######## move_executor ########
Fig. 1: move_executor, clock wires, drivers and flops
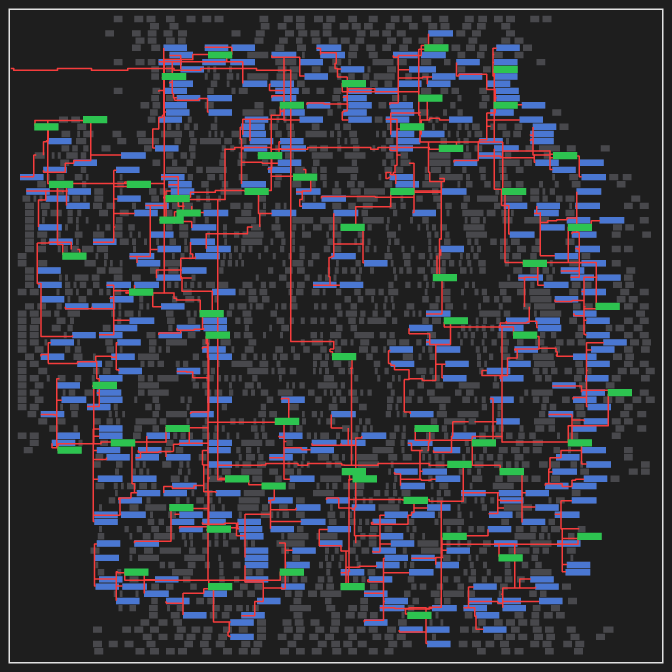

<file path="config.mk">
export PLATFORM = sky130hd
export DESIGN_NAME = move_executor
export DESIGN_NICKNAME = d
export VERILOG_FILES = /design/src/rtl/chess_pkg.sv /design/src/rtl/move_executor.sv
export SDC_FILE = /design/constraint.sdc
export NUM_CORES = 1
export LEC_CHECK = 0
export CELL_PAD_IN_SITES_DETAIL_PLACEMENT = 1
export CELL_PAD_IN_SITES_GLOBAL_PLACEMENT = 2
export CORE_MARGIN = 2
export CORE_UTILIZATION = 34
export CTS_CLUSTER_DIAMETER = 40
export CTS_CLUSTER_SIZE = 24
export DETAILED_ROUTE_END_ITERATION = 10
export PLACE_DENSITY = 0.79
export SYNTH_ARGS = -nofsm -noshare
export SYNTH_HDL_FRONTEND = slang
export SYNTH_SLANG_ARGS = --single-unit
export TNS_END_PERCENT = 50
</file>
<file path="constraint.sdc">
create_clock -name clk -period 14.7 [get_ports clk]
set_clock_uncertainty 0.2 [all_clocks]
set_input_delay 2.94 -clock clk [delete_from_list [all_inputs] [get_ports clk]]
set_output_delay 2.94 -clock clk [all_outputs]
set_load 0.005 [all_outputs]
</file>
<file path="src/rtl/chess_pkg.sv">
// Shared chess encodings: square codes, result codes, FSM states and the start position.
// Reset and new_game both load the board through start_board().
package chess_pkg;

    localparam logic [2:0] PT_PAWN   = 3'b001;
    localparam logic [2:0] PT_KNIGHT = 3'b010;
    localparam logic [2:0] PT_BISHOP = 3'b011;
    localparam logic [2:0] PT_ROOK   = 3'b100;
    localparam logic [2:0] PT_QUEEN  = 3'b101;
    localparam logic [2:0] PT_KING   = 3'b110;

    localparam logic COL_WHITE = 1'b0;
    localparam logic COL_BLACK = 1'b1;

    localparam logic [2:0] RES_OK           = 3'b000;
    localparam logic [2:0] RES_SAME_SQ      = 3'b001;
    localparam logic [2:0] RES_EMPTY        = 3'b010;
    localparam logic [2:0] RES_WRONG_TURN   = 3'b011;
    localparam logic [2:0] RES_SELF_CAPTURE = 3'b100;

    typedef enum logic [1:0] {
        S_IDLE,
        S_CHECK,
        S_WRITE,
        S_RESP
    } state_t;

    // Indexed board[row][col]; row 0 is the black back rank.
    typedef logic [7:0][7:0][4:0] board_t;

    function automatic logic [4:0] sq(input logic [2:0] pt, input logic col);
        return {pt, col, 1'b1};
    endfunction

    function automatic logic [2:0] back_rank_type(input logic [2:0] col);
        logic [2:0] pt;
        case (col)
            3'd0, 3'd7: pt = PT_ROOK;
            3'd1, 3'd6: pt = PT_KNIGHT;
            3'd2, 3'd5: pt = PT_BISHOP;
            3'd3:       pt = PT_QUEEN;
            default:    pt = PT_KING;
        endcase
        return pt;
    endfunction

    function automatic board_t start_board();
        board_t b;
        b = '0;
        for (int c = 0; c < 8; c++) begin
            b[0][c] = sq(back_rank_type(3'(c)), COL_BLACK);
            b[1][c] = sq(PT_PAWN, COL_BLACK);
            b[6][c] = sq(PT_PAWN, COL_WHITE);
            b[7][c] = sq(back_rank_type(3'(c)), COL_WHITE);
        end
        return b;
    endfunction

endpackage

</file>
<file path="src/rtl/move_executor.sv">
// Applies one requested move to the board: validates, writes, and reports a result.
// Errors complete 2 cycles after accept, legal moves 3; one request at a time, ready only in IDLE.
module move_executor
    import chess_pkg::*;
(
    input  logic         clk,
    input  logic         reset,
    input  logic         new_game,
    input  logic         move_valid,
    output logic         move_ready,
    input  logic [2:0]   from_row,
    input  logic [2:0]   from_col,
    input  logic [2:0]   to_row,
    input  logic [2:0]   to_col,
    output board_t       board,
    output logic         side_to_move,
    output logic         done,
    output logic [2:0]   result,
    output logic [4:0]   captured,
    output logic [3:0]   white_caps,
    output logic [3:0]   black_caps
);

    state_t      state, state_nxt;
    logic [2:0]  fr, fc, tr, tc;
    logic [4:0]  src, dst, moved;
    logic [2:0]  err;

    assign src = board[fr][fc];
    assign dst = board[tr][tc];

    always_comb begin
        err = RES_OK;
        if (fr == tr && fc == tc)
            err = RES_SAME_SQ;
        else if (!src[0])
            err = RES_EMPTY;
        else if (src[1] != side_to_move)
            err = RES_WRONG_TURN;
        else if (dst[0] && dst[1] == src[1])
            err = RES_SELF_CAPTURE;
    end

    // Pawns reaching the far rank always become a queen of their own colour.
    always_comb begin
        moved = src;
        if (src == sq(PT_PAWN, COL_WHITE) && tr == 3'd0)
            moved = sq(PT_QUEEN, COL_WHITE);
        else if (src == sq(PT_PAWN, COL_BLACK) && tr == 3'd7)
            moved = sq(PT_QUEEN, COL_BLACK);
    end

    always_ff @(posedge clk or posedge reset) begin
        if (reset)
            state <= S_IDLE;
        else
            state <= state_nxt;
    end

    always_comb begin
        state_nxt  = state;
        move_ready = 1'b0;
        done       = 1'b0;
        unique case (state)
            S_IDLE: begin
                move_ready = 1'b1;
                if (move_valid)
                    state_nxt = S_CHECK;
            end
            S_CHECK: state_nxt = (err == RES_OK) ? S_WRITE : S_RESP;
            S_WRITE: state_nxt = S_RESP;
            S_RESP: begin
                done      = 1'b1;
                state_nxt = S_IDLE;
            end
        endcase
        if (new_game)
            state_nxt = S_IDLE;
    end

    always_ff @(posedge clk or posedge reset) begin
        if (reset) begin
            board        <= start_board();
            side_to_move <= COL_WHITE;
            white_caps   <= '0;
            black_caps   <= '0;
            result       <= RES_OK;
            captured     <= '0;
            fr           <= '0;
            fc           <= '0;
            tr           <= '0;
            tc           <= '0;
        end else if (new_game) begin
            board        <= start_board();
            side_to_move <= COL_WHITE;
            white_caps   <= '0;
            black_caps   <= '0;
            result       <= RES_OK;
            captured     <= '0;
        end else begin
            case (state)
                S_IDLE: begin
                    if (move_valid) begin
                        fr <= from_row;
                        fc <= from_col;
                        tr <= to_row;
                        tc <= to_col;
                    end
                end
                S_CHECK: begin
                    result   <= err;
                    captured <= '0;
                end
                S_WRITE: begin
                    board[tr][tc] <= moved;
                    board[fr][fc] <= '0;
                    captured      <= dst;
                    side_to_move  <= ~side_to_move;
                    if (dst[0]) begin
                        if (side_to_move == COL_WHITE) begin
                            if (white_caps != 4'd15)
                                white_caps <= white_caps + 4'd1;
                        end else begin
                            if (black_caps != 4'd15)
                                black_caps <= black_caps + 4'd1;
                        end
                    end
                end
                default: ;
            endcase
        end
    end

endmodule
</file>
######## rev_gate_pipe ########
**src/rtl/rev_gate_pipe.sv**
```systemverilog
// rev_gate_pipe: bitwise Feynman/Double-Feynman/Toffoli/Fredkin gate behind an elastic DEPTH-stage pipe.
// Optional self-check datapath enabled by defining REV_GATE_CHECK_EN.
`default_nettype none

module rev_gate_pipe #(
  parameter int WIDTH = 8,
  parameter int DEPTH = 2,
  parameter int CNT_W = 16
) (
  input  logic             clk,
  input  logic             rst_n,
  input  logic             in_valid,
  output logic             in_ready,
  input  logic [1:0]       in_mode,
  input  logic [WIDTH-1:0] in_a,
  input  logic [WIDTH-1:0] in_b,
  input  logic [WIDTH-1:0] in_c,
  output logic             out_valid,
  input  logic             out_ready,
  output logic [WIDTH-1:0] out_p,
  output logic [WIDTH-1:0] out_q,
  output logic [WIDTH-1:0] out_r,
  output logic [1:0]       out_mode,
`ifdef REV_GATE_CHECK_EN
  input  logic             inj_fault,
  output logic             check_err,
  output logic             sticky_err,
`endif
  output logic [CNT_W-1:0] op_count
);

  localparam logic [1:0] c_MODE_FG  = 2'b00;
  localparam logic [1:0] c_MODE_DFG = 2'b01;
  localparam logic [1:0] c_MODE_TG  = 2'b10;
`ifdef REV_GATE_CHECK_EN
  localparam int c_PW = 6*WIDTH + 2;
`else
  localparam int c_PW = 3*WIDTH + 2;
`endif

  function automatic logic [3*WIDTH-1:0] f_gate(input logic [1:0] m,
                                                input logic [WIDTH-1:0] a,
                                                input logic [WIDTH-1:0] b,
                                                input logic [WIDTH-1:0] c);
    logic [3*WIDTH-1:0] y;
    case (m)
      c_MODE_FG:  y = {a, a ^ b, c};
      c_MODE_DFG: y = {a, a ^ b, a ^ c};
      c_MODE_TG:  y = {a, b, c ^ (a & b)};
      default:    y = {a, (a & c) | (~a & b), (a & b) | (~a & c)};
    endcase
    return y;
  endfunction

  logic [3*WIDTH-1:0] w_gate;
  logic [WIDTH-1:0]   w_q_in;
  logic [c_PW-1:0]    w_pay_in;
  logic [DEPTH-1:0]   w_adv;
  logic [DEPTH-1:0]   w_load;
  logic [DEPTH-1:0]   r_vld;
  logic [c_PW-1:0]    r_pay [DEPTH];
  logic [CNT_W-1:0]   r_cnt;

  assign w_gate = f_gate(in_mode, in_a, in_b, in_c);
`ifdef REV_GATE_CHECK_EN
  assign w_q_in   = w_gate[2*WIDTH-1:WIDTH] ^ WIDTH'(inj_fault);
  assign w_pay_in = {in_a, in_b, in_c, in_mode, w_gate[3*WIDTH-1:2*WIDTH], w_q_in, w_gate[WIDTH-1:0]};
`else
  assign w_q_in   = w_gate[2*WIDTH-1:WIDTH];
  assign w_pay_in = {in_mode, w_gate[3*WIDTH-1:2*WIDTH], w_q_in, w_gate[WIDTH-1:0]};
`endif

  // Advance is resolved from the output back toward stage 0 so bubbles fill under stall.
  always_comb begin
    w_adv = '0;
    w_adv[DEPTH-1] = r_vld[DEPTH-1] & out_ready;
    for (int k = DEPTH - 2; k >= 0; k--) begin
      w_adv[k] = r_vld[k] & (~r_vld[k+1] | w_adv[k+1]);
    end
    w_load = ~r_vld | w_adv;
  end

  always_ff @(posedge clk or negedge rst_n) begin
    if (!rst_n) begin
      r_vld <= '0;
      r_cnt <= '0;
      for (int k = 0; k < DEPTH; k++) begin
        r_pay[k] <= '0;
      end
    end else begin
      if (w_load[0]) begin
        r_vld[0] <= in_valid;
        if (in_valid) begin
          r_pay[0] <= w_pay_in;
          r_cnt    <= r_cnt + CNT_W'(1);
        end
      end
      for (int k = 1; k < DEPTH; k++) begin
        if (w_load[k]) begin
          r_vld[k] <= r_vld[k-1];
          if (r_vld[k-1]) begin
            r_pay[k] <= r_pay[k-1];
          end
        end
      end
    end
  end

  assign in_ready  = w_load[0];
  assign out_valid = r_vld[DEPTH-1];
  assign op_count  = r_cnt;
  assign {out_mode, out_p, out_q, out_r} = r_pay[DEPTH-1][3*WIDTH+1:0];

`ifdef REV_GATE_CHECK_EN
  logic [3*WIDTH-1:0] w_rev;
  logic               w_mis;
  logic               r_sticky;

  // Every gate is self-inverse, so reapplying it must reproduce the carried operands.
  assign w_rev     = f_gate(out_mode, out_p, out_q, out_r);
  assign w_mis     = (w_rev != r_pay[DEPTH-1][c_PW-1 -: 3*WIDTH]);
  assign check_err = out_valid & w_mis;

  always_ff @(posedge clk or negedge rst_n) begin
    if (!rst_n) begin
      r_sticky <= 1'b0;
    end else if (out_valid && out_ready && w_mis) begin
      r_sticky <= 1'b1;
    end
  end

  assign sticky_err = r_sticky;
`endif

endmodule

`default_nettype wire

```
**config.mk**
```make
export PLATFORM = sky130hd
export DESIGN_NAME = rev_gate_pipe
export DESIGN_NICKNAME = d
export VERILOG_FILES = /design/src/rtl/rev_gate_pipe.sv
export SDC_FILE = /design/constraint.sdc
export NUM_CORES = 1
export LEC_CHECK = 0
export ABC_AREA = 0
export CAP_MARGIN = 25
export CELL_PAD_IN_SITES_DETAIL_PLACEMENT = 0
export CELL_PAD_IN_SITES_GLOBAL_PLACEMENT = 1
export CORE_UTILIZATION = 36
export CTS_CLUSTER_SIZE = 10
export DETAILED_ROUTE_END_ITERATION = 10
export PLACE_DENSITY = 0.82
export RECOVER_POWER = 25
export SYNTH_ARGS = -nofsm -noshare
export SYNTH_HDL_FRONTEND = slang
export SYNTH_SLANG_ARGS = --single-unit
```
**constraint.sdc**
```tcl
create_clock -name clk -period 1.21 [get_ports clk]
set_input_delay 0.121 -clock clk [delete_from_list [all_inputs] [get_ports clk]]
set_output_delay 0.121 -clock clk [all_outputs]
set_load 0.005 [all_outputs]
```
Fig. 2: move_executor, cell sizes after repair
Scale bar: 50 microns.
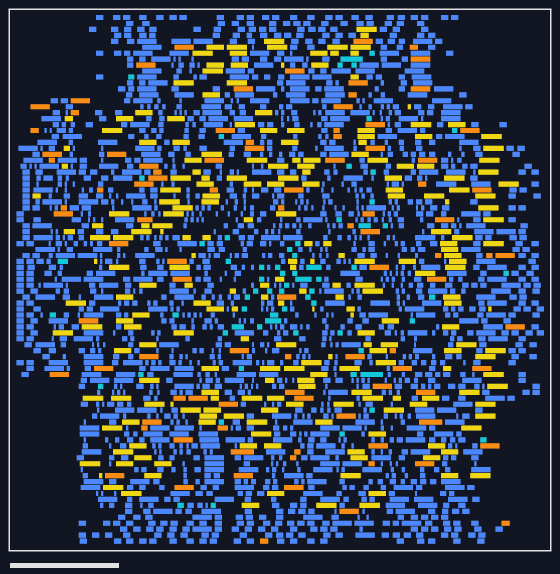
blue -> x1 and smaller  # cells 1,828, most used clkdlybuf4s50_1
yellow -> x2  # cells 235, most used mux4_2
cyan -> x3 and x4  # cells 65, most used buf_4
orange -> x6 and larger  # cells 93, most used clkbuf_16

Notes on Fig. 1 above:
blue -> flip-flops  # count 351
green -> clock-net drivers  # count 61
red -> clock wires  # length 5,630 microns
flops lie = widely spread

==> results.toml, move_executor <==
# synthesis and place-and-route metrics
[yosys]
ys_area_sq_um = 20100
synth_cell_types = 75
adder_share_pct = 0.437
topCellsByArea = "dfrtp_1 (33%), dfstp_2 (12%), mux4_2 (10%)"
syn-mean-instance-area_sq_um = 10.7
ys_top_cells_by_count = "dfrtp_1 (263), nor2_1 (176), a22o_1 (166)"
synth.largest_area_cell = "dfrtp_1"

[setup_path]
worst_setup_path_start_kind = "register"
worst-path-max-fanout = 68
arrival_ps = 6300
r2r-start = "fr[0]$_DFFE_PP0P_"
crit_cells = 10
cp_slowest_stage_delay_ps = 1020
critPathKind = "reg -> reg"
crit_start = "fr[0]$_DFFE_PP0P_"
worstSetupEndpoint = "result[2]$_DFFE_PP0P_"
cp_top_family = "AND-OR/OR-AND gates"
reg2reg_slack_ps = 8780
path_buffers = 2

[grt]
grt_overflow = 0
grtUsageMet3_pct = 8.87
grt_max_degree = 155
antenna_found_initial = 4

[sta]
max_freq_mhz = 169
period_needed_ps = 5920
fin_setup_tns_ps = 0

[status]
status = "finished clean"

[floorplanning]
die_h_microns = 247
io_pins = 355
core-area_sq_um = 58700

[detailed_routing]
drt_first_pass_iters = 7
drc = 0
ant_nets = 0
routedWlPerCell_microns = 35.8
routed-wl-met2_mm = 48.8
drt-met1-wl_mm = 40.8
routed_wl_mm = 107

[final_layout]
final_cell_area_sq_um = 26200
drive_gt1_share_pct = 17.7
regMostFlops = "board"
n_antenna_cell = 0

[cts]
postCtsSetupRepairBufs = 0
cts_buffers = 61
clk_pin_slew_ps = 60
worstSkewPairLatency_ps = 650
cts_max_path_buffers = 3
cts_tree = "done"
cts.hold.buffers_added = 0

[power]
comb_power_share_pct = 48.2
pg_seq_mw = 1.17
clkPwrFrac_pct = 28.4
power_density_nw_per_um2 = 191

[flow_run]
maxCapViolCount = 0

[min_path]
hold_depth = 2
-- move_executor: layout make-up --
cell class	instances	area, sq um
clock buffers	67	1580
well taps	773	967
repair buffers	397	3880
multi-input cells	1340	10400
fillers	6295	32400
flip-flops and latches	351	8910
inverters	18	80.1
clock inverters	48	462
-- move_executor: through the flow --
stage	cells	util, %
after floorplan	1875	-
after global placement	2879	41.2
after detailed placement	2879	41.2
after CTS	2994	44.7
after global routing	2994	44.7
final	2994	44.7
Fig. 3: rev_gate_pipe, M4 wires
Scale bar: 20 microns.
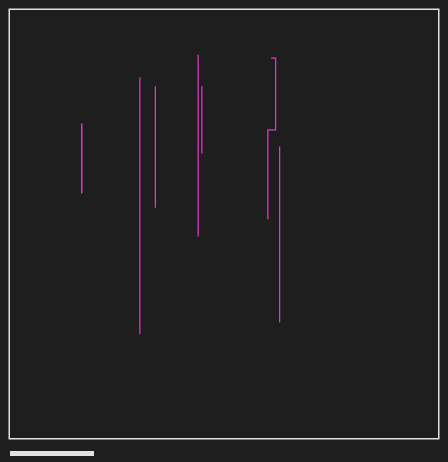
longest straight run = 60.5 microns
nets with wire on the layer = 6
main direction = vertical
share of all routed wire = 2.9%

==> results.toml, rev_gate_pipe <==
# synthesis and place-and-route metrics
[power]
swShare_pct = 28.8
vdd_drop_max_v = 0.000658
pg_seq_mw = 3.09
leakage_nw = 2.51
net-switching-power_mw = 2.12
p_clk_mw = 1.90

[setup_path]
required_ps = 1450
arrival_ps = 1560
end_kind = "register"
cp_cell_sequence = "clkdlybuf4s50_1, nand4_1, nor2b_4, buf_6, nand4_1, xnor2_1"
critPathKind = "in -> reg"
worst_r2r_path_depth = 6
reg2reg_to = "op_count[15]$_DFFE_PN0P_"
worst_path_max_delay_cell = "clkdlybuf4s50_1"
reg2reg_slack_ps = -90
cp_slowest_stage_delay_ps = 680
crit_cells = 6
worstSetupEndpoint = "op_count[15]$_DFFE_PN0P_"
r2r-start = "r_vld[1]$_DFFE_PN0P_"

[grt]
grt_max_degree = 37
grt_usage_pct = 17.5
use_met1_pct = 21.4
met2_usage_pct = 29.3
top_usage_layer = "met2"

[final_layout]
fin_cells = 560
final_layout_top_logic_cell = "dfrtp_1"
regArea_sq_um = 1750
area_growth_pct = 46.9
final_util_pct = 55.6
final_cell_area_sq_um = 5240
drive_gt1_share_pct = 34.3

[sta]
setup_viol = 61
setup_slack_ps = -110
rsz0062_at_grt = "true"
tightestPinTransition_ps = 702
drv_slew = 0
hold_viol_final = 0
slew_headroom_pct = 53.2

[placed_design]
place_area_sq_um = 4580
hpwlAfterDp_mm = 5.54
numPortBuffers = 73

[yosys]
synthCells = 321
edf_count = 0
ys_area_sq_um = 3570
async_flop_share_pct = 100
synth_area_sq_um = 3570
top_cell_area_share_pct = 49.1
topCellsByArea = "dfrtp_1 (49%), mux2_1 (9.2%), buf_4 (5.9%)"
ys_ff = 70
synth-main-ff-cell = "dfrtp_1"
synth.cellmix.compoundShare_pct = 10.6

[detailed_routing]
routedWlPerCell_microns = 15.2
routed-wl-met2_mm = 4.14
drt_first_pass_iters = 4
drt_iter0_markers = 60
dr_wl_met3_microns = 266
routed_wl_mm = 8.49
maxUsedRoutingLayer = "met4"
drt-met1-wl_mm = 3.84

[status]
violations = "setup timing"
status = "finished with violations"

[cts]
cts.hold.buffers_added = 1
cts.sinks = 70
cts_tree = "done"
worstSkewPairLatency_ps = 350

[flow_run]
warning_count = 29

[floorplanning]
die_h_microns = 102
die_x_microns = 102
rev_gate_pipe: layout make-up:
cell class | count | share of cell area (%)
multi-input cells | 208 | 34.6
flip-flops and latches | 70 | 33.4
repair buffers | 136 | 25.2
well taps | 129 | 3.08
clock buffers | 11 | 2.51
clock inverters | 5 | 1.12
inverters | 1 | 0.0717
rev_gate_pipe: registers in the layout, indices dropped and copies added (netlist names):
register and flops:
out_p 8, r_vld 2, r_pay 26, out_q 8, out_r 8, op_count 16, out_mode 2

## Gallery

Pin placement.
Pins as bars across the die edge, other pins in grey.
image #1
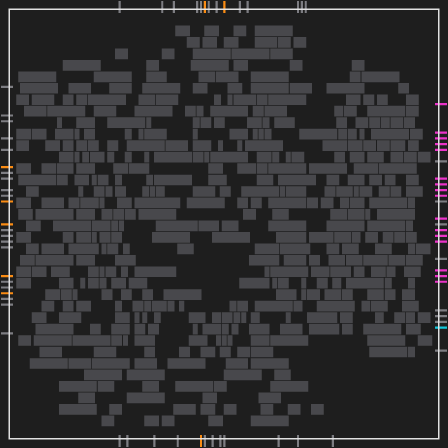
image #2
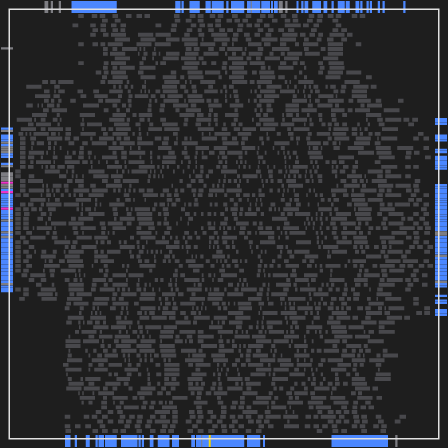
move_executor -> image #2
rev_gate_pipe -> image #1
- most pins: image #2

Key to image #1:
orange -> in_c  # pins 8, direction input, edge 5 left, 2 top, 1 bottom
cyan -> out_valid  # pins 1, direction output, edge right
magenta -> op_count  # pins 16, direction output, edge right
all pins by edge = 25 right, 23 left, 14 top, 12 bottom


######## fetch_unit ########
$ cat src/rtl/fetch_unit.sv
// Instruction fetch stage for iDEA: owns the PC, drives the synchronous instruction memory, and NOPs killed fetches.
// Optional halt-at-top-of-memory behaviour is enabled by defining IDEA_FETCH_WRAP_HALT_EN.
module fetch_unit #(
    parameter int IM_ADDR_WIDTH = 9,
    parameter int INST_WIDTH    = 32
) (
    input  logic                     clk,
    input  logic                     rst,
    input  logic                     start_i,
    input  logic                     stall_i,
    input  logic                     branch_taken_i,
    input  logic [IM_ADDR_WIDTH-1:0] branch_target_i,
    output logic [IM_ADDR_WIDTH-1:0] im_addr_o,
    output logic                     im_en_o,
    input  logic [INST_WIDTH-1:0]    im_data_i,
    output logic [INST_WIDTH-1:0]    inst_o,
    output logic                     inst_valid_o,
    output logic [IM_ADDR_WIDTH-1:0] pc_o,
    output logic                     halted_o
);

    typedef enum logic [1:0] {
        IDLE  = 2'd0,
        RUN   = 2'd1,
`ifdef IDEA_FETCH_WRAP_HALT_EN
        FLUSH = 2'd2,
        HALT  = 2'd3
`else
        FLUSH = 2'd2
`endif
    } state_t;

    localparam logic [IM_ADDR_WIDTH-1:0] ADDR_MAX = '1;

    state_t                   state_q, state_d;
    logic [IM_ADDR_WIDTH-1:0] im_addr_q, im_addr_d;
    logic                     im_en_q, im_en_d;
    logic                     valid_q, valid_d;
    logic [IM_ADDR_WIDTH-1:0] pc_q, pc_d;
`ifdef IDEA_FETCH_WRAP_HALT_EN
    logic                     halted_q, halted_d;
`endif

    always_comb begin
        state_d   = state_q;
        im_addr_d = im_addr_q;
        im_en_d   = im_en_q;
        valid_d   = valid_q;
        pc_d      = pc_q;
`ifdef IDEA_FETCH_WRAP_HALT_EN
        halted_d  = halted_q;
`endif
        case (state_q)
            IDLE: begin
                if (start_i) begin
                    state_d   = FLUSH;
                    im_addr_d = '0;
                    im_en_d   = 1'b1;
                end
            end
            RUN, FLUSH: begin
                if (branch_taken_i) begin
                    state_d   = FLUSH;
                    im_addr_d = branch_target_i;
                    im_en_d   = 1'b1;
                    valid_d   = 1'b0;
                end else if (!stall_i) begin
                    // The memory reads im_addr_q on this edge, so that word becomes the live one.
                    valid_d = 1'b1;
                    pc_d    = im_addr_q;
`ifdef IDEA_FETCH_WRAP_HALT_EN
                    if (im_addr_q == ADDR_MAX) begin
                        state_d = HALT;
                        im_en_d = 1'b0;
                    end else begin
                        state_d   = RUN;
                        im_addr_d = im_addr_q + IM_ADDR_WIDTH'(1);
                    end
`else
                    state_d   = RUN;
                    im_addr_d = im_addr_q + IM_ADDR_WIDTH'(1);
`endif
                end
            end
`ifdef IDEA_FETCH_WRAP_HALT_EN
            HALT: begin
                if (valid_q && !stall_i) begin
                    valid_d  = 1'b0;
                    halted_d = 1'b1;
                end
            end
`endif
            default: state_d = IDLE;
        endcase
    end

    always_ff @(posedge clk or posedge rst) begin
        if (rst) begin
            state_q   <= IDLE;
            im_addr_q <= '0;
            im_en_q   <= 1'b0;
            valid_q   <= 1'b0;
            pc_q      <= '0;
`ifdef IDEA_FETCH_WRAP_HALT_EN
            halted_q  <= 1'b0;
`endif
        end else begin
            state_q   <= state_d;
            im_addr_q <= im_addr_d;
            im_en_q   <= im_en_d;
            valid_q   <= valid_d;
            pc_q      <= pc_d;
`ifdef IDEA_FETCH_WRAP_HALT_EN
            halted_q  <= halted_d;
`endif
        end
    end

    // A stall must freeze the memory on the very edge it is sampled, or the held word would advance.
    assign im_en_o      = im_en_q && !(stall_i && !branch_taken_i);
    assign im_addr_o    = im_addr_q;
    assign inst_valid_o = valid_q;
    assign pc_o         = pc_q;
    assign inst_o       = valid_q ? im_data_i : '0;
`ifdef IDEA_FETCH_WRAP_HALT_EN
    assign halted_o     = halted_q;
`else
    assign halted_o     = 1'b0;
`endif

endmodule

$ cat config.mk
export PLATFORM = sky130hd
export DESIGN_NAME = fetch_unit
export DESIGN_NICKNAME = d
export VERILOG_FILES = /design/src/rtl/fetch_unit.sv
export SDC_FILE = /design/constraint.sdc
export NUM_CORES = 1
export LEC_CHECK = 0
export ABC_AREA = 1
export CORE_ASPECT_RATIO = 0.8
export CORE_MARGIN = 3
export CORE_UTILIZATION = 35
export CTS_CLUSTER_DIAMETER = 150
export DETAILED_ROUTE_END_ITERATION = 10
export PLACE_DENSITY = 0.78
export SLEW_MARGIN = 30
export SYNTH_ARGS = -nofsm -noshare
export SYNTH_HDL_FRONTEND = slang
export SYNTH_SLANG_ARGS = --single-unit
$ cat constraint.sdc
create_clock -name clk -period 1.7 [get_ports clk]
set_clock_uncertainty 0.1 [all_clocks]
set_input_delay 0.255 -clock clk [delete_from_list [all_inputs] [get_ports clk]]
set_output_delay 0.255 -clock clk [all_outputs]
set_load 0.02 [all_outputs]
######## als_spi_sampler ########
File: src/rtl/als_spi_sampler.sv
// rtl/als_spi_sampler.sv - SPI master that repeatedly reads the Pmod ALS ADC (ADC081S021)
module als_spi_sampler #(
  parameter int SCK_HALF_PERIOD = 3,
  parameter int CS_HIGH_CYCLES  = 24
) (
  input  logic        clock,
  input  logic        reset_n,
  input  logic        enable,
  output logic        cs,
  output logic        sck,
  input  logic        sdo,
  output logic [15:0] value,
  output logic [7:0]  light,
  output logic        value_valid,
  output logic        frame_error
);

  typedef enum logic [1:0] {
    ST_IDLE  = 2'd0,
    ST_FRAME = 2'd1,
    ST_DONE  = 2'd2
  } state_t;

  localparam logic [7:0]  HALF_LAST = 8'(SCK_HALF_PERIOD - 1);
  localparam logic [15:0] GAP_MAX   = 16'(CS_HIGH_CYCLES);
  localparam logic [4:0]  BITS      = 5'd16;

  state_t      state_q, state_d;
  logic [7:0]  half_q, half_d;
  logic [4:0]  bit_q, bit_d;
  logic [15:0] gap_q, gap_d;
  logic [15:0] shift_q, shift_d;
  logic        cs_q, cs_d;
  logic        sck_q, sck_d;
  logic [15:0] value_q, value_d;
  logic [7:0]  light_q, light_d;
  logic        valid_q, valid_d;
  logic        error_q, error_d;

  // Next-state logic: gap timing in IDLE, SCK generation and sampling in FRAME, publish in DONE
  always_comb begin
    state_d = state_q;
    half_d  = half_q;
    bit_d   = bit_q;
    gap_d   = gap_q;
    shift_d = shift_q;
    cs_d    = cs_q;
    sck_d   = sck_q;
    value_d = value_q;
    light_d = light_q;
    valid_d = 1'b0;
    error_d = error_q;
    case (state_q)
      ST_IDLE: begin
        cs_d  = 1'b1;
        sck_d = 1'b1;
        if (gap_q < GAP_MAX) begin
          gap_d = gap_q + 16'd1;
        end else if (enable) begin
          cs_d    = 1'b0;
          half_d  = 8'd0;
          bit_d   = 5'd0;
          state_d = ST_FRAME;
        end
      end
      ST_FRAME: begin
        if (half_q == HALF_LAST) begin
          half_d = 8'd0;
          if (bit_q == BITS) begin
            // one extra half-period after the last rise before releasing cs
            cs_d    = 1'b1;
            state_d = ST_DONE;
          end else if (sck_q) begin
            sck_d = 1'b0;
          end else begin
            // ADC launched this bit on the preceding fall, so it has settled by now
            sck_d   = 1'b1;
            shift_d = {shift_q[14:0], sdo};
            bit_d   = bit_q + 5'd1;
          end
        end else begin
          half_d = half_q + 8'd1;
        end
      end
      ST_DONE: begin
        value_d = shift_q;
        light_d = shift_q[12:5];
        valid_d = 1'b1;
        // leading zeros and trailing zeros must be zero; bit 0 is the tristate slot
        error_d = (|shift_q[15:13]) | (|shift_q[4:1]);
        gap_d   = 16'd1;
        state_d = ST_IDLE;
      end
      default: begin
        state_d = ST_IDLE;
      end
    endcase
  end

  // State and output registers with asynchronous clear
  always_ff @(posedge clock or negedge reset_n) begin
    if (!reset_n) begin
      state_q <= ST_IDLE;
      half_q  <= 8'd0;
      bit_q   <= 5'd0;
      gap_q   <= 16'd0;
      shift_q <= 16'd0;
      cs_q    <= 1'b1;
      sck_q   <= 1'b1;
      value_q <= 16'd0;
      light_q <= 8'd0;
      valid_q <= 1'b0;
      error_q <= 1'b0;
    end else begin
      state_q <= state_d;
      half_q  <= half_d;
      bit_q   <= bit_d;
      gap_q   <= gap_d;
      shift_q <= shift_d;
      cs_q    <= cs_d;
      sck_q   <= sck_d;
      value_q <= value_d;
      light_q <= light_d;
      valid_q <= valid_d;
      error_q <= error_d;
    end
  end

  assign cs          = cs_q;
  assign sck         = sck_q;
  assign value       = value_q;
  assign light       = light_q;
  assign value_valid = valid_q;
  assign frame_error = error_q;

endmodule
File: config.mk
export PLATFORM = sky130hd
export DESIGN_NAME = als_spi_sampler
export DESIGN_NICKNAME = d
export VERILOG_FILES = /design/src/rtl/als_spi_sampler.sv
export SDC_FILE = /design/constraint.sdc
export NUM_CORES = 1
export LEC_CHECK = 0
export ABC_AREA = 1
export CAP_MARGIN = 10
export CELL_PAD_IN_SITES_DETAIL_PLACEMENT = 1
export CELL_PAD_IN_SITES_GLOBAL_PLACEMENT = 2
export CORE_ASPECT_RATIO = 1.75
export CORE_UTILIZATION = 35
export CTS_BUF_LIST = sky130_fd_sc_hd__clkbuf_4 sky130_fd_sc_hd__clkbuf_8 sky130_fd_sc_hd__clkbuf_16
export CTS_CLUSTER_SIZE = 25
export DETAILED_ROUTE_END_ITERATION = 8
export GPL_ROUTABILITY_DRIVEN = 0
export GPL_TIMING_DRIVEN = 0
export PLACE_DENSITY_LB_ADDON = 0.05
export SYNTH_ARGS = -nofsm -noshare
export SYNTH_HDL_FRONTEND = slang
export SYNTH_SLANG_ARGS = --single-unit
export TNS_END_PERCENT = 30
File: constraint.sdc
create_clock -name clock -period 1.72 [get_ports clock]
set_input_delay 0.258 -clock clock [delete_from_list [all_inputs] [get_ports clock]]
set_output_delay 0.258 -clock clock [all_outputs]
set_load 0.01 [all_outputs]
######## mult_div_unit ########
`src/rtl/mult_div_unit.sv`:
```
// mult_div_unit: iterative radix-2 shift-add multiplier and restoring divider.
// One operation at a time: IDLE -> PREP (magnitudes) -> RUN (WIDTH steps) -> FIX (signs, write-back).
// Optional divide support is controlled by the macro MULT_DIV_UNIT_DIV_EN; when it is
// undefined only multiplies are accepted and div_by_zero is tied low.
module mult_div_unit #(
    parameter int WIDTH = 32
) (
    input  logic             clk,
    input  logic             reset,
    input  logic             start,
    input  logic             op_div,
    input  logic             mult_sign,
    input  logic             flush,
    input  logic [WIDTH-1:0] a,
    input  logic [WIDTH-1:0] b,
    output logic             busy,
    output logic             done,
    output logic             div_by_zero,
    output logic [WIDTH-1:0] hi,
    output logic [WIDTH-1:0] lo
);
    localparam int CW = $clog2(WIDTH);

    typedef enum logic [1:0] {
        IDLE = 2'd0,
        PREP = 2'd1,
        RUN  = 2'd2,
        FIX  = 2'd3
    } state_t;

    state_t             r_state;
    state_t             w_next;
    logic [CW-1:0]      r_count;
    logic               r_aNeg;
    logic               r_bNeg;
    logic [WIDTH-1:0]   r_m;
    logic [WIDTH-1:0]   r_work;
    logic [WIDTH-1:0]   r_q;
    logic [WIDTH-1:0]   r_hi;
    logic [WIDTH-1:0]   r_lo;
    logic               r_done;
    logic               w_accept;
    logic [WIDTH:0]     w_mulSum;
    logic [2*WIDTH-1:0] w_prod;

`ifdef MULT_DIV_UNIT_DIV_EN
    logic               r_opDiv;
    logic               r_dbz;
    logic [WIDTH:0]     w_divShift;
    logic [WIDTH:0]     w_divDiff;
    logic               w_divFits;
    logic [WIDTH-1:0]   w_quot;
    logic [WIDTH-1:0]   w_rem;

    assign w_accept    = start & ~flush;
    assign div_by_zero = r_dbz;
`else
    assign w_accept    = start & ~flush & ~op_div;
    assign div_by_zero = 1'b0;
`endif

    assign done = r_done;
    assign hi   = r_hi;
    assign lo   = r_lo;

    // Iteration arithmetic and final sign correction, shared by all states.
    always_comb begin
        w_mulSum = {1'b0, r_work} + ({1'b0, r_m} & {(WIDTH+1){r_q[0]}});
        w_prod   = (r_aNeg ^ r_bNeg) ? -{r_work, r_q} : {r_work, r_q};
`ifdef MULT_DIV_UNIT_DIV_EN
        w_divShift = {r_work, r_q[WIDTH-1]};
        w_divDiff  = w_divShift - {1'b0, r_m};
        w_divFits  = ~w_divDiff[WIDTH];
        w_quot     = (r_aNeg ^ r_bNeg) ? -r_q : r_q;
        w_rem      = r_aNeg ? -r_work : r_work;
`endif
    end

    // State register.
    always_ff @(posedge clk or negedge reset) begin
        if (!reset) begin
            r_state <= IDLE;
        end else begin
            r_state <= w_next;
        end
    end

    // Next-state logic; flush overrides everything and forces IDLE.
    always_comb begin
        w_next = r_state;
        if (flush) begin
            w_next = IDLE;
        end else begin
            case (r_state)
                IDLE: if (w_accept) w_next = PREP;
                PREP: w_next = RUN;
                RUN:  if (r_count == '0) w_next = FIX;
                FIX:  w_next = IDLE;
                default: w_next = IDLE;
            endcase
        end
    end

    // FSM outputs.
    always_comb begin
        busy = (r_state != IDLE);
    end

    // Datapath: operand capture, magnitude prep, iteration and write-back.
    always_ff @(posedge clk or negedge reset) begin
        if (!reset) begin
            r_count <= '0;
            r_aNeg  <= 1'b0;
            r_bNeg  <= 1'b0;
            r_m     <= '0;
            r_work  <= '0;
            r_q     <= '0;
            r_hi    <= '0;
            r_lo    <= '0;
            r_done  <= 1'b0;
`ifdef MULT_DIV_UNIT_DIV_EN
            r_opDiv <= 1'b0;
            r_dbz   <= 1'b0;
`endif
        end else begin
            r_done <= 1'b0;
            if (!flush) begin
                case (r_state)
                    IDLE: begin
                        if (w_accept) begin
                            r_q    <= a;
                            r_m    <= b;
                            r_work <= '0;
                            r_aNeg <= mult_sign & a[WIDTH-1];
                            r_bNeg <= mult_sign & b[WIDTH-1];
`ifdef MULT_DIV_UNIT_DIV_EN
                            r_opDiv <= op_div;
`endif
                        end
                    end
                    PREP: begin
                        if (r_aNeg) r_q <= -r_q;
                        if (r_bNeg) r_m <= -r_m;
                        r_count <= CW'(WIDTH - 1);
                    end
                    RUN: begin
`ifdef MULT_DIV_UNIT_DIV_EN
                        if (r_opDiv) begin
                            r_work <= w_divFits ? w_divDiff[WIDTH-1:0] : w_divShift[WIDTH-1:0];
                            r_q    <= {r_q[WIDTH-2:0], w_divFits};
                        end else
`endif
                        begin
                            r_work <= w_mulSum[WIDTH:1];
                            r_q    <= {w_mulSum[0], r_q[WIDTH-1:1]};
                        end
                        if (r_count != '0) r_count <= r_count - CW'(1);
                    end
                    FIX: begin
                        r_done <= 1'b1;
`ifdef MULT_DIV_UNIT_DIV_EN
                        if (r_opDiv) begin
                            r_hi  <= w_rem;
                            r_lo  <= (r_m == '0) ? '1 : w_quot;
                            r_dbz <= (r_m == '0);
                        end else begin
                            {r_hi, r_lo} <= w_prod;
                            r_dbz        <= 1'b0;
                        end
`else
                        {r_hi, r_lo} <= w_prod;
`endif
                    end
                    default: ;
                endcase
            end
        end
    end

endmodule

```
`config.mk`:
```
export PLATFORM = sky130hd
export DESIGN_NAME = mult_div_unit
export DESIGN_NICKNAME = d
export VERILOG_FILES = /design/src/rtl/mult_div_unit.sv
export SDC_FILE = /design/constraint.sdc
export NUM_CORES = 1
export LEC_CHECK = 0
export CAP_MARGIN = 20
export CORE_MARGIN = 10
export CORE_UTILIZATION = 45
export CTS_CLUSTER_SIZE = 8
export DETAILED_ROUTE_END_ITERATION = 16
export GPL_ROUTABILITY_DRIVEN = 0
export PLACE_DENSITY = 0.7
export SLEW_MARGIN = 20
export SYNTH_ARGS = -nofsm -noshare
export SYNTH_HDL_FRONTEND = slang
export SYNTH_SLANG_ARGS = --single-unit
```
`constraint.sdc`:
```
create_clock -name clk -period 3.75 [get_ports clk]
set_input_delay 0.75 -clock clk [delete_from_list [all_inputs] [get_ports clk]]
set_output_delay 0.75 -clock clk [all_outputs]
set_load 0.01 [all_outputs]
```
######## data_strobe_tx ########
`src/rtl/data_strobe_tx.sv`:
```
// Transmit side of the data_ready strobe interface: accepts a word over valid/ready,
// holds it on data_out and issues one fixed-shape setup/high/low data_ready pulse.
//
// state | meaning
// ------+---------------------------------------------------------------
// IDLE  | in_ready high, waiting for in_valid; data_out keeps last word
// SETUP | word held, data_ready low for SETUP_CYCLES
// HIGH  | data_ready high for HIGH_CYCLES; words_sent bumped on entry
// LOW   | data_ready low for LOW_CYCLES before returning to IDLE
module data_strobe_tx #(
   parameter int DATA_WIDTH   = 32,
   parameter int SETUP_CYCLES = 1,
   parameter int HIGH_CYCLES  = 4,
   parameter int LOW_CYCLES   = 4,
   parameter int CNT_WIDTH    = 16
) (
   input  logic                  clk,
   input  logic                  rst,
   input  logic [DATA_WIDTH-1:0] in_data,
   input  logic                  in_valid,
   output logic                  in_ready,
   output logic [DATA_WIDTH-1:0] data_out,
   output logic                  data_ready,
   output logic                  busy,
   output logic [CNT_WIDTH-1:0]  words_sent
);

   localparam int MAX_SH  = (SETUP_CYCLES > HIGH_CYCLES) ? SETUP_CYCLES : HIGH_CYCLES;
   localparam int MAX_CYC = (MAX_SH > LOW_CYCLES) ? MAX_SH : LOW_CYCLES;
   localparam int PW      = (MAX_CYC > 1) ? $clog2(MAX_CYC) : 1;

   // Phase counter is loaded with length-1 and the phase ends at terminal count zero.
   localparam logic [PW-1:0] SETUP_LD = PW'(SETUP_CYCLES - 1);
   localparam logic [PW-1:0] HIGH_LD  = PW'(HIGH_CYCLES - 1);
   localparam logic [PW-1:0] LOW_LD   = PW'(LOW_CYCLES - 1);

   typedef enum logic [1:0] {IDLE, SETUP, HIGH, LOW} state_t;

   state_t         state;
   logic [PW-1:0]  phase_cnt;

   always_ff @(posedge clk) begin
      if (rst) begin
         state      <= IDLE;
         phase_cnt  <= '0;
         data_out   <= '0;
         data_ready <= 1'b0;
         in_ready   <= 1'b1;
         busy       <= 1'b0;
         words_sent <= '0;
      end else begin
         case (state)
            IDLE: begin
               if (in_valid) begin
                  data_out  <= in_data;
                  phase_cnt <= SETUP_LD;
                  in_ready  <= 1'b0;
                  busy      <= 1'b1;
                  state     <= SETUP;
               end
            end
            SETUP: begin
               if (phase_cnt == '0) begin
                  phase_cnt  <= HIGH_LD;
                  data_ready <= 1'b1;
                  words_sent <= words_sent + 1'b1;
                  state      <= HIGH;
               end else begin
                  phase_cnt <= phase_cnt - 1'b1;
               end
            end
            HIGH: begin
               if (phase_cnt == '0) begin
                  phase_cnt  <= LOW_LD;
                  data_ready <= 1'b0;
                  state      <= LOW;
               end else begin
                  phase_cnt <= phase_cnt - 1'b1;
               end
            end
            LOW: begin
               if (phase_cnt == '0) begin
                  in_ready <= 1'b1;
                  busy     <= 1'b0;
                  state    <= IDLE;
               end else begin
                  phase_cnt <= phase_cnt - 1'b1;
               end
            end
            default: begin
               state <= IDLE;
            end
         endcase
      end
   end

endmodule

```
`config.mk`:
```
export PLATFORM = sky130hd
export DESIGN_NAME = data_strobe_tx
export DESIGN_NICKNAME = d
export VERILOG_FILES = /design/src/rtl/data_strobe_tx.sv
export SDC_FILE = /design/constraint.sdc
export NUM_CORES = 1
export LEC_CHECK = 0
export CAP_MARGIN = 15
export CORE_UTILIZATION = 30
export CTS_CLUSTER_DIAMETER = 30
export DETAILED_ROUTE_END_ITERATION = 8
export PLACE_DENSITY = 0.66
export SLEW_MARGIN = 20
export SYNTH_ARGS = -nofsm -noshare
export SYNTH_HDL_FRONTEND = slang
export SYNTH_SLANG_ARGS = --single-unit
```
`constraint.sdc`:
```
create_clock -name clk -period 1.83 [get_ports clk]
set_input_delay 0.366 -clock clk [delete_from_list [all_inputs] [get_ports clk]]
set_output_delay 0.366 -clock clk [all_outputs]
set_load 0.01 [all_outputs]
```
Fig. 4: als_spi_sampler, clock wires, drivers and flops
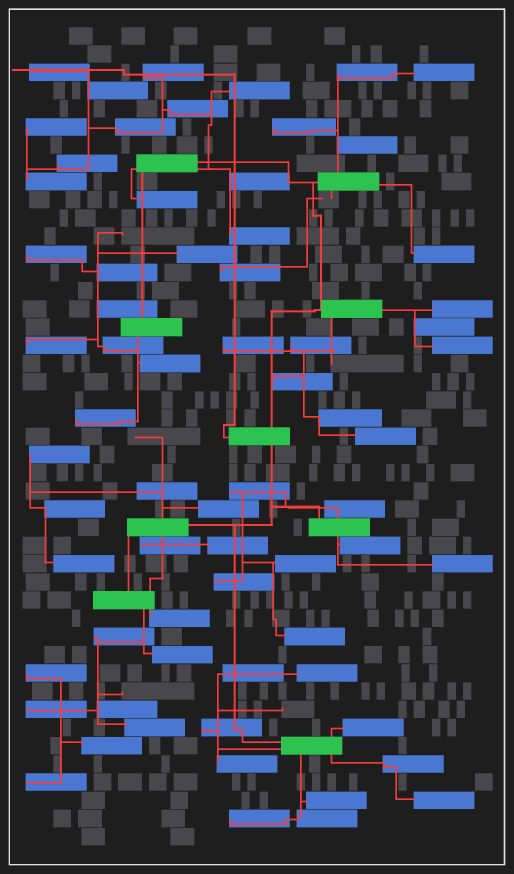
red -> clock wires  # length 1,020 microns
green -> clock-net drivers  # count 9
blue -> flip-flops  # count 67
routed clock nets = 10

==> results.toml, als_spi_sampler <==
# synthesis and place-and-route metrics
[yosys]
ys_top_cells_by_count = "nand2_1 (72), dfrtp_1 (65), inv_1 (42)"
ys_ff = 67
synth-main-ff-cell = "dfrtp_1"
edf_count = 0
syn-mean-instance-area_sq_um = 9.20
synth_cell_types = 29
topCellsByArea = "dfrtp_1 (52%), nand2_1 (8.6%), inv_1 (5.0%)"
most_common_cell = "nand2_1"

[status]
status = "finished clean"

[cts]
cts.repair.resized = 1
postCtsSetupRepairBufs = 0
cts.sinks = 67
clk_pin_slew_ps = 60
root_buffer = "clkbuf_16"
cts.hold.buffers_added = 0

[detailed_routing]
routed_wl_mm = 6.94
drc = 0
ant_nets = 0
drt_iter0_markers = 58
drt_first_pass_iters = 4
routed-wl-met2_mm = 3.82
vias = 2326

[setup_path]
worstSetupEndpoint = "cs"
required_ps = 1460
path_buffers = 1
cp_top_family = "flip-flops"
critPathKind = "reg -> out"
crit_cells = 1
worst_setup_path_start_kind = "register"
worst_path_max_delay_cell = "dfstp_2"

[sta]
max_freq_mhz = 610
whs_ps = 27.8
period_needed_ps = 1640
slew_headroom_pct = 42.0
hold_viol_final = 0
setup_viol = 0
rsz0062_at_grt = "false"

[grt]
grt_pass1_vias = 2503
grt_usage_pct = 17.2
grt_overflow = 0
met2_usage_pct = 30.3
antenna_found_initial = 0

[floorplanning]
die-area_sq_um = 9420
die_h_microns = 128

[final_layout]
fillers = 1031
nNonClkInverters = 48
regArea_sq_um = 1680
final_cell_area_sq_um = 4010

[min_path]
hold_path.class = "in -> async"

[placed_design]
numPortBuffers = 31

[flow_run]
maxCapViolCount = 0
-- als_spi_sampler: cells by family after synthesis --
family / count (synthesis) / share of synthesized area, %
fa+ha+maj: 5 / 1.98
buf+inv: 64 / 9.55
simple gates: 160 / 25.4
compound gates: 43 / 8.76
flops: 67 / 53.2
xor+xnor: 4 / 1.11
-- als_spi_sampler: power by group --
part / internal [mW] / total [mW] / switching, mW
Clock: 1.60 / 2.31 / 0.704
Sequential: 1.59 / 1.59 / 0.00670
Combinational: 0.0156 / 0.0621 / 0.0465
Total: 3.21 / 3.96 / 0.757
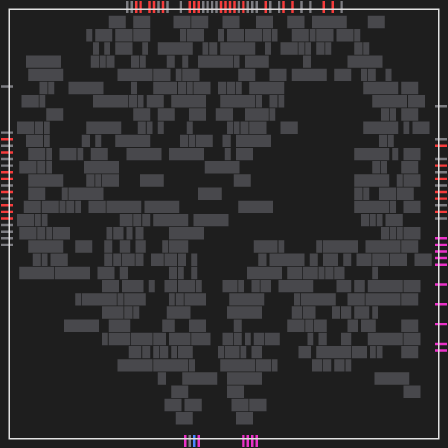
Fig. 5. Pin placement (data_strobe_tx).
Pins as bars across the die edge, other pins in grey.
red -> in_data  # pins 32, direction input, edge 18 top, 8 left, 6 right
magenta -> words_sent  # pins 16, direction output, edge 10 right, 6 bottom
blue -> data_ready  # pins 1, direction output, edge bottom
all pins by edge = 36 top, 23 right, 19 left, 8 bottom

==> results.toml, data_strobe_tx <==
# synthesis and place-and-route metrics
[sta]
whs_ps = 457
setup_slack_ps = 100
tightestPinTransition_ps = 567
period_needed_ps = 1730
slew_headroom_pct = 62.2

[cts]
cts_tree = "done"
cts_buffers = 5
worstSkewPairLatency_ps = 310
cts.repair.resized = 0
clk_pin_slew_ps = 90
htreeDepth = 2

[final_layout]
combGateArea_sq_um = 1050
n_antenna_cell = 0
fillers = 728
clkCellAreaFrac_pct = 3.11
fin_cells = 456
sh_seq_area_pct = 33.0
final_layout_top_logic_cell = "clkdlybuf4s50_1"
nNetsFinal = 399
area_growth_pct = 49.8
comb_cells = 196
nNonClkInverters = 5
largest_cell_class = "registers"

[floorplanning]
core-area_sq_um = 7210
taps = 99
fp_util_pct = 30.9

[grt]
grt_usage_pct = 14.1
grt_pass1_wl_mm = 8.53
grt_max_degree = 33
grt_overflow = 0
grt_pass1_vias = 1860

[min_path]
hold_path.class = "reg -> reg"
worstHoldStart = "data_out[18]$_SDFFE_PP0P_"

[detailed_routing]
drt-met1-wl_mm = 2.23
drt_first_pass_iters = 4
dr_wl_met3_microns = 296
vias = 2070
ant_nets = 0
maxUsedRoutingLayer = "met4"
routed-wl-met2_mm = 2.64

[power]
leakage_nw = 1.21
swShare_pct = 34.0
internal_power_mw = 2.54
power_density_nw_per_um2 = 1150
p_clk_uw = 744

[setup_path]
worst_setup_path_start_kind = "register"
worstSetupEndpoint = "words_sent[2]"
worst_r2r_path_depth = 6
reg2reg_slack_ps = 180
cp_cell_sequence = "clkdlybuf4s50_1"
end_kind = "output port"
arrival_ps = 1360
reg2reg_to = "words_sent[15]$_SDFFE_PP0P_"
path_buffers = 1
crit_cells = 1

[yosys]
ys_ff = 55
async_flop_share_pct = 0
topCellsByArea = "dfxtp_1 (49%), nand2_1 (13%), a21oi_1 (9.4%)"
ys_area_sq_um = 2230
synth.largest_area_cell = "dfxtp_1"
synth_cell_types = 28
ys_top_cells_by_count = "nand2_1 (75), dfxtp_1 (55), a21oi_1 (42)"
seq_area_frac_synth_pct = 49.4
edf_count = 0
most_common_cell = "nand2_1"

[status]
status = "finished clean"

[flow_run]
warning_count = 31
maxCapViolCount = 0

[placed_design]
dp.cells = 448
-- data_strobe_tx: cell families (layout without fill, tap and decap cells) --
family / after synthesis / after routing / synth area share (%)
muxes: 2 / 2 / 0.899
adders and majority gates: 8 / 8 / 4.49
AOI/OAI and AO/OA: 54 / 54 / 13.1
buffers and inverters: 20 / 106 / 3.71
xor gates and xnor gates: 11 / 11 / 4.33
and+or+nand+nor: 121 / 121 / 24.0
DFF: 55 / 55 / 49.4
-- data_strobe_tx: sequential cells by signal, summed over array words and instances, names as in the netlist --
register    count
data_ready      1
busy            1
state           2
data_out       32
phase_cnt       2
in_ready        1
words_sent     16
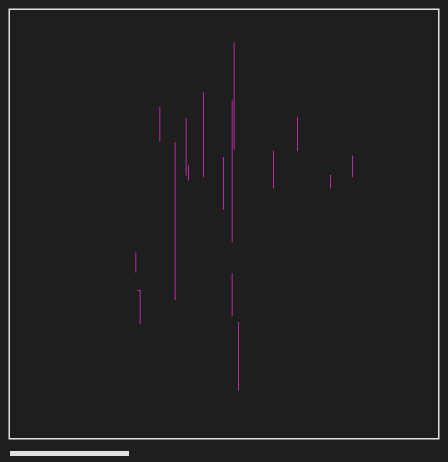
Fig. 6. M4 wires (mult_div_unit).
Scale bar: 50 microns.
share of all routed wire = 1.2%
nets with wire on the layer = 13
longest straight run = 66.0 microns

==> results.toml, mult_div_unit <==
# synthesis and place-and-route metrics
[status]
status = "finished clean"

[sta]
finClkSkew_ps = 10.9
max_freq_mhz = 307
period_needed_ps = 3260
slew_headroom_pct = 46.2
drv_slew = 0
fin_crit_sh_pct = 87.0

[power]
total_power_mw = 10.5
power_density_nw_per_um2 = 767

[final_layout]
final_cell_mix = "nand2_1 (183), o21ai_0 (175), dfrtp_1 (170)"
combGateArea_sq_um = 6780
flops = 170
comb_share_pct = 49.4
buffers = 158
drive_gt1_share_pct = 5.23
regArea_sq_um = 4250
largest_cell_class = "logic gates"
fillers = 2346
final_cell_area_sq_um = 13700
final_layout_top_logic_cell = "nand2_1"
nClkBuffers = 19
comb_cells = 1116

[grt]
met2_usage_pct = 33.4
grt_usage_pct = 20.1
grt_max_degree = 81
grt_overflow = 0
grt_pass1_wl_mm = 55.5

[cts]
clk_pin_slew_ps = 70
htreeDepth = 4
cts_max_path_buffers = 2
postCtsSetupRepairBufs = 0
cts.sinks = 170
cts.repair.resized = 0
cts_tree = "done"

[min_path]
hold_path.class = "in -> async"

[placed_design]
dp.cells = 1809
hpwlAfterDp_mm = 24.7

[setup_path]
r2r-start = "r_q[0]$_DFFE_PN0P_"
worst-path-max-fanout = 5
worstSetupEndpoint = "hi[26]$_DFFE_PN0P_"
end_kind = "register"
critPathKind = "reg -> reg"
required_ps = 4100
reg2reg_slack_ps = 490

[yosys]
ys_sh_mux_pct = 0.793
topCellsByArea = "dfrtp_1 (37%), o21ai_0 (7.6%), nand2_1 (6.0%)"
floorplan.nets = 1531
async_flop_share_pct = 100
synth_cell_types = 71
ys_ff = 170
syn-mean-instance-area_sq_um = 8.11
synth.largest_area_cell = "dfrtp_1"
synthCells = 1420

[detailed_routing]
vias = 11000
dr_wl_met3_mm = 2.20
drt_first_pass_iters = 5
routedWlPerCell_microns = 18.3
routed-wl-met2_mm = 15.9
viasPerCell = 6.00
maxUsedRoutingLayer = "met5"

[floorplanning]
io_pins = 137
core-area_sq_um = 25200
die-area_sq_um = 32400
die_x_microns = 180
die_h_microns = 180

[flow_run]
warning_count = 30
==> mult_div_unit: worst max-delay path, cell delays in order (launching register included) <==
cell	delay, ps
dfrtp_1	400
inv_1	200
ha_1	230
or3b_1	460
nor4b_2	420
nand2_1	250
nor4_2	710
a31oi_1	200
xnor2_1	150
o21ai_0	150
==> mult_div_unit: power breakdown <==
part | switching (mW) | internal, mW | total, mW | leakage (nW)
Sequential | 0.850 | 2.46 | 3.31 | 2.17
Clock | 0.791 | 1.02 | 1.82 | 0.283
Combinational | 3.07 | 2.33 | 5.40 | 3.05
Fig. 7: fetch_unit, pin placement
Pins as bars across the die edge, other pins in grey.
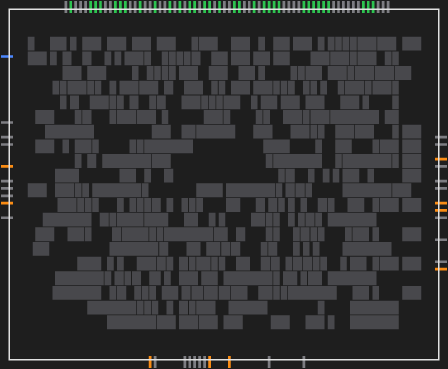
orange -> im_addr_o  # pins 9, direction output, edge 4 right, 3 bottom, 2 left
blue -> halted_o  # pins 1, direction output, edge left
green -> inst_o  # pins 32, direction output, edge top

==> results.toml, fetch_unit <==
# synthesis and place-and-route metrics
[yosys]
synth.largest_area_cell = "dfrtp_1"
edf_count = 0
ys_cells = 232
synth-main-ff-cell = "dfrtp_1"
synth_area_sq_um = 1510
ys_ff = 22
synthCells = 232
seq_area_frac_synth_pct = 36.5
ys_area_sq_um = 1510

[sta]
whs_ps = 241
setup_slack_ps = 45.0
period_needed_ps = 1650
setup_viol = 0
drv_slew = 0

[final_layout]
nNetsFinal = 387
area_growth_pct = 72.7
buffers = 109
comb_cells = 141
final_layout_top_logic_cell = "nand2_1"
n_antenna_cell = 0
regArea_sq_um = 551
comb_share_pct = 26.0
fillers = 350

[grt]
grt_overflow = 0
top_usage_layer = "met2"
grt_usage_pct = 18.0
met2_usage_pct = 31.6
antenna_found_initial = 0

[cts]
cts_tree = "done"

[power]
internal_power_mw = 2.25
total_power_mw = 4.35
comb_power_share_pct = 69.3
leakage_nw = 1.54

[min_path]
hold_path.class = "in -> async"

[floorplanning]
rows = 20
io_pins = 99
fp_util_pct = 37.9

[setup_path]
worst_path_max_delay_cell = "clkdlybuf4s50_1"
worst_setup_path_start_kind = "register"
cp_cell_sequence = "clkdlybuf4s50_1"
cp_slowest_stage_delay_ps = 630
path_buffers = 1
critPathKind = "reg -> out"

[placed_design]
dp.cells = 388
place_area_sq_um = 2600
numPortBuffers = 97

[detailed_routing]
dr_wl_met3_microns = 145
drc = 0
drt_iter0_markers = 88
viasPerCell = 4.24
routedWlPerCell_microns = 11.8

[status]
status = "finished clean"
-- fetch_unit: cell families after synthesis --
group / after synthesis / share of synthesized area [%]
simple gates: 109 / 29.1
fa+ha+maj: 3 / 2.49
compound gates: 28 / 12.2
other cells: 1 / 0.249
buf+inv: 69 / 19.5
flops: 22 / 36.5
-- fetch_unit: sequential cells by signal, summed over array words and instances (netlist names) --
name,flops
im_addr_o,9
im_en_q,1
pc_o,9
state_q,2
inst_valid_o,1

######## hdmi_timing_gen ########
Fig. 8: hdmi_timing_gen, M4 wires
Scale bar: 20 microns.
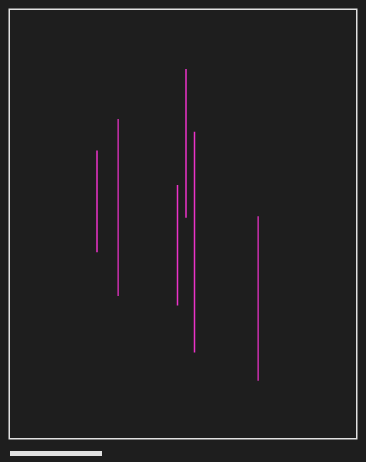

`src/rtl/hdmi_timing_gen.sv`:
```
`default_nettype none
//==============================================================================
// Module : hdmi_timing_gen
// Desc   : 640x480 video timing generator with divided pixel enable and a
//          delayed display-enable/sync path matched to the readout pipeline.
// Rev    : 1.0  initial release
//==============================================================================
module hdmi_timing_gen #(
    parameter int   H_ACTIVE  = 640,
    parameter int   H_FP      = 16,
    parameter int   H_SYNC    = 96,
    parameter int   H_BP      = 48,
    parameter int   V_ACTIVE  = 480,
    parameter int   V_FP      = 10,
    parameter int   V_SYNC    = 2,
    parameter int   V_BP      = 33,
    parameter int   CLK_DIV   = 5,
    parameter int   VDE_DELAY = 10,
    parameter logic SYNC_POL  = 1'b0
) (
    input  logic        clk,
    input  logic        rstn,
    input  logic        En,
    output logic        PixEn,
    output logic        HVsync,
    output logic        HMemRead,
    output logic        pVDE,
    output logic        Hsync,
    output logic        Vsync,
    output logic        FrameDone,
    output logic [15:0] FrameCnt
);

    localparam int c_H_TOTAL = H_ACTIVE + H_FP + H_SYNC + H_BP;
    localparam int c_V_TOTAL = V_ACTIVE + V_FP + V_SYNC + V_BP;
    localparam int c_HW      = $clog2(c_H_TOTAL + 1);
    localparam int c_VW      = $clog2(c_V_TOTAL + 1);
    localparam int c_DW      = (CLK_DIV > 1) ? $clog2(CLK_DIV) : 1;

    localparam logic [c_DW-1:0] c_DIV_LAST = c_DW'(CLK_DIV - 1);
    localparam logic [c_HW-1:0] c_H_LAST   = c_HW'(c_H_TOTAL - 1);
    localparam logic [c_HW-1:0] c_H_ACT    = c_HW'(H_ACTIVE);
    localparam logic [c_HW-1:0] c_HS_BEG   = c_HW'(H_ACTIVE + H_FP);
    localparam logic [c_HW-1:0] c_HS_END   = c_HW'(H_ACTIVE + H_FP + H_SYNC);
    localparam logic [c_VW-1:0] c_V_LAST   = c_VW'(c_V_TOTAL - 1);
    localparam logic [c_VW-1:0] c_V_ACT    = c_VW'(V_ACTIVE);
    localparam logic [c_VW-1:0] c_VS_BEG   = c_VW'(V_ACTIVE + V_FP);
    localparam logic [c_VW-1:0] c_VS_END   = c_VW'(V_ACTIVE + V_FP + V_SYNC);

    // Delay-line entry: {display enable, hsync level, vsync level}
    localparam logic [2:0] c_DL_IDLE = {1'b0, ~SYNC_POL, ~SYNC_POL};

    logic [c_DW-1:0] r_div_cnt;
    logic            w_wrap;
    logic [c_HW-1:0] r_hcnt;
    logic [c_VW-1:0] r_vcnt;
    logic [c_HW-1:0] w_h_next;
    logic [c_VW-1:0] w_v_next;
    logic            w_hv_next;
    logic            w_mem_next;
    logic            w_hs_next;
    logic            w_vs_next;
    logic            w_frame_edge;

    logic            r_pix_en;
    logic            r_hv;
    logic            r_mem;
    logic            r_hs_raw;
    logic            r_vs_raw;
    logic            r_frame_done;
    logic [15:0]     r_frame_cnt;
    logic [2:0]      r_dl [VDE_DELAY];

    // Divider runs regardless of En so its phase tracks the receiver's divider
    assign w_wrap = (r_div_cnt == c_DIV_LAST);

    always_ff @(posedge clk or negedge rstn) begin
        if (!rstn) begin
            r_div_cnt <= '0;
        end else if (w_wrap) begin
            r_div_cnt <= '0;
        end else begin
            r_div_cnt <= r_div_cnt + 1'b1;
        end
    end

    always_comb begin
        w_h_next = r_hcnt;
        w_v_next = r_vcnt;
        if (r_hcnt == c_H_LAST) begin
            w_h_next = '0;
            w_v_next = (r_vcnt == c_V_LAST) ? '0 : r_vcnt + 1'b1;
        end else begin
            w_h_next = r_hcnt + 1'b1;
        end
    end

    // Outputs decode the position that becomes current on this wrap edge
    assign w_hv_next    = (w_v_next < c_V_ACT);
    assign w_mem_next   = (w_h_next < c_H_ACT) && w_hv_next;
    assign w_hs_next    = ((w_h_next >= c_HS_BEG) && (w_h_next < c_HS_END)) ? SYNC_POL : ~SYNC_POL;
    assign w_vs_next    = ((w_v_next >= c_VS_BEG) && (w_v_next < c_VS_END)) ? SYNC_POL : ~SYNC_POL;
    assign w_frame_edge = (w_h_next == '0) && (w_v_next == c_V_ACT);

    always_ff @(posedge clk or negedge rstn) begin
        if (!rstn) begin
            r_hcnt       <= c_H_LAST;
            r_vcnt       <= c_V_LAST;
            r_pix_en     <= 1'b0;
            r_hv         <= 1'b0;
            r_mem        <= 1'b0;
            r_hs_raw     <= ~SYNC_POL;
            r_vs_raw     <= ~SYNC_POL;
            r_frame_done <= 1'b0;
            r_frame_cnt  <= '0;
        end else begin
            r_pix_en     <= w_wrap;
            r_frame_done <= 1'b0;
            if (!En) begin
                r_hcnt   <= c_H_LAST;
                r_vcnt   <= c_V_LAST;
                r_hv     <= 1'b0;
                r_mem    <= 1'b0;
                r_hs_raw <= ~SYNC_POL;
                r_vs_raw <= ~SYNC_POL;
            end else if (w_wrap) begin
                r_hcnt   <= w_h_next;
                r_vcnt   <= w_v_next;
                r_hv     <= w_hv_next;
                r_mem    <= w_mem_next;
                r_hs_raw <= w_hs_next;
                r_vs_raw <= w_vs_next;
                if (w_frame_edge) begin
                    r_frame_done <= 1'b1;
                    r_frame_cnt  <= r_frame_cnt + 16'd1;
                end
            end
        end
    end

    // Matches the memory readout plus colour-conversion latency
    always_ff @(posedge clk or negedge rstn) begin
        if (!rstn) begin
            for (int i = 0; i < VDE_DELAY; i++) begin
                r_dl[i] <= c_DL_IDLE;
            end
        end else begin
            r_dl[0] <= {r_mem, r_hs_raw, r_vs_raw};
            for (int i = 1; i < VDE_DELAY; i++) begin
                r_dl[i] <= r_dl[i-1];
            end
        end
    end

    assign PixEn     = r_pix_en;
    assign HVsync    = r_hv;
    assign HMemRead  = r_mem;
    assign FrameDone = r_frame_done;
    assign FrameCnt  = r_frame_cnt;
    assign pVDE      = r_dl[VDE_DELAY-1][2];
    assign Hsync     = r_dl[VDE_DELAY-1][1];
    assign Vsync     = r_dl[VDE_DELAY-1][0];

endmodule
`default_nettype wire

```
`config.mk`:
```
export PLATFORM = sky130hd
export DESIGN_NAME = hdmi_timing_gen
export DESIGN_NICKNAME = d
export VERILOG_FILES = /design/src/rtl/hdmi_timing_gen.sv
export SDC_FILE = /design/constraint.sdc
export NUM_CORES = 1
export LEC_CHECK = 0
export CAP_MARGIN = 20
export CORE_ASPECT_RATIO = 1.25
export CORE_MARGIN = 2
export CORE_UTILIZATION = 55
export DETAILED_ROUTE_END_ITERATION = 16
export GPL_TIMING_DRIVEN = 0
export PLACE_DENSITY_LB_ADDON = 0.3
export SYNTH_ARGS = -nofsm -noshare
export SYNTH_HDL_FRONTEND = slang
export SYNTH_SLANG_ARGS = --single-unit
export TNS_END_PERCENT = 10
```
`constraint.sdc`:
```
create_clock -name clk -period 5.8 [get_ports clk]
set_input_delay 0.87 -clock clk [delete_from_list [all_inputs] [get_ports clk]]
set_output_delay 0.87 -clock clk [all_outputs]
set_load 0.01 [all_outputs]
```
######## fft_frame_sequencer ########
<file path="src/rtl/fft_frame_sequencer.sv">
// Frame sequencer for a streaming FFT core: flushes the core, captures one frame of ADC
// samples, waits for the transform, then reads magnitude bins out under a valid/accept handshake.
module fft_frame_sequencer #(
  parameter int FFT_LENGTH   = 1024,
  parameter int NUM_BINS     = FFT_LENGTH / 2,
  parameter int FLUSH_CYCLES = 4,
  parameter int TIMEOUT      = 65535,
  localparam int IDX_W       = $clog2(FFT_LENGTH)
) (
  input  logic             clk,
  input  logic             reset,
  input  logic             enable,
  input  logic             adc_valid_i,
  input  logic [11:0]      adc_data_i,
  input  logic             fft_done_i,
  input  logic [15:0]      mag_i,
  input  logic             mag_ready_i,
  input  logic             mag_accept_i,
  output logic             fft_reset_o,
  output logic             fft_in_valid_o,
  output logic [15:0]      fft_in_real_o,
  output logic [IDX_W-1:0] index_o,
  output logic [15:0]      mag_o,
  output logic             mag_valid_o,
  output logic             frame_done_o,
  output logic             busy_o,
  output logic             overrun_o,
  output logic             timeout_o
);

  localparam int FL_W = $clog2(FLUSH_CYCLES + 1);
  localparam int TO_W = $clog2(TIMEOUT + 1);

  typedef enum logic [2:0] {
    IDLE, FLUSH, CAPTURE, COMPUTE, READ_REQ, READ_HOLD, DONE
  } state_t;

  state_t           state;
  logic [IDX_W-1:0] sample_cnt;
  logic [FL_W-1:0]  flush_cnt;
  logic [TO_W-1:0]  tout_cnt;
  logic             drop_window;

  // Unsigned 12-bit ADC code placed in the top of the 16-bit FFT input word.
  function automatic logic [15:0] widen_sample(input logic [11:0] s);
    return {s, 4'b0000};
  endfunction

  assign drop_window = (state == COMPUTE) || (state == READ_REQ) ||
                       (state == READ_HOLD) || (state == DONE);

  always_ff @(posedge clk or posedge reset) begin
    if (reset) begin
      state          <= IDLE;
      fft_reset_o    <= 1'b1;
      busy_o         <= 1'b0;
      fft_in_valid_o <= 1'b0;
      fft_in_real_o  <= '0;
      index_o        <= '0;
      mag_o          <= '0;
      mag_valid_o    <= 1'b0;
      frame_done_o   <= 1'b0;
      overrun_o      <= 1'b0;
      timeout_o      <= 1'b0;
      sample_cnt     <= '0;
      flush_cnt      <= '0;
      tout_cnt       <= '0;
    end else begin
      fft_in_valid_o <= 1'b0;
      frame_done_o   <= 1'b0;
      if (adc_valid_i && drop_window) overrun_o <= 1'b1;

      case (state)
        IDLE: begin
          if (enable) begin
            state      <= FLUSH;
            busy_o     <= 1'b1;
            flush_cnt  <= '0;
            sample_cnt <= '0;
          end
        end

        FLUSH: begin
          if (flush_cnt == FL_W'(FLUSH_CYCLES - 1)) begin
            state       <= CAPTURE;
            fft_reset_o <= 1'b0;
          end else begin
            flush_cnt <= flush_cnt + 1'b1;
          end
        end

        // Capture stage: one registered FFT input word per strobe
        CAPTURE: begin
          if (adc_valid_i) begin
            fft_in_real_o  <= widen_sample(adc_data_i);
            fft_in_valid_o <= 1'b1;
            if (sample_cnt == IDX_W'(FFT_LENGTH - 1)) begin
              state    <= COMPUTE;
              tout_cnt <= '0;
            end else begin
              sample_cnt <= sample_cnt + 1'b1;
            end
          end
        end

        // A timed-out transform aborts the frame without a done pulse
        COMPUTE: begin
          if (fft_done_i) begin
            state   <= READ_REQ;
            index_o <= '0;
          end else if (tout_cnt == TO_W'(TIMEOUT - 1)) begin
            state       <= IDLE;
            timeout_o   <= 1'b1;
            fft_reset_o <= 1'b1;
            busy_o      <= 1'b0;
          end else begin
            tout_cnt <= tout_cnt + 1'b1;
          end
        end

        // Readout stage: request a bin, then hold it until downstream takes it
        READ_REQ: begin
          if (mag_ready_i) begin
            mag_o       <= mag_i;
            mag_valid_o <= 1'b1;
            state       <= READ_HOLD;
          end
        end

        READ_HOLD: begin
          if (mag_accept_i) begin
            mag_valid_o <= 1'b0;
            if (index_o == IDX_W'(NUM_BINS - 1)) begin
              state        <= DONE;
              frame_done_o <= 1'b1;
            end else begin
              index_o <= index_o + 1'b1;
              state   <= READ_REQ;
            end
          end
        end

        DONE: begin
          fft_reset_o <= 1'b1;
          flush_cnt   <= '0;
          sample_cnt  <= '0;
          if (enable) begin
            state <= FLUSH;
          end else begin
            state  <= IDLE;
            busy_o <= 1'b0;
          end
        end

        default: state <= IDLE;
      endcase
    end
  end

endmodule

</file>
<file path="config.mk">
export PLATFORM = sky130hd
export DESIGN_NAME = fft_frame_sequencer
export DESIGN_NICKNAME = d
export VERILOG_FILES = /design/src/rtl/fft_frame_sequencer.sv
export SDC_FILE = /design/constraint.sdc
export NUM_CORES = 1
export LEC_CHECK = 0
export CORE_UTILIZATION = 51
export DETAILED_ROUTE_END_ITERATION = 8
export GPL_ROUTABILITY_DRIVEN = 1
export GPL_TIMING_DRIVEN = 0
export PLACE_DENSITY = 0.85
export SYNTH_ARGS = -nofsm -noshare
export SYNTH_HDL_FRONTEND = slang
export SYNTH_SLANG_ARGS = --single-unit
</file>
<file path="constraint.sdc">
create_clock -name clk -period 2.99 [get_ports clk]
set_input_delay 0.598 -clock clk [delete_from_list [all_inputs] [get_ports clk]]
set_output_delay 0.598 -clock clk [all_outputs]
set_load 0.02 [all_outputs]
</file>
######## lpfull_coeff_sequencer ########
$ cat src/rtl/lpfull_coeff_sequencer.sv
// Runtime coefficient sequencer for the 8-lane half-band lowpass.
// Software fills a shadow bank through a valid/ready port; a commit copies
// the bank (upshifted) onto the live DSP coefficient bus, then holds the
// filter in reset and blanks its output valid while the pipeline flushes.
module lpfull_coeff_sequencer #(
   parameter int unsigned NTAPS         = 8,
   parameter int unsigned COEFF_BITS    = 18,
   parameter int unsigned COEFF_UPSHIFT = 3,
   parameter int unsigned FLUSH_CYCLES  = 12
) (
   input  logic                          clk_i,
   input  logic                          rst_ni,
   input  logic                          wr_valid_i,
   output logic                          wr_ready_o,
   input  logic [$clog2(NTAPS)-1:0]      wr_addr_i,
   input  logic [COEFF_BITS-1:0]         wr_data_i,
   input  logic                          commit_i,
   output logic                          busy_o,
   output logic                          done_o,
   output logic                          err_o,
   output logic [NTAPS*COEFF_BITS-1:0]   coeff_o,
   output logic                          filt_rst_o,
   output logic                          out_valid_o
);

   localparam int unsigned CNT_W = (FLUSH_CYCLES > 1) ? $clog2(FLUSH_CYCLES) : 1;

   typedef enum logic [1:0] {
      IDLE,
      SWAP,
      FLUSH
   } state_t;

   state_t                        state_q, state_d;
   logic [CNT_W-1:0]              cnt_q, cnt_d;
   logic signed [COEFF_BITS-1:0]  shadow_q [NTAPS];
   logic                          dirty_q;

   logic [COEFF_UPSHIFT:0]        head;
   logic                          fits;
   logic                          wr_acc;
   logic                          wr_ok;
   logic                          wr_bad;

   // Power-on tap set, index 0 = B1 ... 7 = B15.
   function automatic logic signed [COEFF_BITS-1:0] default_tap(input int unsigned k);
      case (k)
         0:       return COEFF_BITS'(-23);
         1:       return COEFF_BITS'(105);
         2:       return COEFF_BITS'(-263);
         3:       return COEFF_BITS'(526);
         4:       return COEFF_BITS'(-949);
         5:       return COEFF_BITS'(1672);
         6:       return COEFF_BITS'(-3216);
         7:       return COEFF_BITS'(10342);
         default: return '0;
      endcase
   endfunction

   // The sign bit and the bits shifted out by the upshift must all agree,
   // otherwise the shifted value would wrap on the DSP port.
   assign head   = wr_data_i[COEFF_BITS-1 -: COEFF_UPSHIFT+1];
   assign fits   = (&head) | ~(|head);
   assign wr_acc = wr_valid_i & wr_ready_o;
   assign wr_ok  = wr_acc & fits;
   assign wr_bad = wr_acc & ~fits;

   // State and flush counter registers; reset lands in FLUSH so the filter
   // sees a full flush after power-up.
   always_ff @(posedge clk_i or negedge rst_ni) begin
      if (!rst_ni) begin
         state_q <= FLUSH;
         cnt_q   <= CNT_W'(FLUSH_CYCLES - 1);
      end else begin
         state_q <= state_d;
         cnt_q   <= cnt_d;
      end
   end

   // Next-state logic: commits are only honoured in IDLE with pending data.
   always_comb begin
      state_d = state_q;
      cnt_d   = cnt_q;
      case (state_q)
         IDLE: begin
            if (commit_i && (dirty_q || wr_ok)) begin
               state_d = SWAP;
            end
         end
         SWAP: begin
            state_d = FLUSH;
            cnt_d   = CNT_W'(FLUSH_CYCLES - 1);
         end
         FLUSH: begin
            if (cnt_q == '0) begin
               state_d = IDLE;
            end else begin
               cnt_d = cnt_q - 1'b1;
            end
         end
         default: begin
            state_d = IDLE;
         end
      endcase
   end

   // Registered control outputs, decoded from the upcoming state so they
   // line up with the state they describe.
   always_ff @(posedge clk_i or negedge rst_ni) begin
      if (!rst_ni) begin
         wr_ready_o  <= 1'b1;
         busy_o      <= 1'b0;
         done_o      <= 1'b0;
         filt_rst_o  <= 1'b1;
         out_valid_o <= 1'b0;
      end else begin
         wr_ready_o  <= (state_d == IDLE);
         busy_o      <= (state_d != IDLE);
         done_o      <= (state_q == FLUSH) && (state_d == IDLE);
         filt_rst_o  <= (state_d != IDLE);
         out_valid_o <= (state_d == IDLE);
      end
   end

   // Shadow bank, dirty flag and sticky overflow error.
   always_ff @(posedge clk_i or negedge rst_ni) begin
      if (!rst_ni) begin
         for (int unsigned k = 0; k < NTAPS; k++) begin
            shadow_q[k] <= default_tap(k);
         end
         dirty_q <= 1'b0;
         err_o   <= 1'b0;
      end else if (state_q == SWAP) begin
         dirty_q <= 1'b0;
         err_o   <= 1'b0;
      end else begin
         if (wr_ok) begin
            shadow_q[wr_addr_i] <= wr_data_i;
            dirty_q             <= 1'b1;
         end
         if (wr_bad) begin
            err_o <= 1'b1;
         end
      end
   end

   // Live bank: the upshifted copy on the DSP bus changes only on the SWAP edge.
   always_ff @(posedge clk_i or negedge rst_ni) begin
      if (!rst_ni) begin
         for (int unsigned k = 0; k < NTAPS; k++) begin
            coeff_o[k*COEFF_BITS +: COEFF_BITS] <= default_tap(k) << COEFF_UPSHIFT;
         end
      end else if (state_q == SWAP) begin
         for (int unsigned k = 0; k < NTAPS; k++) begin
            coeff_o[k*COEFF_BITS +: COEFF_BITS] <= shadow_q[k] << COEFF_UPSHIFT;
         end
      end
   end

endmodule

$ cat config.mk
export PLATFORM = sky130hd
export DESIGN_NAME = lpfull_coeff_sequencer
export DESIGN_NICKNAME = d
export VERILOG_FILES = /design/src/rtl/lpfull_coeff_sequencer.sv
export SDC_FILE = /design/constraint.sdc
export NUM_CORES = 1
export LEC_CHECK = 0
export CAP_MARGIN = 20
export CORE_ASPECT_RATIO = 0.5
export CORE_MARGIN = 5
export CORE_UTILIZATION = 53
export CTS_BUF_LIST = sky130_fd_sc_hd__clkbuf_4 sky130_fd_sc_hd__clkbuf_8 sky130_fd_sc_hd__clkbuf_16
export DETAILED_ROUTE_END_ITERATION = 10
export PLACE_DENSITY = 0.8
export RECOVER_POWER = 50
export SYNTH_ARGS = -nofsm -noshare
export SYNTH_HDL_FRONTEND = slang
export SYNTH_SLANG_ARGS = --single-unit
$ cat constraint.sdc
create_clock -name clk_i -period 2.5 [get_ports clk_i]
set_input_delay 0.75 -clock clk_i [delete_from_list [all_inputs] [get_ports clk_i]]
set_output_delay 0.75 -clock clk_i [all_outputs]
set_load 0.03 [all_outputs]
######## vector_issue_scheduler ########
`src/rtl/vector_issue_scheduler_pkg.sv`:
```
// Shared types and functional-unit tables for the vector issue scheduler.
// Tag order matches vector_execution.
package vector_issue_scheduler_pkg;

  localparam int FU_COUNT = 21;
  localparam int FU_MAX_LATENCY = 16;
  localparam int FU_TAG_WIDTH = 5;
  localparam int TAG_WIDTH = 5;

  typedef logic [4:0] latency_t;

  typedef struct packed {
    logic [FU_TAG_WIDTH-1:0] functional_unit_tag;
    logic [7:0]              operation;
    logic [TAG_WIDTH-1:0]    vs1;
    logic [TAG_WIDTH-1:0]    vs2;
    logic [TAG_WIDTH-1:0]    vd;
  } execution_packet_t;

  typedef struct packed {
    logic                 valid;
    logic [TAG_WIDTH-1:0] tag;
  } reservation_entry_t;

  localparam latency_t FUNCTIONAL_UNIT_LATENCY [FU_COUNT] = '{
    5'd1, 5'd1, 5'd16, 5'd1, 5'd1, 5'd1, 5'd1,
    5'd3, 5'd4, 5'd1, 5'd1, 5'd2, 5'd3, 5'd1,
    5'd16, 5'd1, 5'd1, 5'd5, 5'd4, 5'd1, 5'd16
  };

  // Divide, fp divide and square root are iterative.
  localparam logic [FU_COUNT-1:0] FUNCTIONAL_UNIT_PIPELINED =
    21'b0_11111_0_11111111111_0_11;

  localparam logic [FU_TAG_WIDTH-1:0] FU_LIMIT =
    FU_TAG_WIDTH'(FU_COUNT);

  function automatic latency_t unit_latency(
    input logic [FU_TAG_WIDTH-1:0] fu
  );
    if (fu < FU_LIMIT) return FUNCTIONAL_UNIT_LATENCY[fu];
    return 5'd1;
  endfunction

  function automatic logic unit_pipelined(
    input logic [FU_TAG_WIDTH-1:0] fu
  );
    if (fu < FU_LIMIT) return FUNCTIONAL_UNIT_PIPELINED[fu];
    return 1'b1;
  endfunction

endpackage

```
`src/rtl/vector_issue_scheduler_issue_fifo.sv`:
```
// Synchronous FIFO with flush; no bypass, pushes and pops gated by
// registered full/empty only.
module issue_fifo #(
  parameter int  DEPTH = 4,
  parameter type T     = logic [7:0]
) (
  input  logic clock,
  input  logic reset_n,
  input  logic flush,
  input  logic push,
  input  T     data_in,
  input  logic pop,
  output T     data_out,
  output logic empty,
  output logic full
);

  localparam int AW = $clog2(DEPTH);

  T mem [DEPTH];
  logic [AW-1:0] rd_ptr;
  logic [AW-1:0] wr_ptr;
  logic [AW:0]   count;
  logic          push_ok;
  logic          pop_ok;

  assign empty    = (count == '0);
  assign full     = (count == (AW+1)'(DEPTH));
  assign push_ok  = push && !full && !flush;
  assign pop_ok   = pop && !empty && !flush;
  assign data_out = mem[rd_ptr];

  always_ff @(posedge clock) begin
    if (!reset_n || flush) begin
      rd_ptr <= '0;
      wr_ptr <= '0;
      count  <= '0;
    end else begin
      if (push_ok) wr_ptr <= wr_ptr + 1'b1;
      if (pop_ok)  rd_ptr <= rd_ptr + 1'b1;
      count <= count + (AW+1)'(push_ok) - (AW+1)'(pop_ok);
    end
  end

  always_ff @(posedge clock) begin
    if (push_ok) mem[wr_ptr] <= data_in;
  end

endmodule

```
`src/rtl/vector_issue_scheduler.sv`:
```
// In-order issue control: holds the head packet until its unit is free
// and its writeback slot on the shared bus is unclaimed.
module vector_issue_scheduler
  import vector_issue_scheduler_pkg::*;
#(
  parameter int QUEUE_DEPTH             = 4,
  parameter int MAX_LATENCY             = FU_MAX_LATENCY,
  parameter int NUMBER_FUNCTIONAL_UNITS = FU_COUNT
) (
  input  logic                 clock,
  input  logic                 reset_n,
  input  logic                 input_valid,
  output logic                 input_ready,
  input  execution_packet_t    input_packet,
  input  logic                 flush,
  output logic                 issue_valid,
  output execution_packet_t    issue_packet,
  output logic                 writeback_valid,
  output logic [TAG_WIDTH-1:0] writeback_tag,
  output logic                 illegal_unit_error
);

  localparam int SW = $clog2(MAX_LATENCY);

  execution_packet_t       head;
  logic                    fifo_empty;
  logic                    fifo_full;
  logic                    can_issue;
  logic                    legal;
  logic                    pipelined;
  logic [FU_TAG_WIDTH-1:0] fu;
  logic [SW:0]             lat;
  logic [SW-1:0]           lat_m1;
  logic                    error_q;

  reservation_entry_t slot [MAX_LATENCY];
  logic [SW-1:0]      busy [NUMBER_FUNCTIONAL_UNITS];

  issue_fifo #(
    .DEPTH (QUEUE_DEPTH),
    .T     (execution_packet_t)
  ) u_fifo (
    .clock    (clock),
    .reset_n  (reset_n),
    .flush    (flush),
    .push     (input_valid),
    .data_in  (input_packet),
    .pop      (can_issue),
    .data_out (head),
    .empty    (fifo_empty),
    .full     (fifo_full)
  );

  always_comb begin
    fu        = head.functional_unit_tag;
    legal     = int'(fu) < NUMBER_FUNCTIONAL_UNITS;
    lat       = legal ? (SW+1)'(unit_latency(fu)) : (SW+1)'(1);
    pipelined = legal ? unit_pipelined(fu) : 1'b1;
    lat_m1    = SW'(lat - 1'b1);
    can_issue = !fifo_empty && !flush;
    // A result landing in slot L-1 next edge collides with whatever
    // currently sits in slot L.
    if (lat < (SW+1)'(MAX_LATENCY) && slot[lat[SW-1:0]].valid)
      can_issue = 1'b0;
    if (!pipelined && busy[fu] != '0)
      can_issue = 1'b0;
  end

  assign input_ready        = !fifo_full;
  assign issue_valid        = can_issue;
  assign issue_packet       = can_issue ? head : '0;
  assign writeback_valid    = slot[0].valid;
  assign writeback_tag      = slot[0].valid ? slot[0].tag : '0;
  assign illegal_unit_error = error_q;

  always_ff @(posedge clock) begin
    if (!reset_n) begin
      for (int i = 0; i < MAX_LATENCY; i++) slot[i] <= '0;
      error_q <= 1'b0;
    end else begin
      for (int i = 0; i < MAX_LATENCY-1; i++) slot[i] <= slot[i+1];
      slot[MAX_LATENCY-1] <= '0;
      if (can_issue) begin
        slot[lat_m1] <= '{valid: 1'b1, tag: head.vd};
        if (!legal) error_q <= 1'b1;
      end
    end
  end

  always_ff @(posedge clock) begin
    if (!reset_n) begin
      for (int i = 0; i < NUMBER_FUNCTIONAL_UNITS; i++) busy[i] <= '0;
    end else begin
      for (int i = 0; i < NUMBER_FUNCTIONAL_UNITS; i++) begin
        if (can_issue && !pipelined && int'(fu) == i)
          busy[i] <= lat_m1;
        else if (busy[i] != '0)
          busy[i] <= busy[i] - 1'b1;
      end
    end
  end

endmodule

```
`config.mk`:
```
export PLATFORM = sky130hd
export DESIGN_NAME = vector_issue_scheduler
export DESIGN_NICKNAME = d
export VERILOG_FILES = /design/src/rtl/vector_issue_scheduler_pkg.sv /design/src/rtl/vector_issue_scheduler_issue_fifo.sv /design/src/rtl/vector_issue_scheduler.sv
export SDC_FILE = /design/constraint.sdc
export NUM_CORES = 1
export LEC_CHECK = 0
export CAP_MARGIN = 20
export CORE_UTILIZATION = 63
export DETAILED_ROUTE_END_ITERATION = 8
export PLACE_DENSITY_LB_ADDON = 0.15
export SKIP_CTS_REPAIR_TIMING = 1
export SLEW_MARGIN = 20
export SYNTH_ARGS = -nofsm -noshare
export SYNTH_HDL_FRONTEND = slang
export SYNTH_SLANG_ARGS = --single-unit
```
`constraint.sdc`:
```
create_clock -name clock -period 11.45 [get_ports clock]
set_input_delay 2.29 -clock clock [delete_from_list [all_inputs] [get_ports clock]]
set_output_delay 2.29 -clock clock [all_outputs]
set_load 0.005 [all_outputs]
```
Fig. 9: hdmi_timing_gen, the clock network
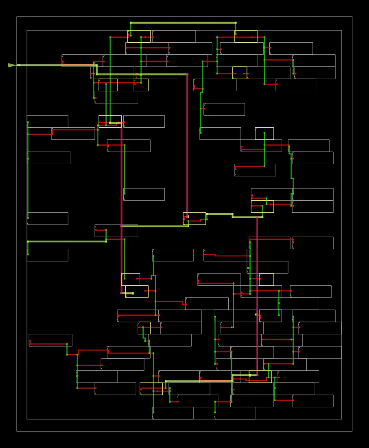
clock sink total: 75
flop count: 75
worst-skew pair later-pin latency: 360 ps
clk_skew: 4.33 ps
clk_buf instances: 9

About Fig. 8:
wire length on this layer = 201 microns
longest straight run = 47.6 microns
share of all routed wire = 3.0%
nets with wire on the layer = 5
main direction = vertical

==> results.toml, hdmi_timing_gen <==
# synthesis and place-and-route metrics
[final_layout]
final_layout_top_logic_cell = "dfrtp_1"
regArea_sq_um = 1920
final_cell_mix = "dfrtp_1 (43), nand2_1 (36), dfstp_2 (32)"
comb_share_pct = 35.6
nNonClkInverters = 12
largest_register_ffs = 27
fin_cells = 452

[floorplanning]
taps = 85
io_pins = 26
core-area_sq_um = 6130
die-area_sq_um = 6970

[setup_path]
crit_cells = 10
arrival_ps = 3770
cp_top_family = "simple AND/OR/NAND/NOR gates"
required_ps = 6080
reg2reg_slack_ps = 2320
worst_setup_path_start_kind = "register"
worst-path-max-fanout = 10
worstSetupEndpoint = "FrameCnt[12]$_DFFE_PN0P_"

[min_path]
hold_path.class = "reg -> reg"

[detailed_routing]
drt_iter0_markers = 140
vias = 2559
viasPerCell = 5.66

[yosys]
ys_top_cells_by_count = "dfrtp_1 (43), nand2_1 (36), dfstp_2 (32)"
seq_area_frac_synth_pct = 55.2
synth.cellmix.compoundShare_pct = 11.8
ys_sh_xor_pct = 5.05
syn-mean-instance-area_sq_um = 10.6
edf_count = 0
async_flop_share_pct = 100
simple_gate_share_pct = 21.5
floorplan.nets = 336
ys_cells = 327

[sta]
period_needed_ps = 3480
fin_crit_sh_pct = 60.0
drv_slew = 0
rsz0062_at_grt = "false"

[grt]
grt_overflow = 0
grt_pass1_vias = 2439
grt_max_degree = 76
grt_pass1_wl_mm = 11.2

[power]
leakage_nw = 1.76
vdd_drop_max_v = 0.000137

[placed_design]
hpwlAfterDp_mm = 4.59
dp.cells = 436

[cts]
postCtsSetupRepairBufs = 0

[flow_run]
warning_count = 28

[status]
status = "finished clean"
[hdmi_timing_gen: power groups by stage]
stage               clock network (mW)  logic (mW)  registers [mW]
finish                           0.384      0.0676           0.534
global route                     0.421      0.0763           0.535
CTS                              0.398      0.0682           0.534
detailed placement                   0      0.0679           0.543
global placement                     0      0.0674           0.543
floorplan                            0      0.0445           0.543
[hdmi_timing_gen: metal layers]
metal,up-vias,global-route usage [%]
met5,-,0
met4,0,11.3
met3,14,5.98
met2,86,34.1
met1,1237,25.9
li1,1222,-
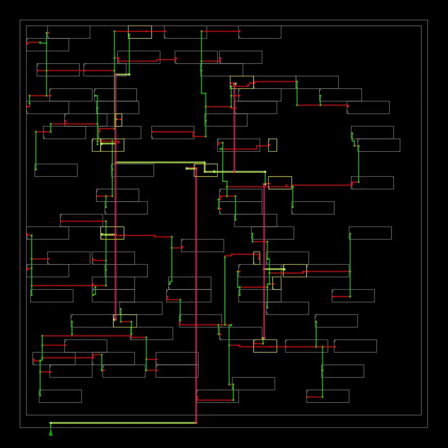
Fig. 10. The clock network (fft_frame_sequencer).
worst-skew pair later-pin latency: 350 ps
clk_buf instances: 11

==> results.toml, fft_frame_sequencer <==
# synthesis and place-and-route metrics
[status]
status = "finished clean"

[placed_design]
place_congestion = 0.870
place_area_sq_um = 4760
dp_slack_ps = 389

[power]
net-switching-power_uw = 930
p_clk_uw = 649
total_power_mw = 2.86
maxPowerGroup = "registers"
seq_power_share_pct = 45.2
power_density_nw_per_um2 = 584
swShare_pct = 32.5
comb_power_share_pct = 32.1

[detailed_routing]
dr_wl_met3_microns = 470
vias = 3316
ant_nets = 0
drt_iter0_markers = 202
viasPerCell = 5.58
drt-met1-wl_mm = 3.79

[setup_path]
reg2reg_slack_ps = 760
crit_start = "mag_accept_i"
reg2reg_to = "index_o[6]$_DFFE_PP0P_"
r2r-start = "state[1]$_DFFE_PP0P_"
worst-path-max-fanout = 10
critPathKind = "in -> reg"

[yosys]
ys_sh_mux_pct = 6.19
ys_sh_xor_pct = 0.922
yosysWarnings = 0
synth_area_sq_um = 3800
edf_count = 0
synth.largest_area_cell = "dfrtp_1"
ys_area_sq_um = 3800

[floorplanning]
io_pins = 84
taps = 99

[sta]
hold_viol_final = 0
slew_headroom_pct = 52.7
drv_slew = 0
fin_setup_tns_ps = 0
rsz0062_at_grt = "false"
fin_crit_sh_pct = 75.2

[final_layout]
buf_share_pct = 18.9
nNonClkInverters = 11
n_antenna_cell = 0
largest_cell_class = "registers"
comb_share_pct = 35.3
final_layout_top_logic_cell = "clkdlybuf4s50_1"
area_growth_pct = 29.0
drive_gt1_share_pct = 10.7
fin_cells = 594
sh_seq_area_pct = 39.3
buffers = 101

[cts]
cts_buffers = 9
cts.hold.buffers_added = 0
cts_max_path_buffers = 2
clk_pin_slew_ps = 80
htreeDepth = 3
cts.sinks = 77

[grt]
grt_usage_pct = 24.6
grt_pass1_vias = 3231

[flow_run]
maxCapViolCount = 0
[fft_frame_sequencer: sequential cells by signal (all words and copies together), names as in the netlist]
name            cells
mag_o              16
tout_cnt           16
fft_in_real_o      12
index_o            10
sample_cnt         10
flush_cnt           3
state               3
busy_o              1
fft_in_valid_o      1
fft_reset_o         1
frame_done_o        1
mag_valid_o         1
overrun_o           1
timeout_o           1
[fft_frame_sequencer: critical path, stage by stage]
cell             delay (ps)
clkdlybuf4s50_1         500
nand4b_1                320
a31o_2                  390
and2_1                  160
clkbuf_1                210
o21ai_0                 210
o31ai_1                  90
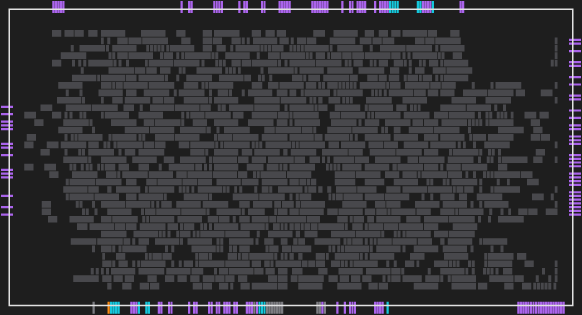
Fig. 11. Pin placement (lpfull_coeff_sequencer).
Pins as bars across the die edge, other pins in grey.
cyan -> wr_data_i  # pins 18, direction input, edge 11 bottom, 7 top
orange -> rst_ni  # pins 1, direction input, edge bottom
purple -> coeff_o  # pins 144, direction output, edge 52 bottom, 47 top, 31 right, 14 left

==> results.toml, lpfull_coeff_sequencer <==
# synthesis and place-and-route metrics
[grt]
grt_pass1_vias = 6911
top_usage_layer = "met2"
use_met1_pct = 28.9

[yosys]
syn-mean-instance-area_sq_um = 12.0
synth.largest_area_cell = "dfstp_2"
synth_cell_types = 33
async_flop_share_pct = 100
ys_top_cells_by_count = "nand2_1 (364), dfrtp_1 (129), dfstp_2 (124)"
ys_ff = 253
top_cell_area_share_pct = 32.1

[cts]
cts.sinks = 253
postCtsSetupRepairBufs = 0
htreeDepth = 1

[detailed_routing]
vias = 6565
ant_nets = 0
drt-met1-wl_mm = 9.97
routed-wl-met2_mm = 11.7
drt_iter0_markers = 410

[sta]
whs_ps = 451
drv_slew = 71
max_freq_mhz = 405

[setup_path]
reg2reg_to = "out_valid_o$_DFF_PN0_"
end_kind = "output port"
worst_setup_path_start_kind = "register"
critPathKind = "reg -> out"
reg2reg_slack_ps = 290

[flow_run]
maxCapViolCount = 1

[final_layout]
comb_cells = 551
fin_cells = 1280
nNetsFinal = 1032
area_growth_pct = 25.2
buffers = 174

[placed_design]
dp.cells = 1240
numPortBuffers = 150

[status]
status = "finished with violations"
violations = "capacitance limit, slew limit"

[power]
power_density_nw_per_um2 = 1280

[floorplanning]
rows = 35
lpfull_coeff_sequencer: power by group:
group	switching, mW	internal, mW
combinational	3.65	2.38
sequential	0.846	5.93
clock	1.44	1.96
total	5.94	10.3
lpfull_coeff_sequencer: logic make-up (layout without fill, tap and decap cells):
group | Yosys count | in the layout | share of synthesized area, %
muxes | 121 | 121 | 14.9
buffers and inverters | 65 | 217 | 3.98
and+or+nand+nor | 393 | 393 | 16.3
other | 1 | 24 | 0.0370
AOI/OAI and AO/OA | 11 | 11 | 0.678
adders and majority gates | 2 | 2 | 0.247
DFF | 253 | 253 | 63.9
Fig. 12: vector_issue_scheduler, pin placement
Pins as bars across the die edge, other pins in grey.
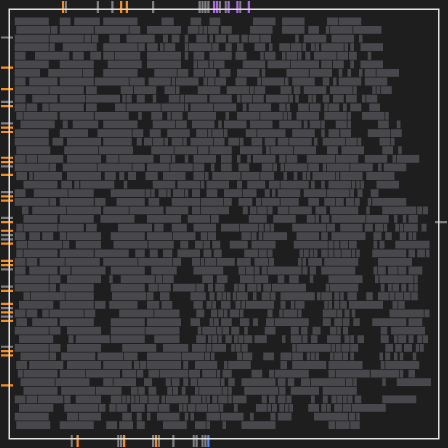
purple -> writeback_tag  # pins 5, direction output, edge top
blue -> illegal_unit_error  # pins 1, direction output, edge bottom
orange -> input_packet  # pins 28, direction input, edge 22 left, 3 top, 3 bottom
all pins by edge = 35 left, 19 top, 14 bottom, 1 right

==> results.toml, vector_issue_scheduler <==
# synthesis and place-and-route metrics
[setup_path]
reg2reg_to = "u_fifo.count[2]$_SDFF_PP0_"
required_ps = 9160
worst_r2r_path_depth = 17
worst_path_max_delay_cell = "mux4_2"
cp_cell_sequence = "buf_4, mux4_2, inv_1, ha_1, or4b_4, nand3_1, mux2i_1, o221ai_4, inv_2, and2_1, clkdlybuf4s50_1"

[power]
total_power_mw = 2.44
pg_seq_mw = 1.12
power_density_nw_per_um2 = 189

[floorplanning]
fp_util_pct = 64.7

[sta]
fin_crit_sh_pct = 65.7
period_needed_ps = 7530

[status]
status = "finished clean"

[yosys]
ys_ff = 254
synth_area_sq_um = 11200

[cts]
cts.sinks = 254
clk_pin_slew_ps = 60

[grt]
antenna_found_initial = 0

[final_layout]
clkCellAreaFrac_pct = 6.41
[vector_issue_scheduler: cell families after synthesis]
logic type               Yosys count  synth area share, %
adder cells (fa/ha/maj)           25                 2.85
multiplexers                     125                 13.9
AND-OR/OR-AND                     86                 5.21
AND/OR/NAND/NOR                  317                 15.2
flip-flops                       254                 58.5
buffers and inverters            100                 3.61
XOR/XNOR                          10                0.780
[vector_issue_scheduler: flip-flops by register name (all words and copies together), names as in the netlist, named ones only]
register / flops
u_fifo.rd_ptr: 2
illegal_unit_error: 1
u_fifo.wr_ptr: 2
u_fifo.mem: 112
busy: 36
u_fifo.count: 3
slot: 96

==> notes/layouts.md <==
Pictures saved along the way, in no particular order.

Cell sizes after repair.
shot_01.png
Scale bar: 20 microns.
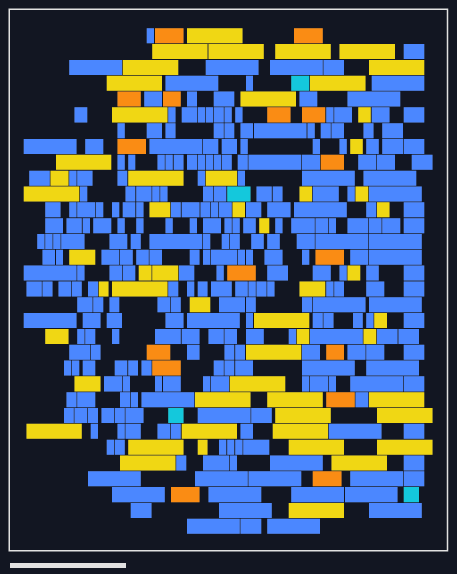
shot_02.png
Scale bar: 20 microns.
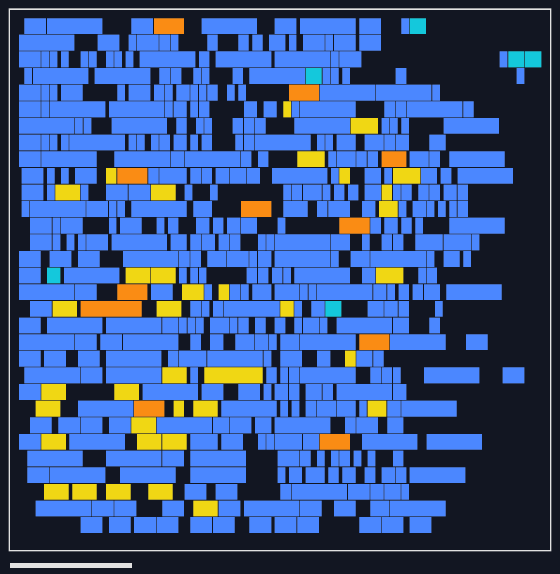
shot_03.png
Scale bar: 50 microns.
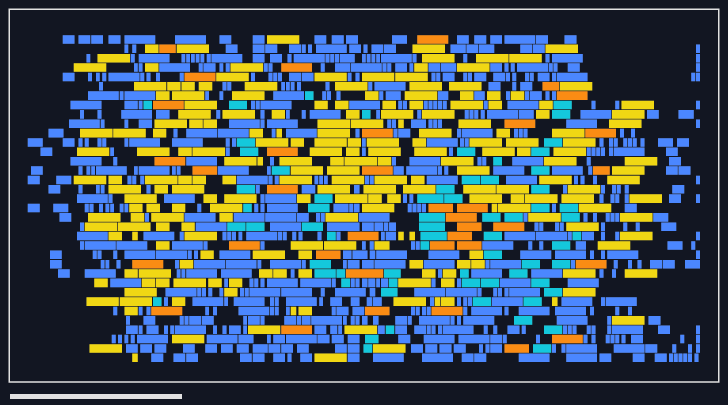
shot_04.png
Scale bar: 50 microns.
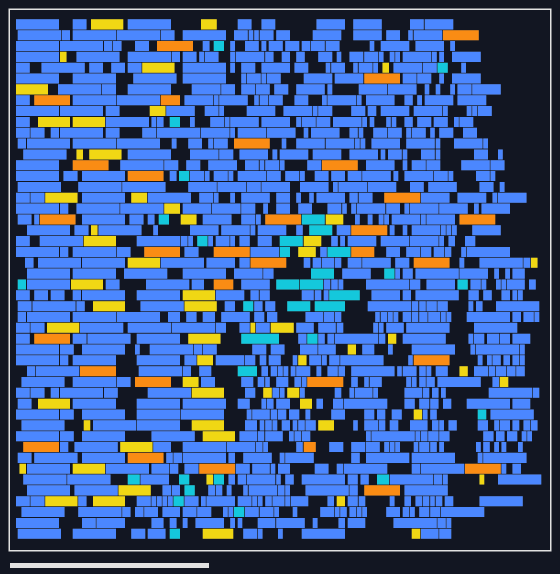
The one with the largest die is shot_03.png.
The one with the fewest cells is shot_01.png.
| picture | from |
|---|---|
| shot_02.png | fft_frame_sequencer |
| shot_03.png | lpfull_coeff_sequencer |
| shot_04.png | vector_issue_scheduler |
| shot_01.png | hdmi_timing_gen |



==> notes/layouts.md <==
Pictures saved along the way, in no particular order.

Pin placement.
Pins as bars across the die edge, other pins in grey.
(a)
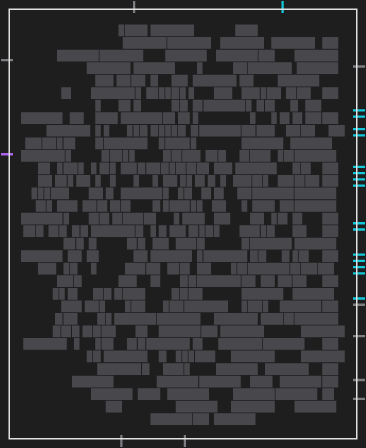
(b)
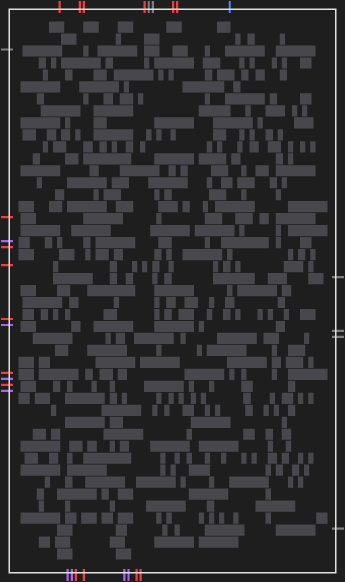
(c)
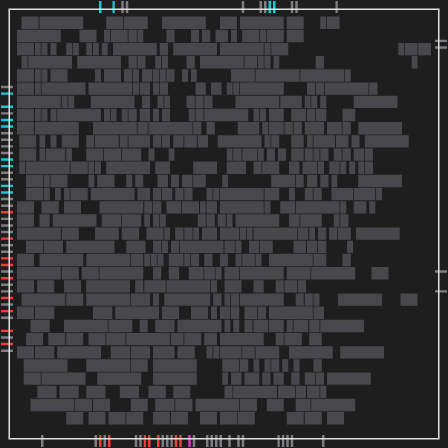
(d)
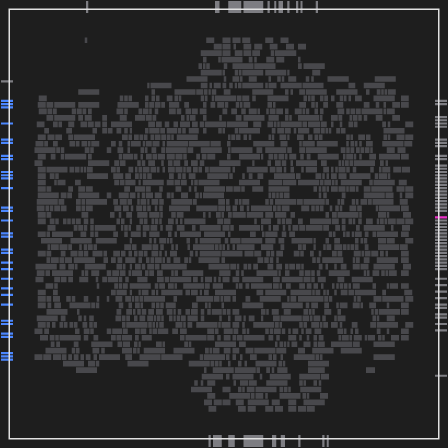
For als_spi_sampler, see (b).
For mult_div_unit, see (d).
For fft_frame_sequencer, see (c).
For hdmi_timing_gen, see (a).
Of these, fewest pins: (a)
Of these, most pins: (d)

Key to (d):
blue -> b  # pins 32, direction input, edge left
magenta -> op_div  # pins 1, direction input, edge right


==> layout pictures side by side <==
Cell sizes after repair.
Plate I
Scale bar: 20 microns.
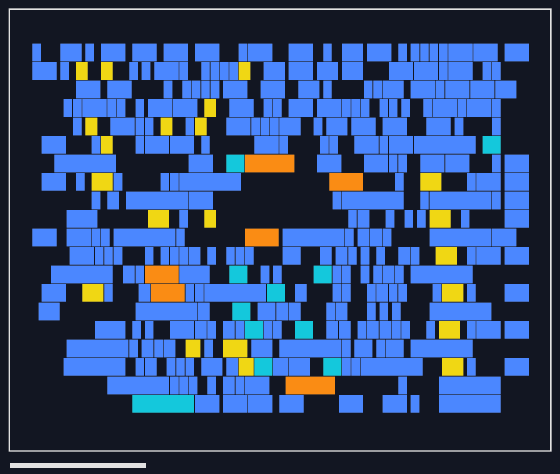
Plate II
Scale bar: 20 microns.
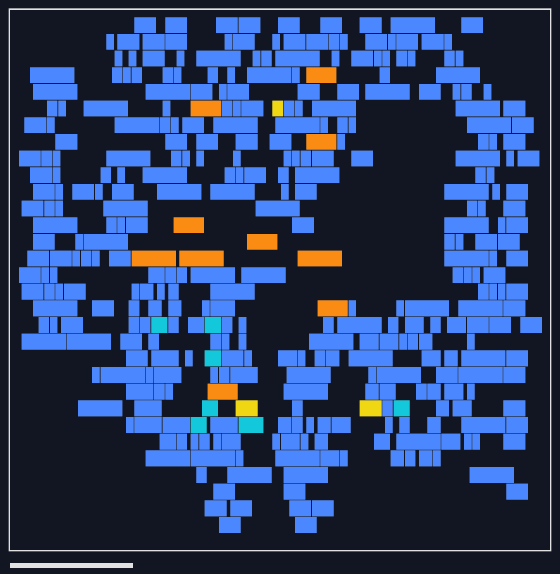
Plate III
Scale bar: 20 microns.
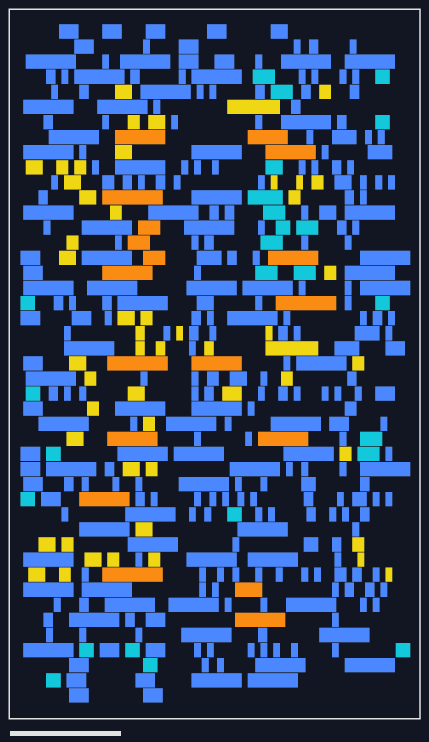
Plate IV
Scale bar: 50 microns.
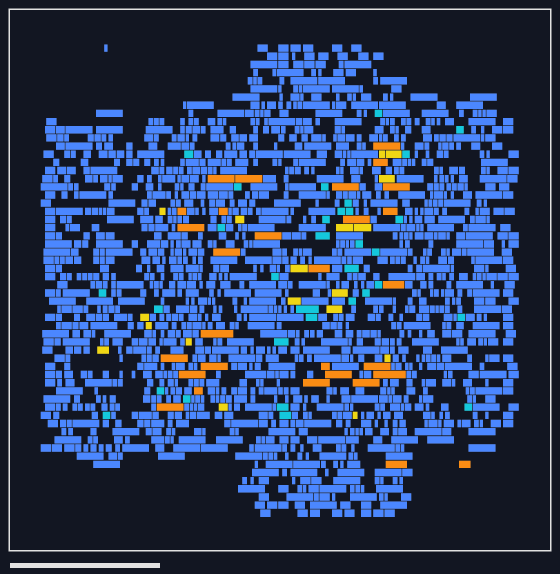
Plate V
Scale bar: 20 microns.
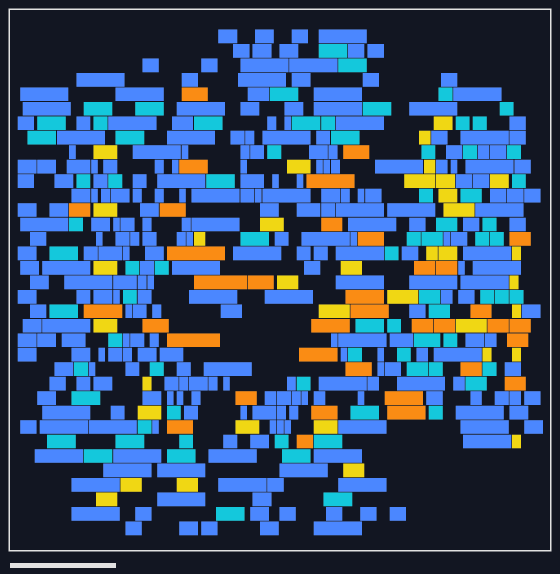
| picture | from |
|---|---|
| Plate V | rev_gate_pipe |
| Plate II | data_strobe_tx |
| Plate IV | mult_div_unit |
| Plate III | als_spi_sampler |
| Plate I | fetch_unit |

Power is estimated from default activity; no workload was simulated.
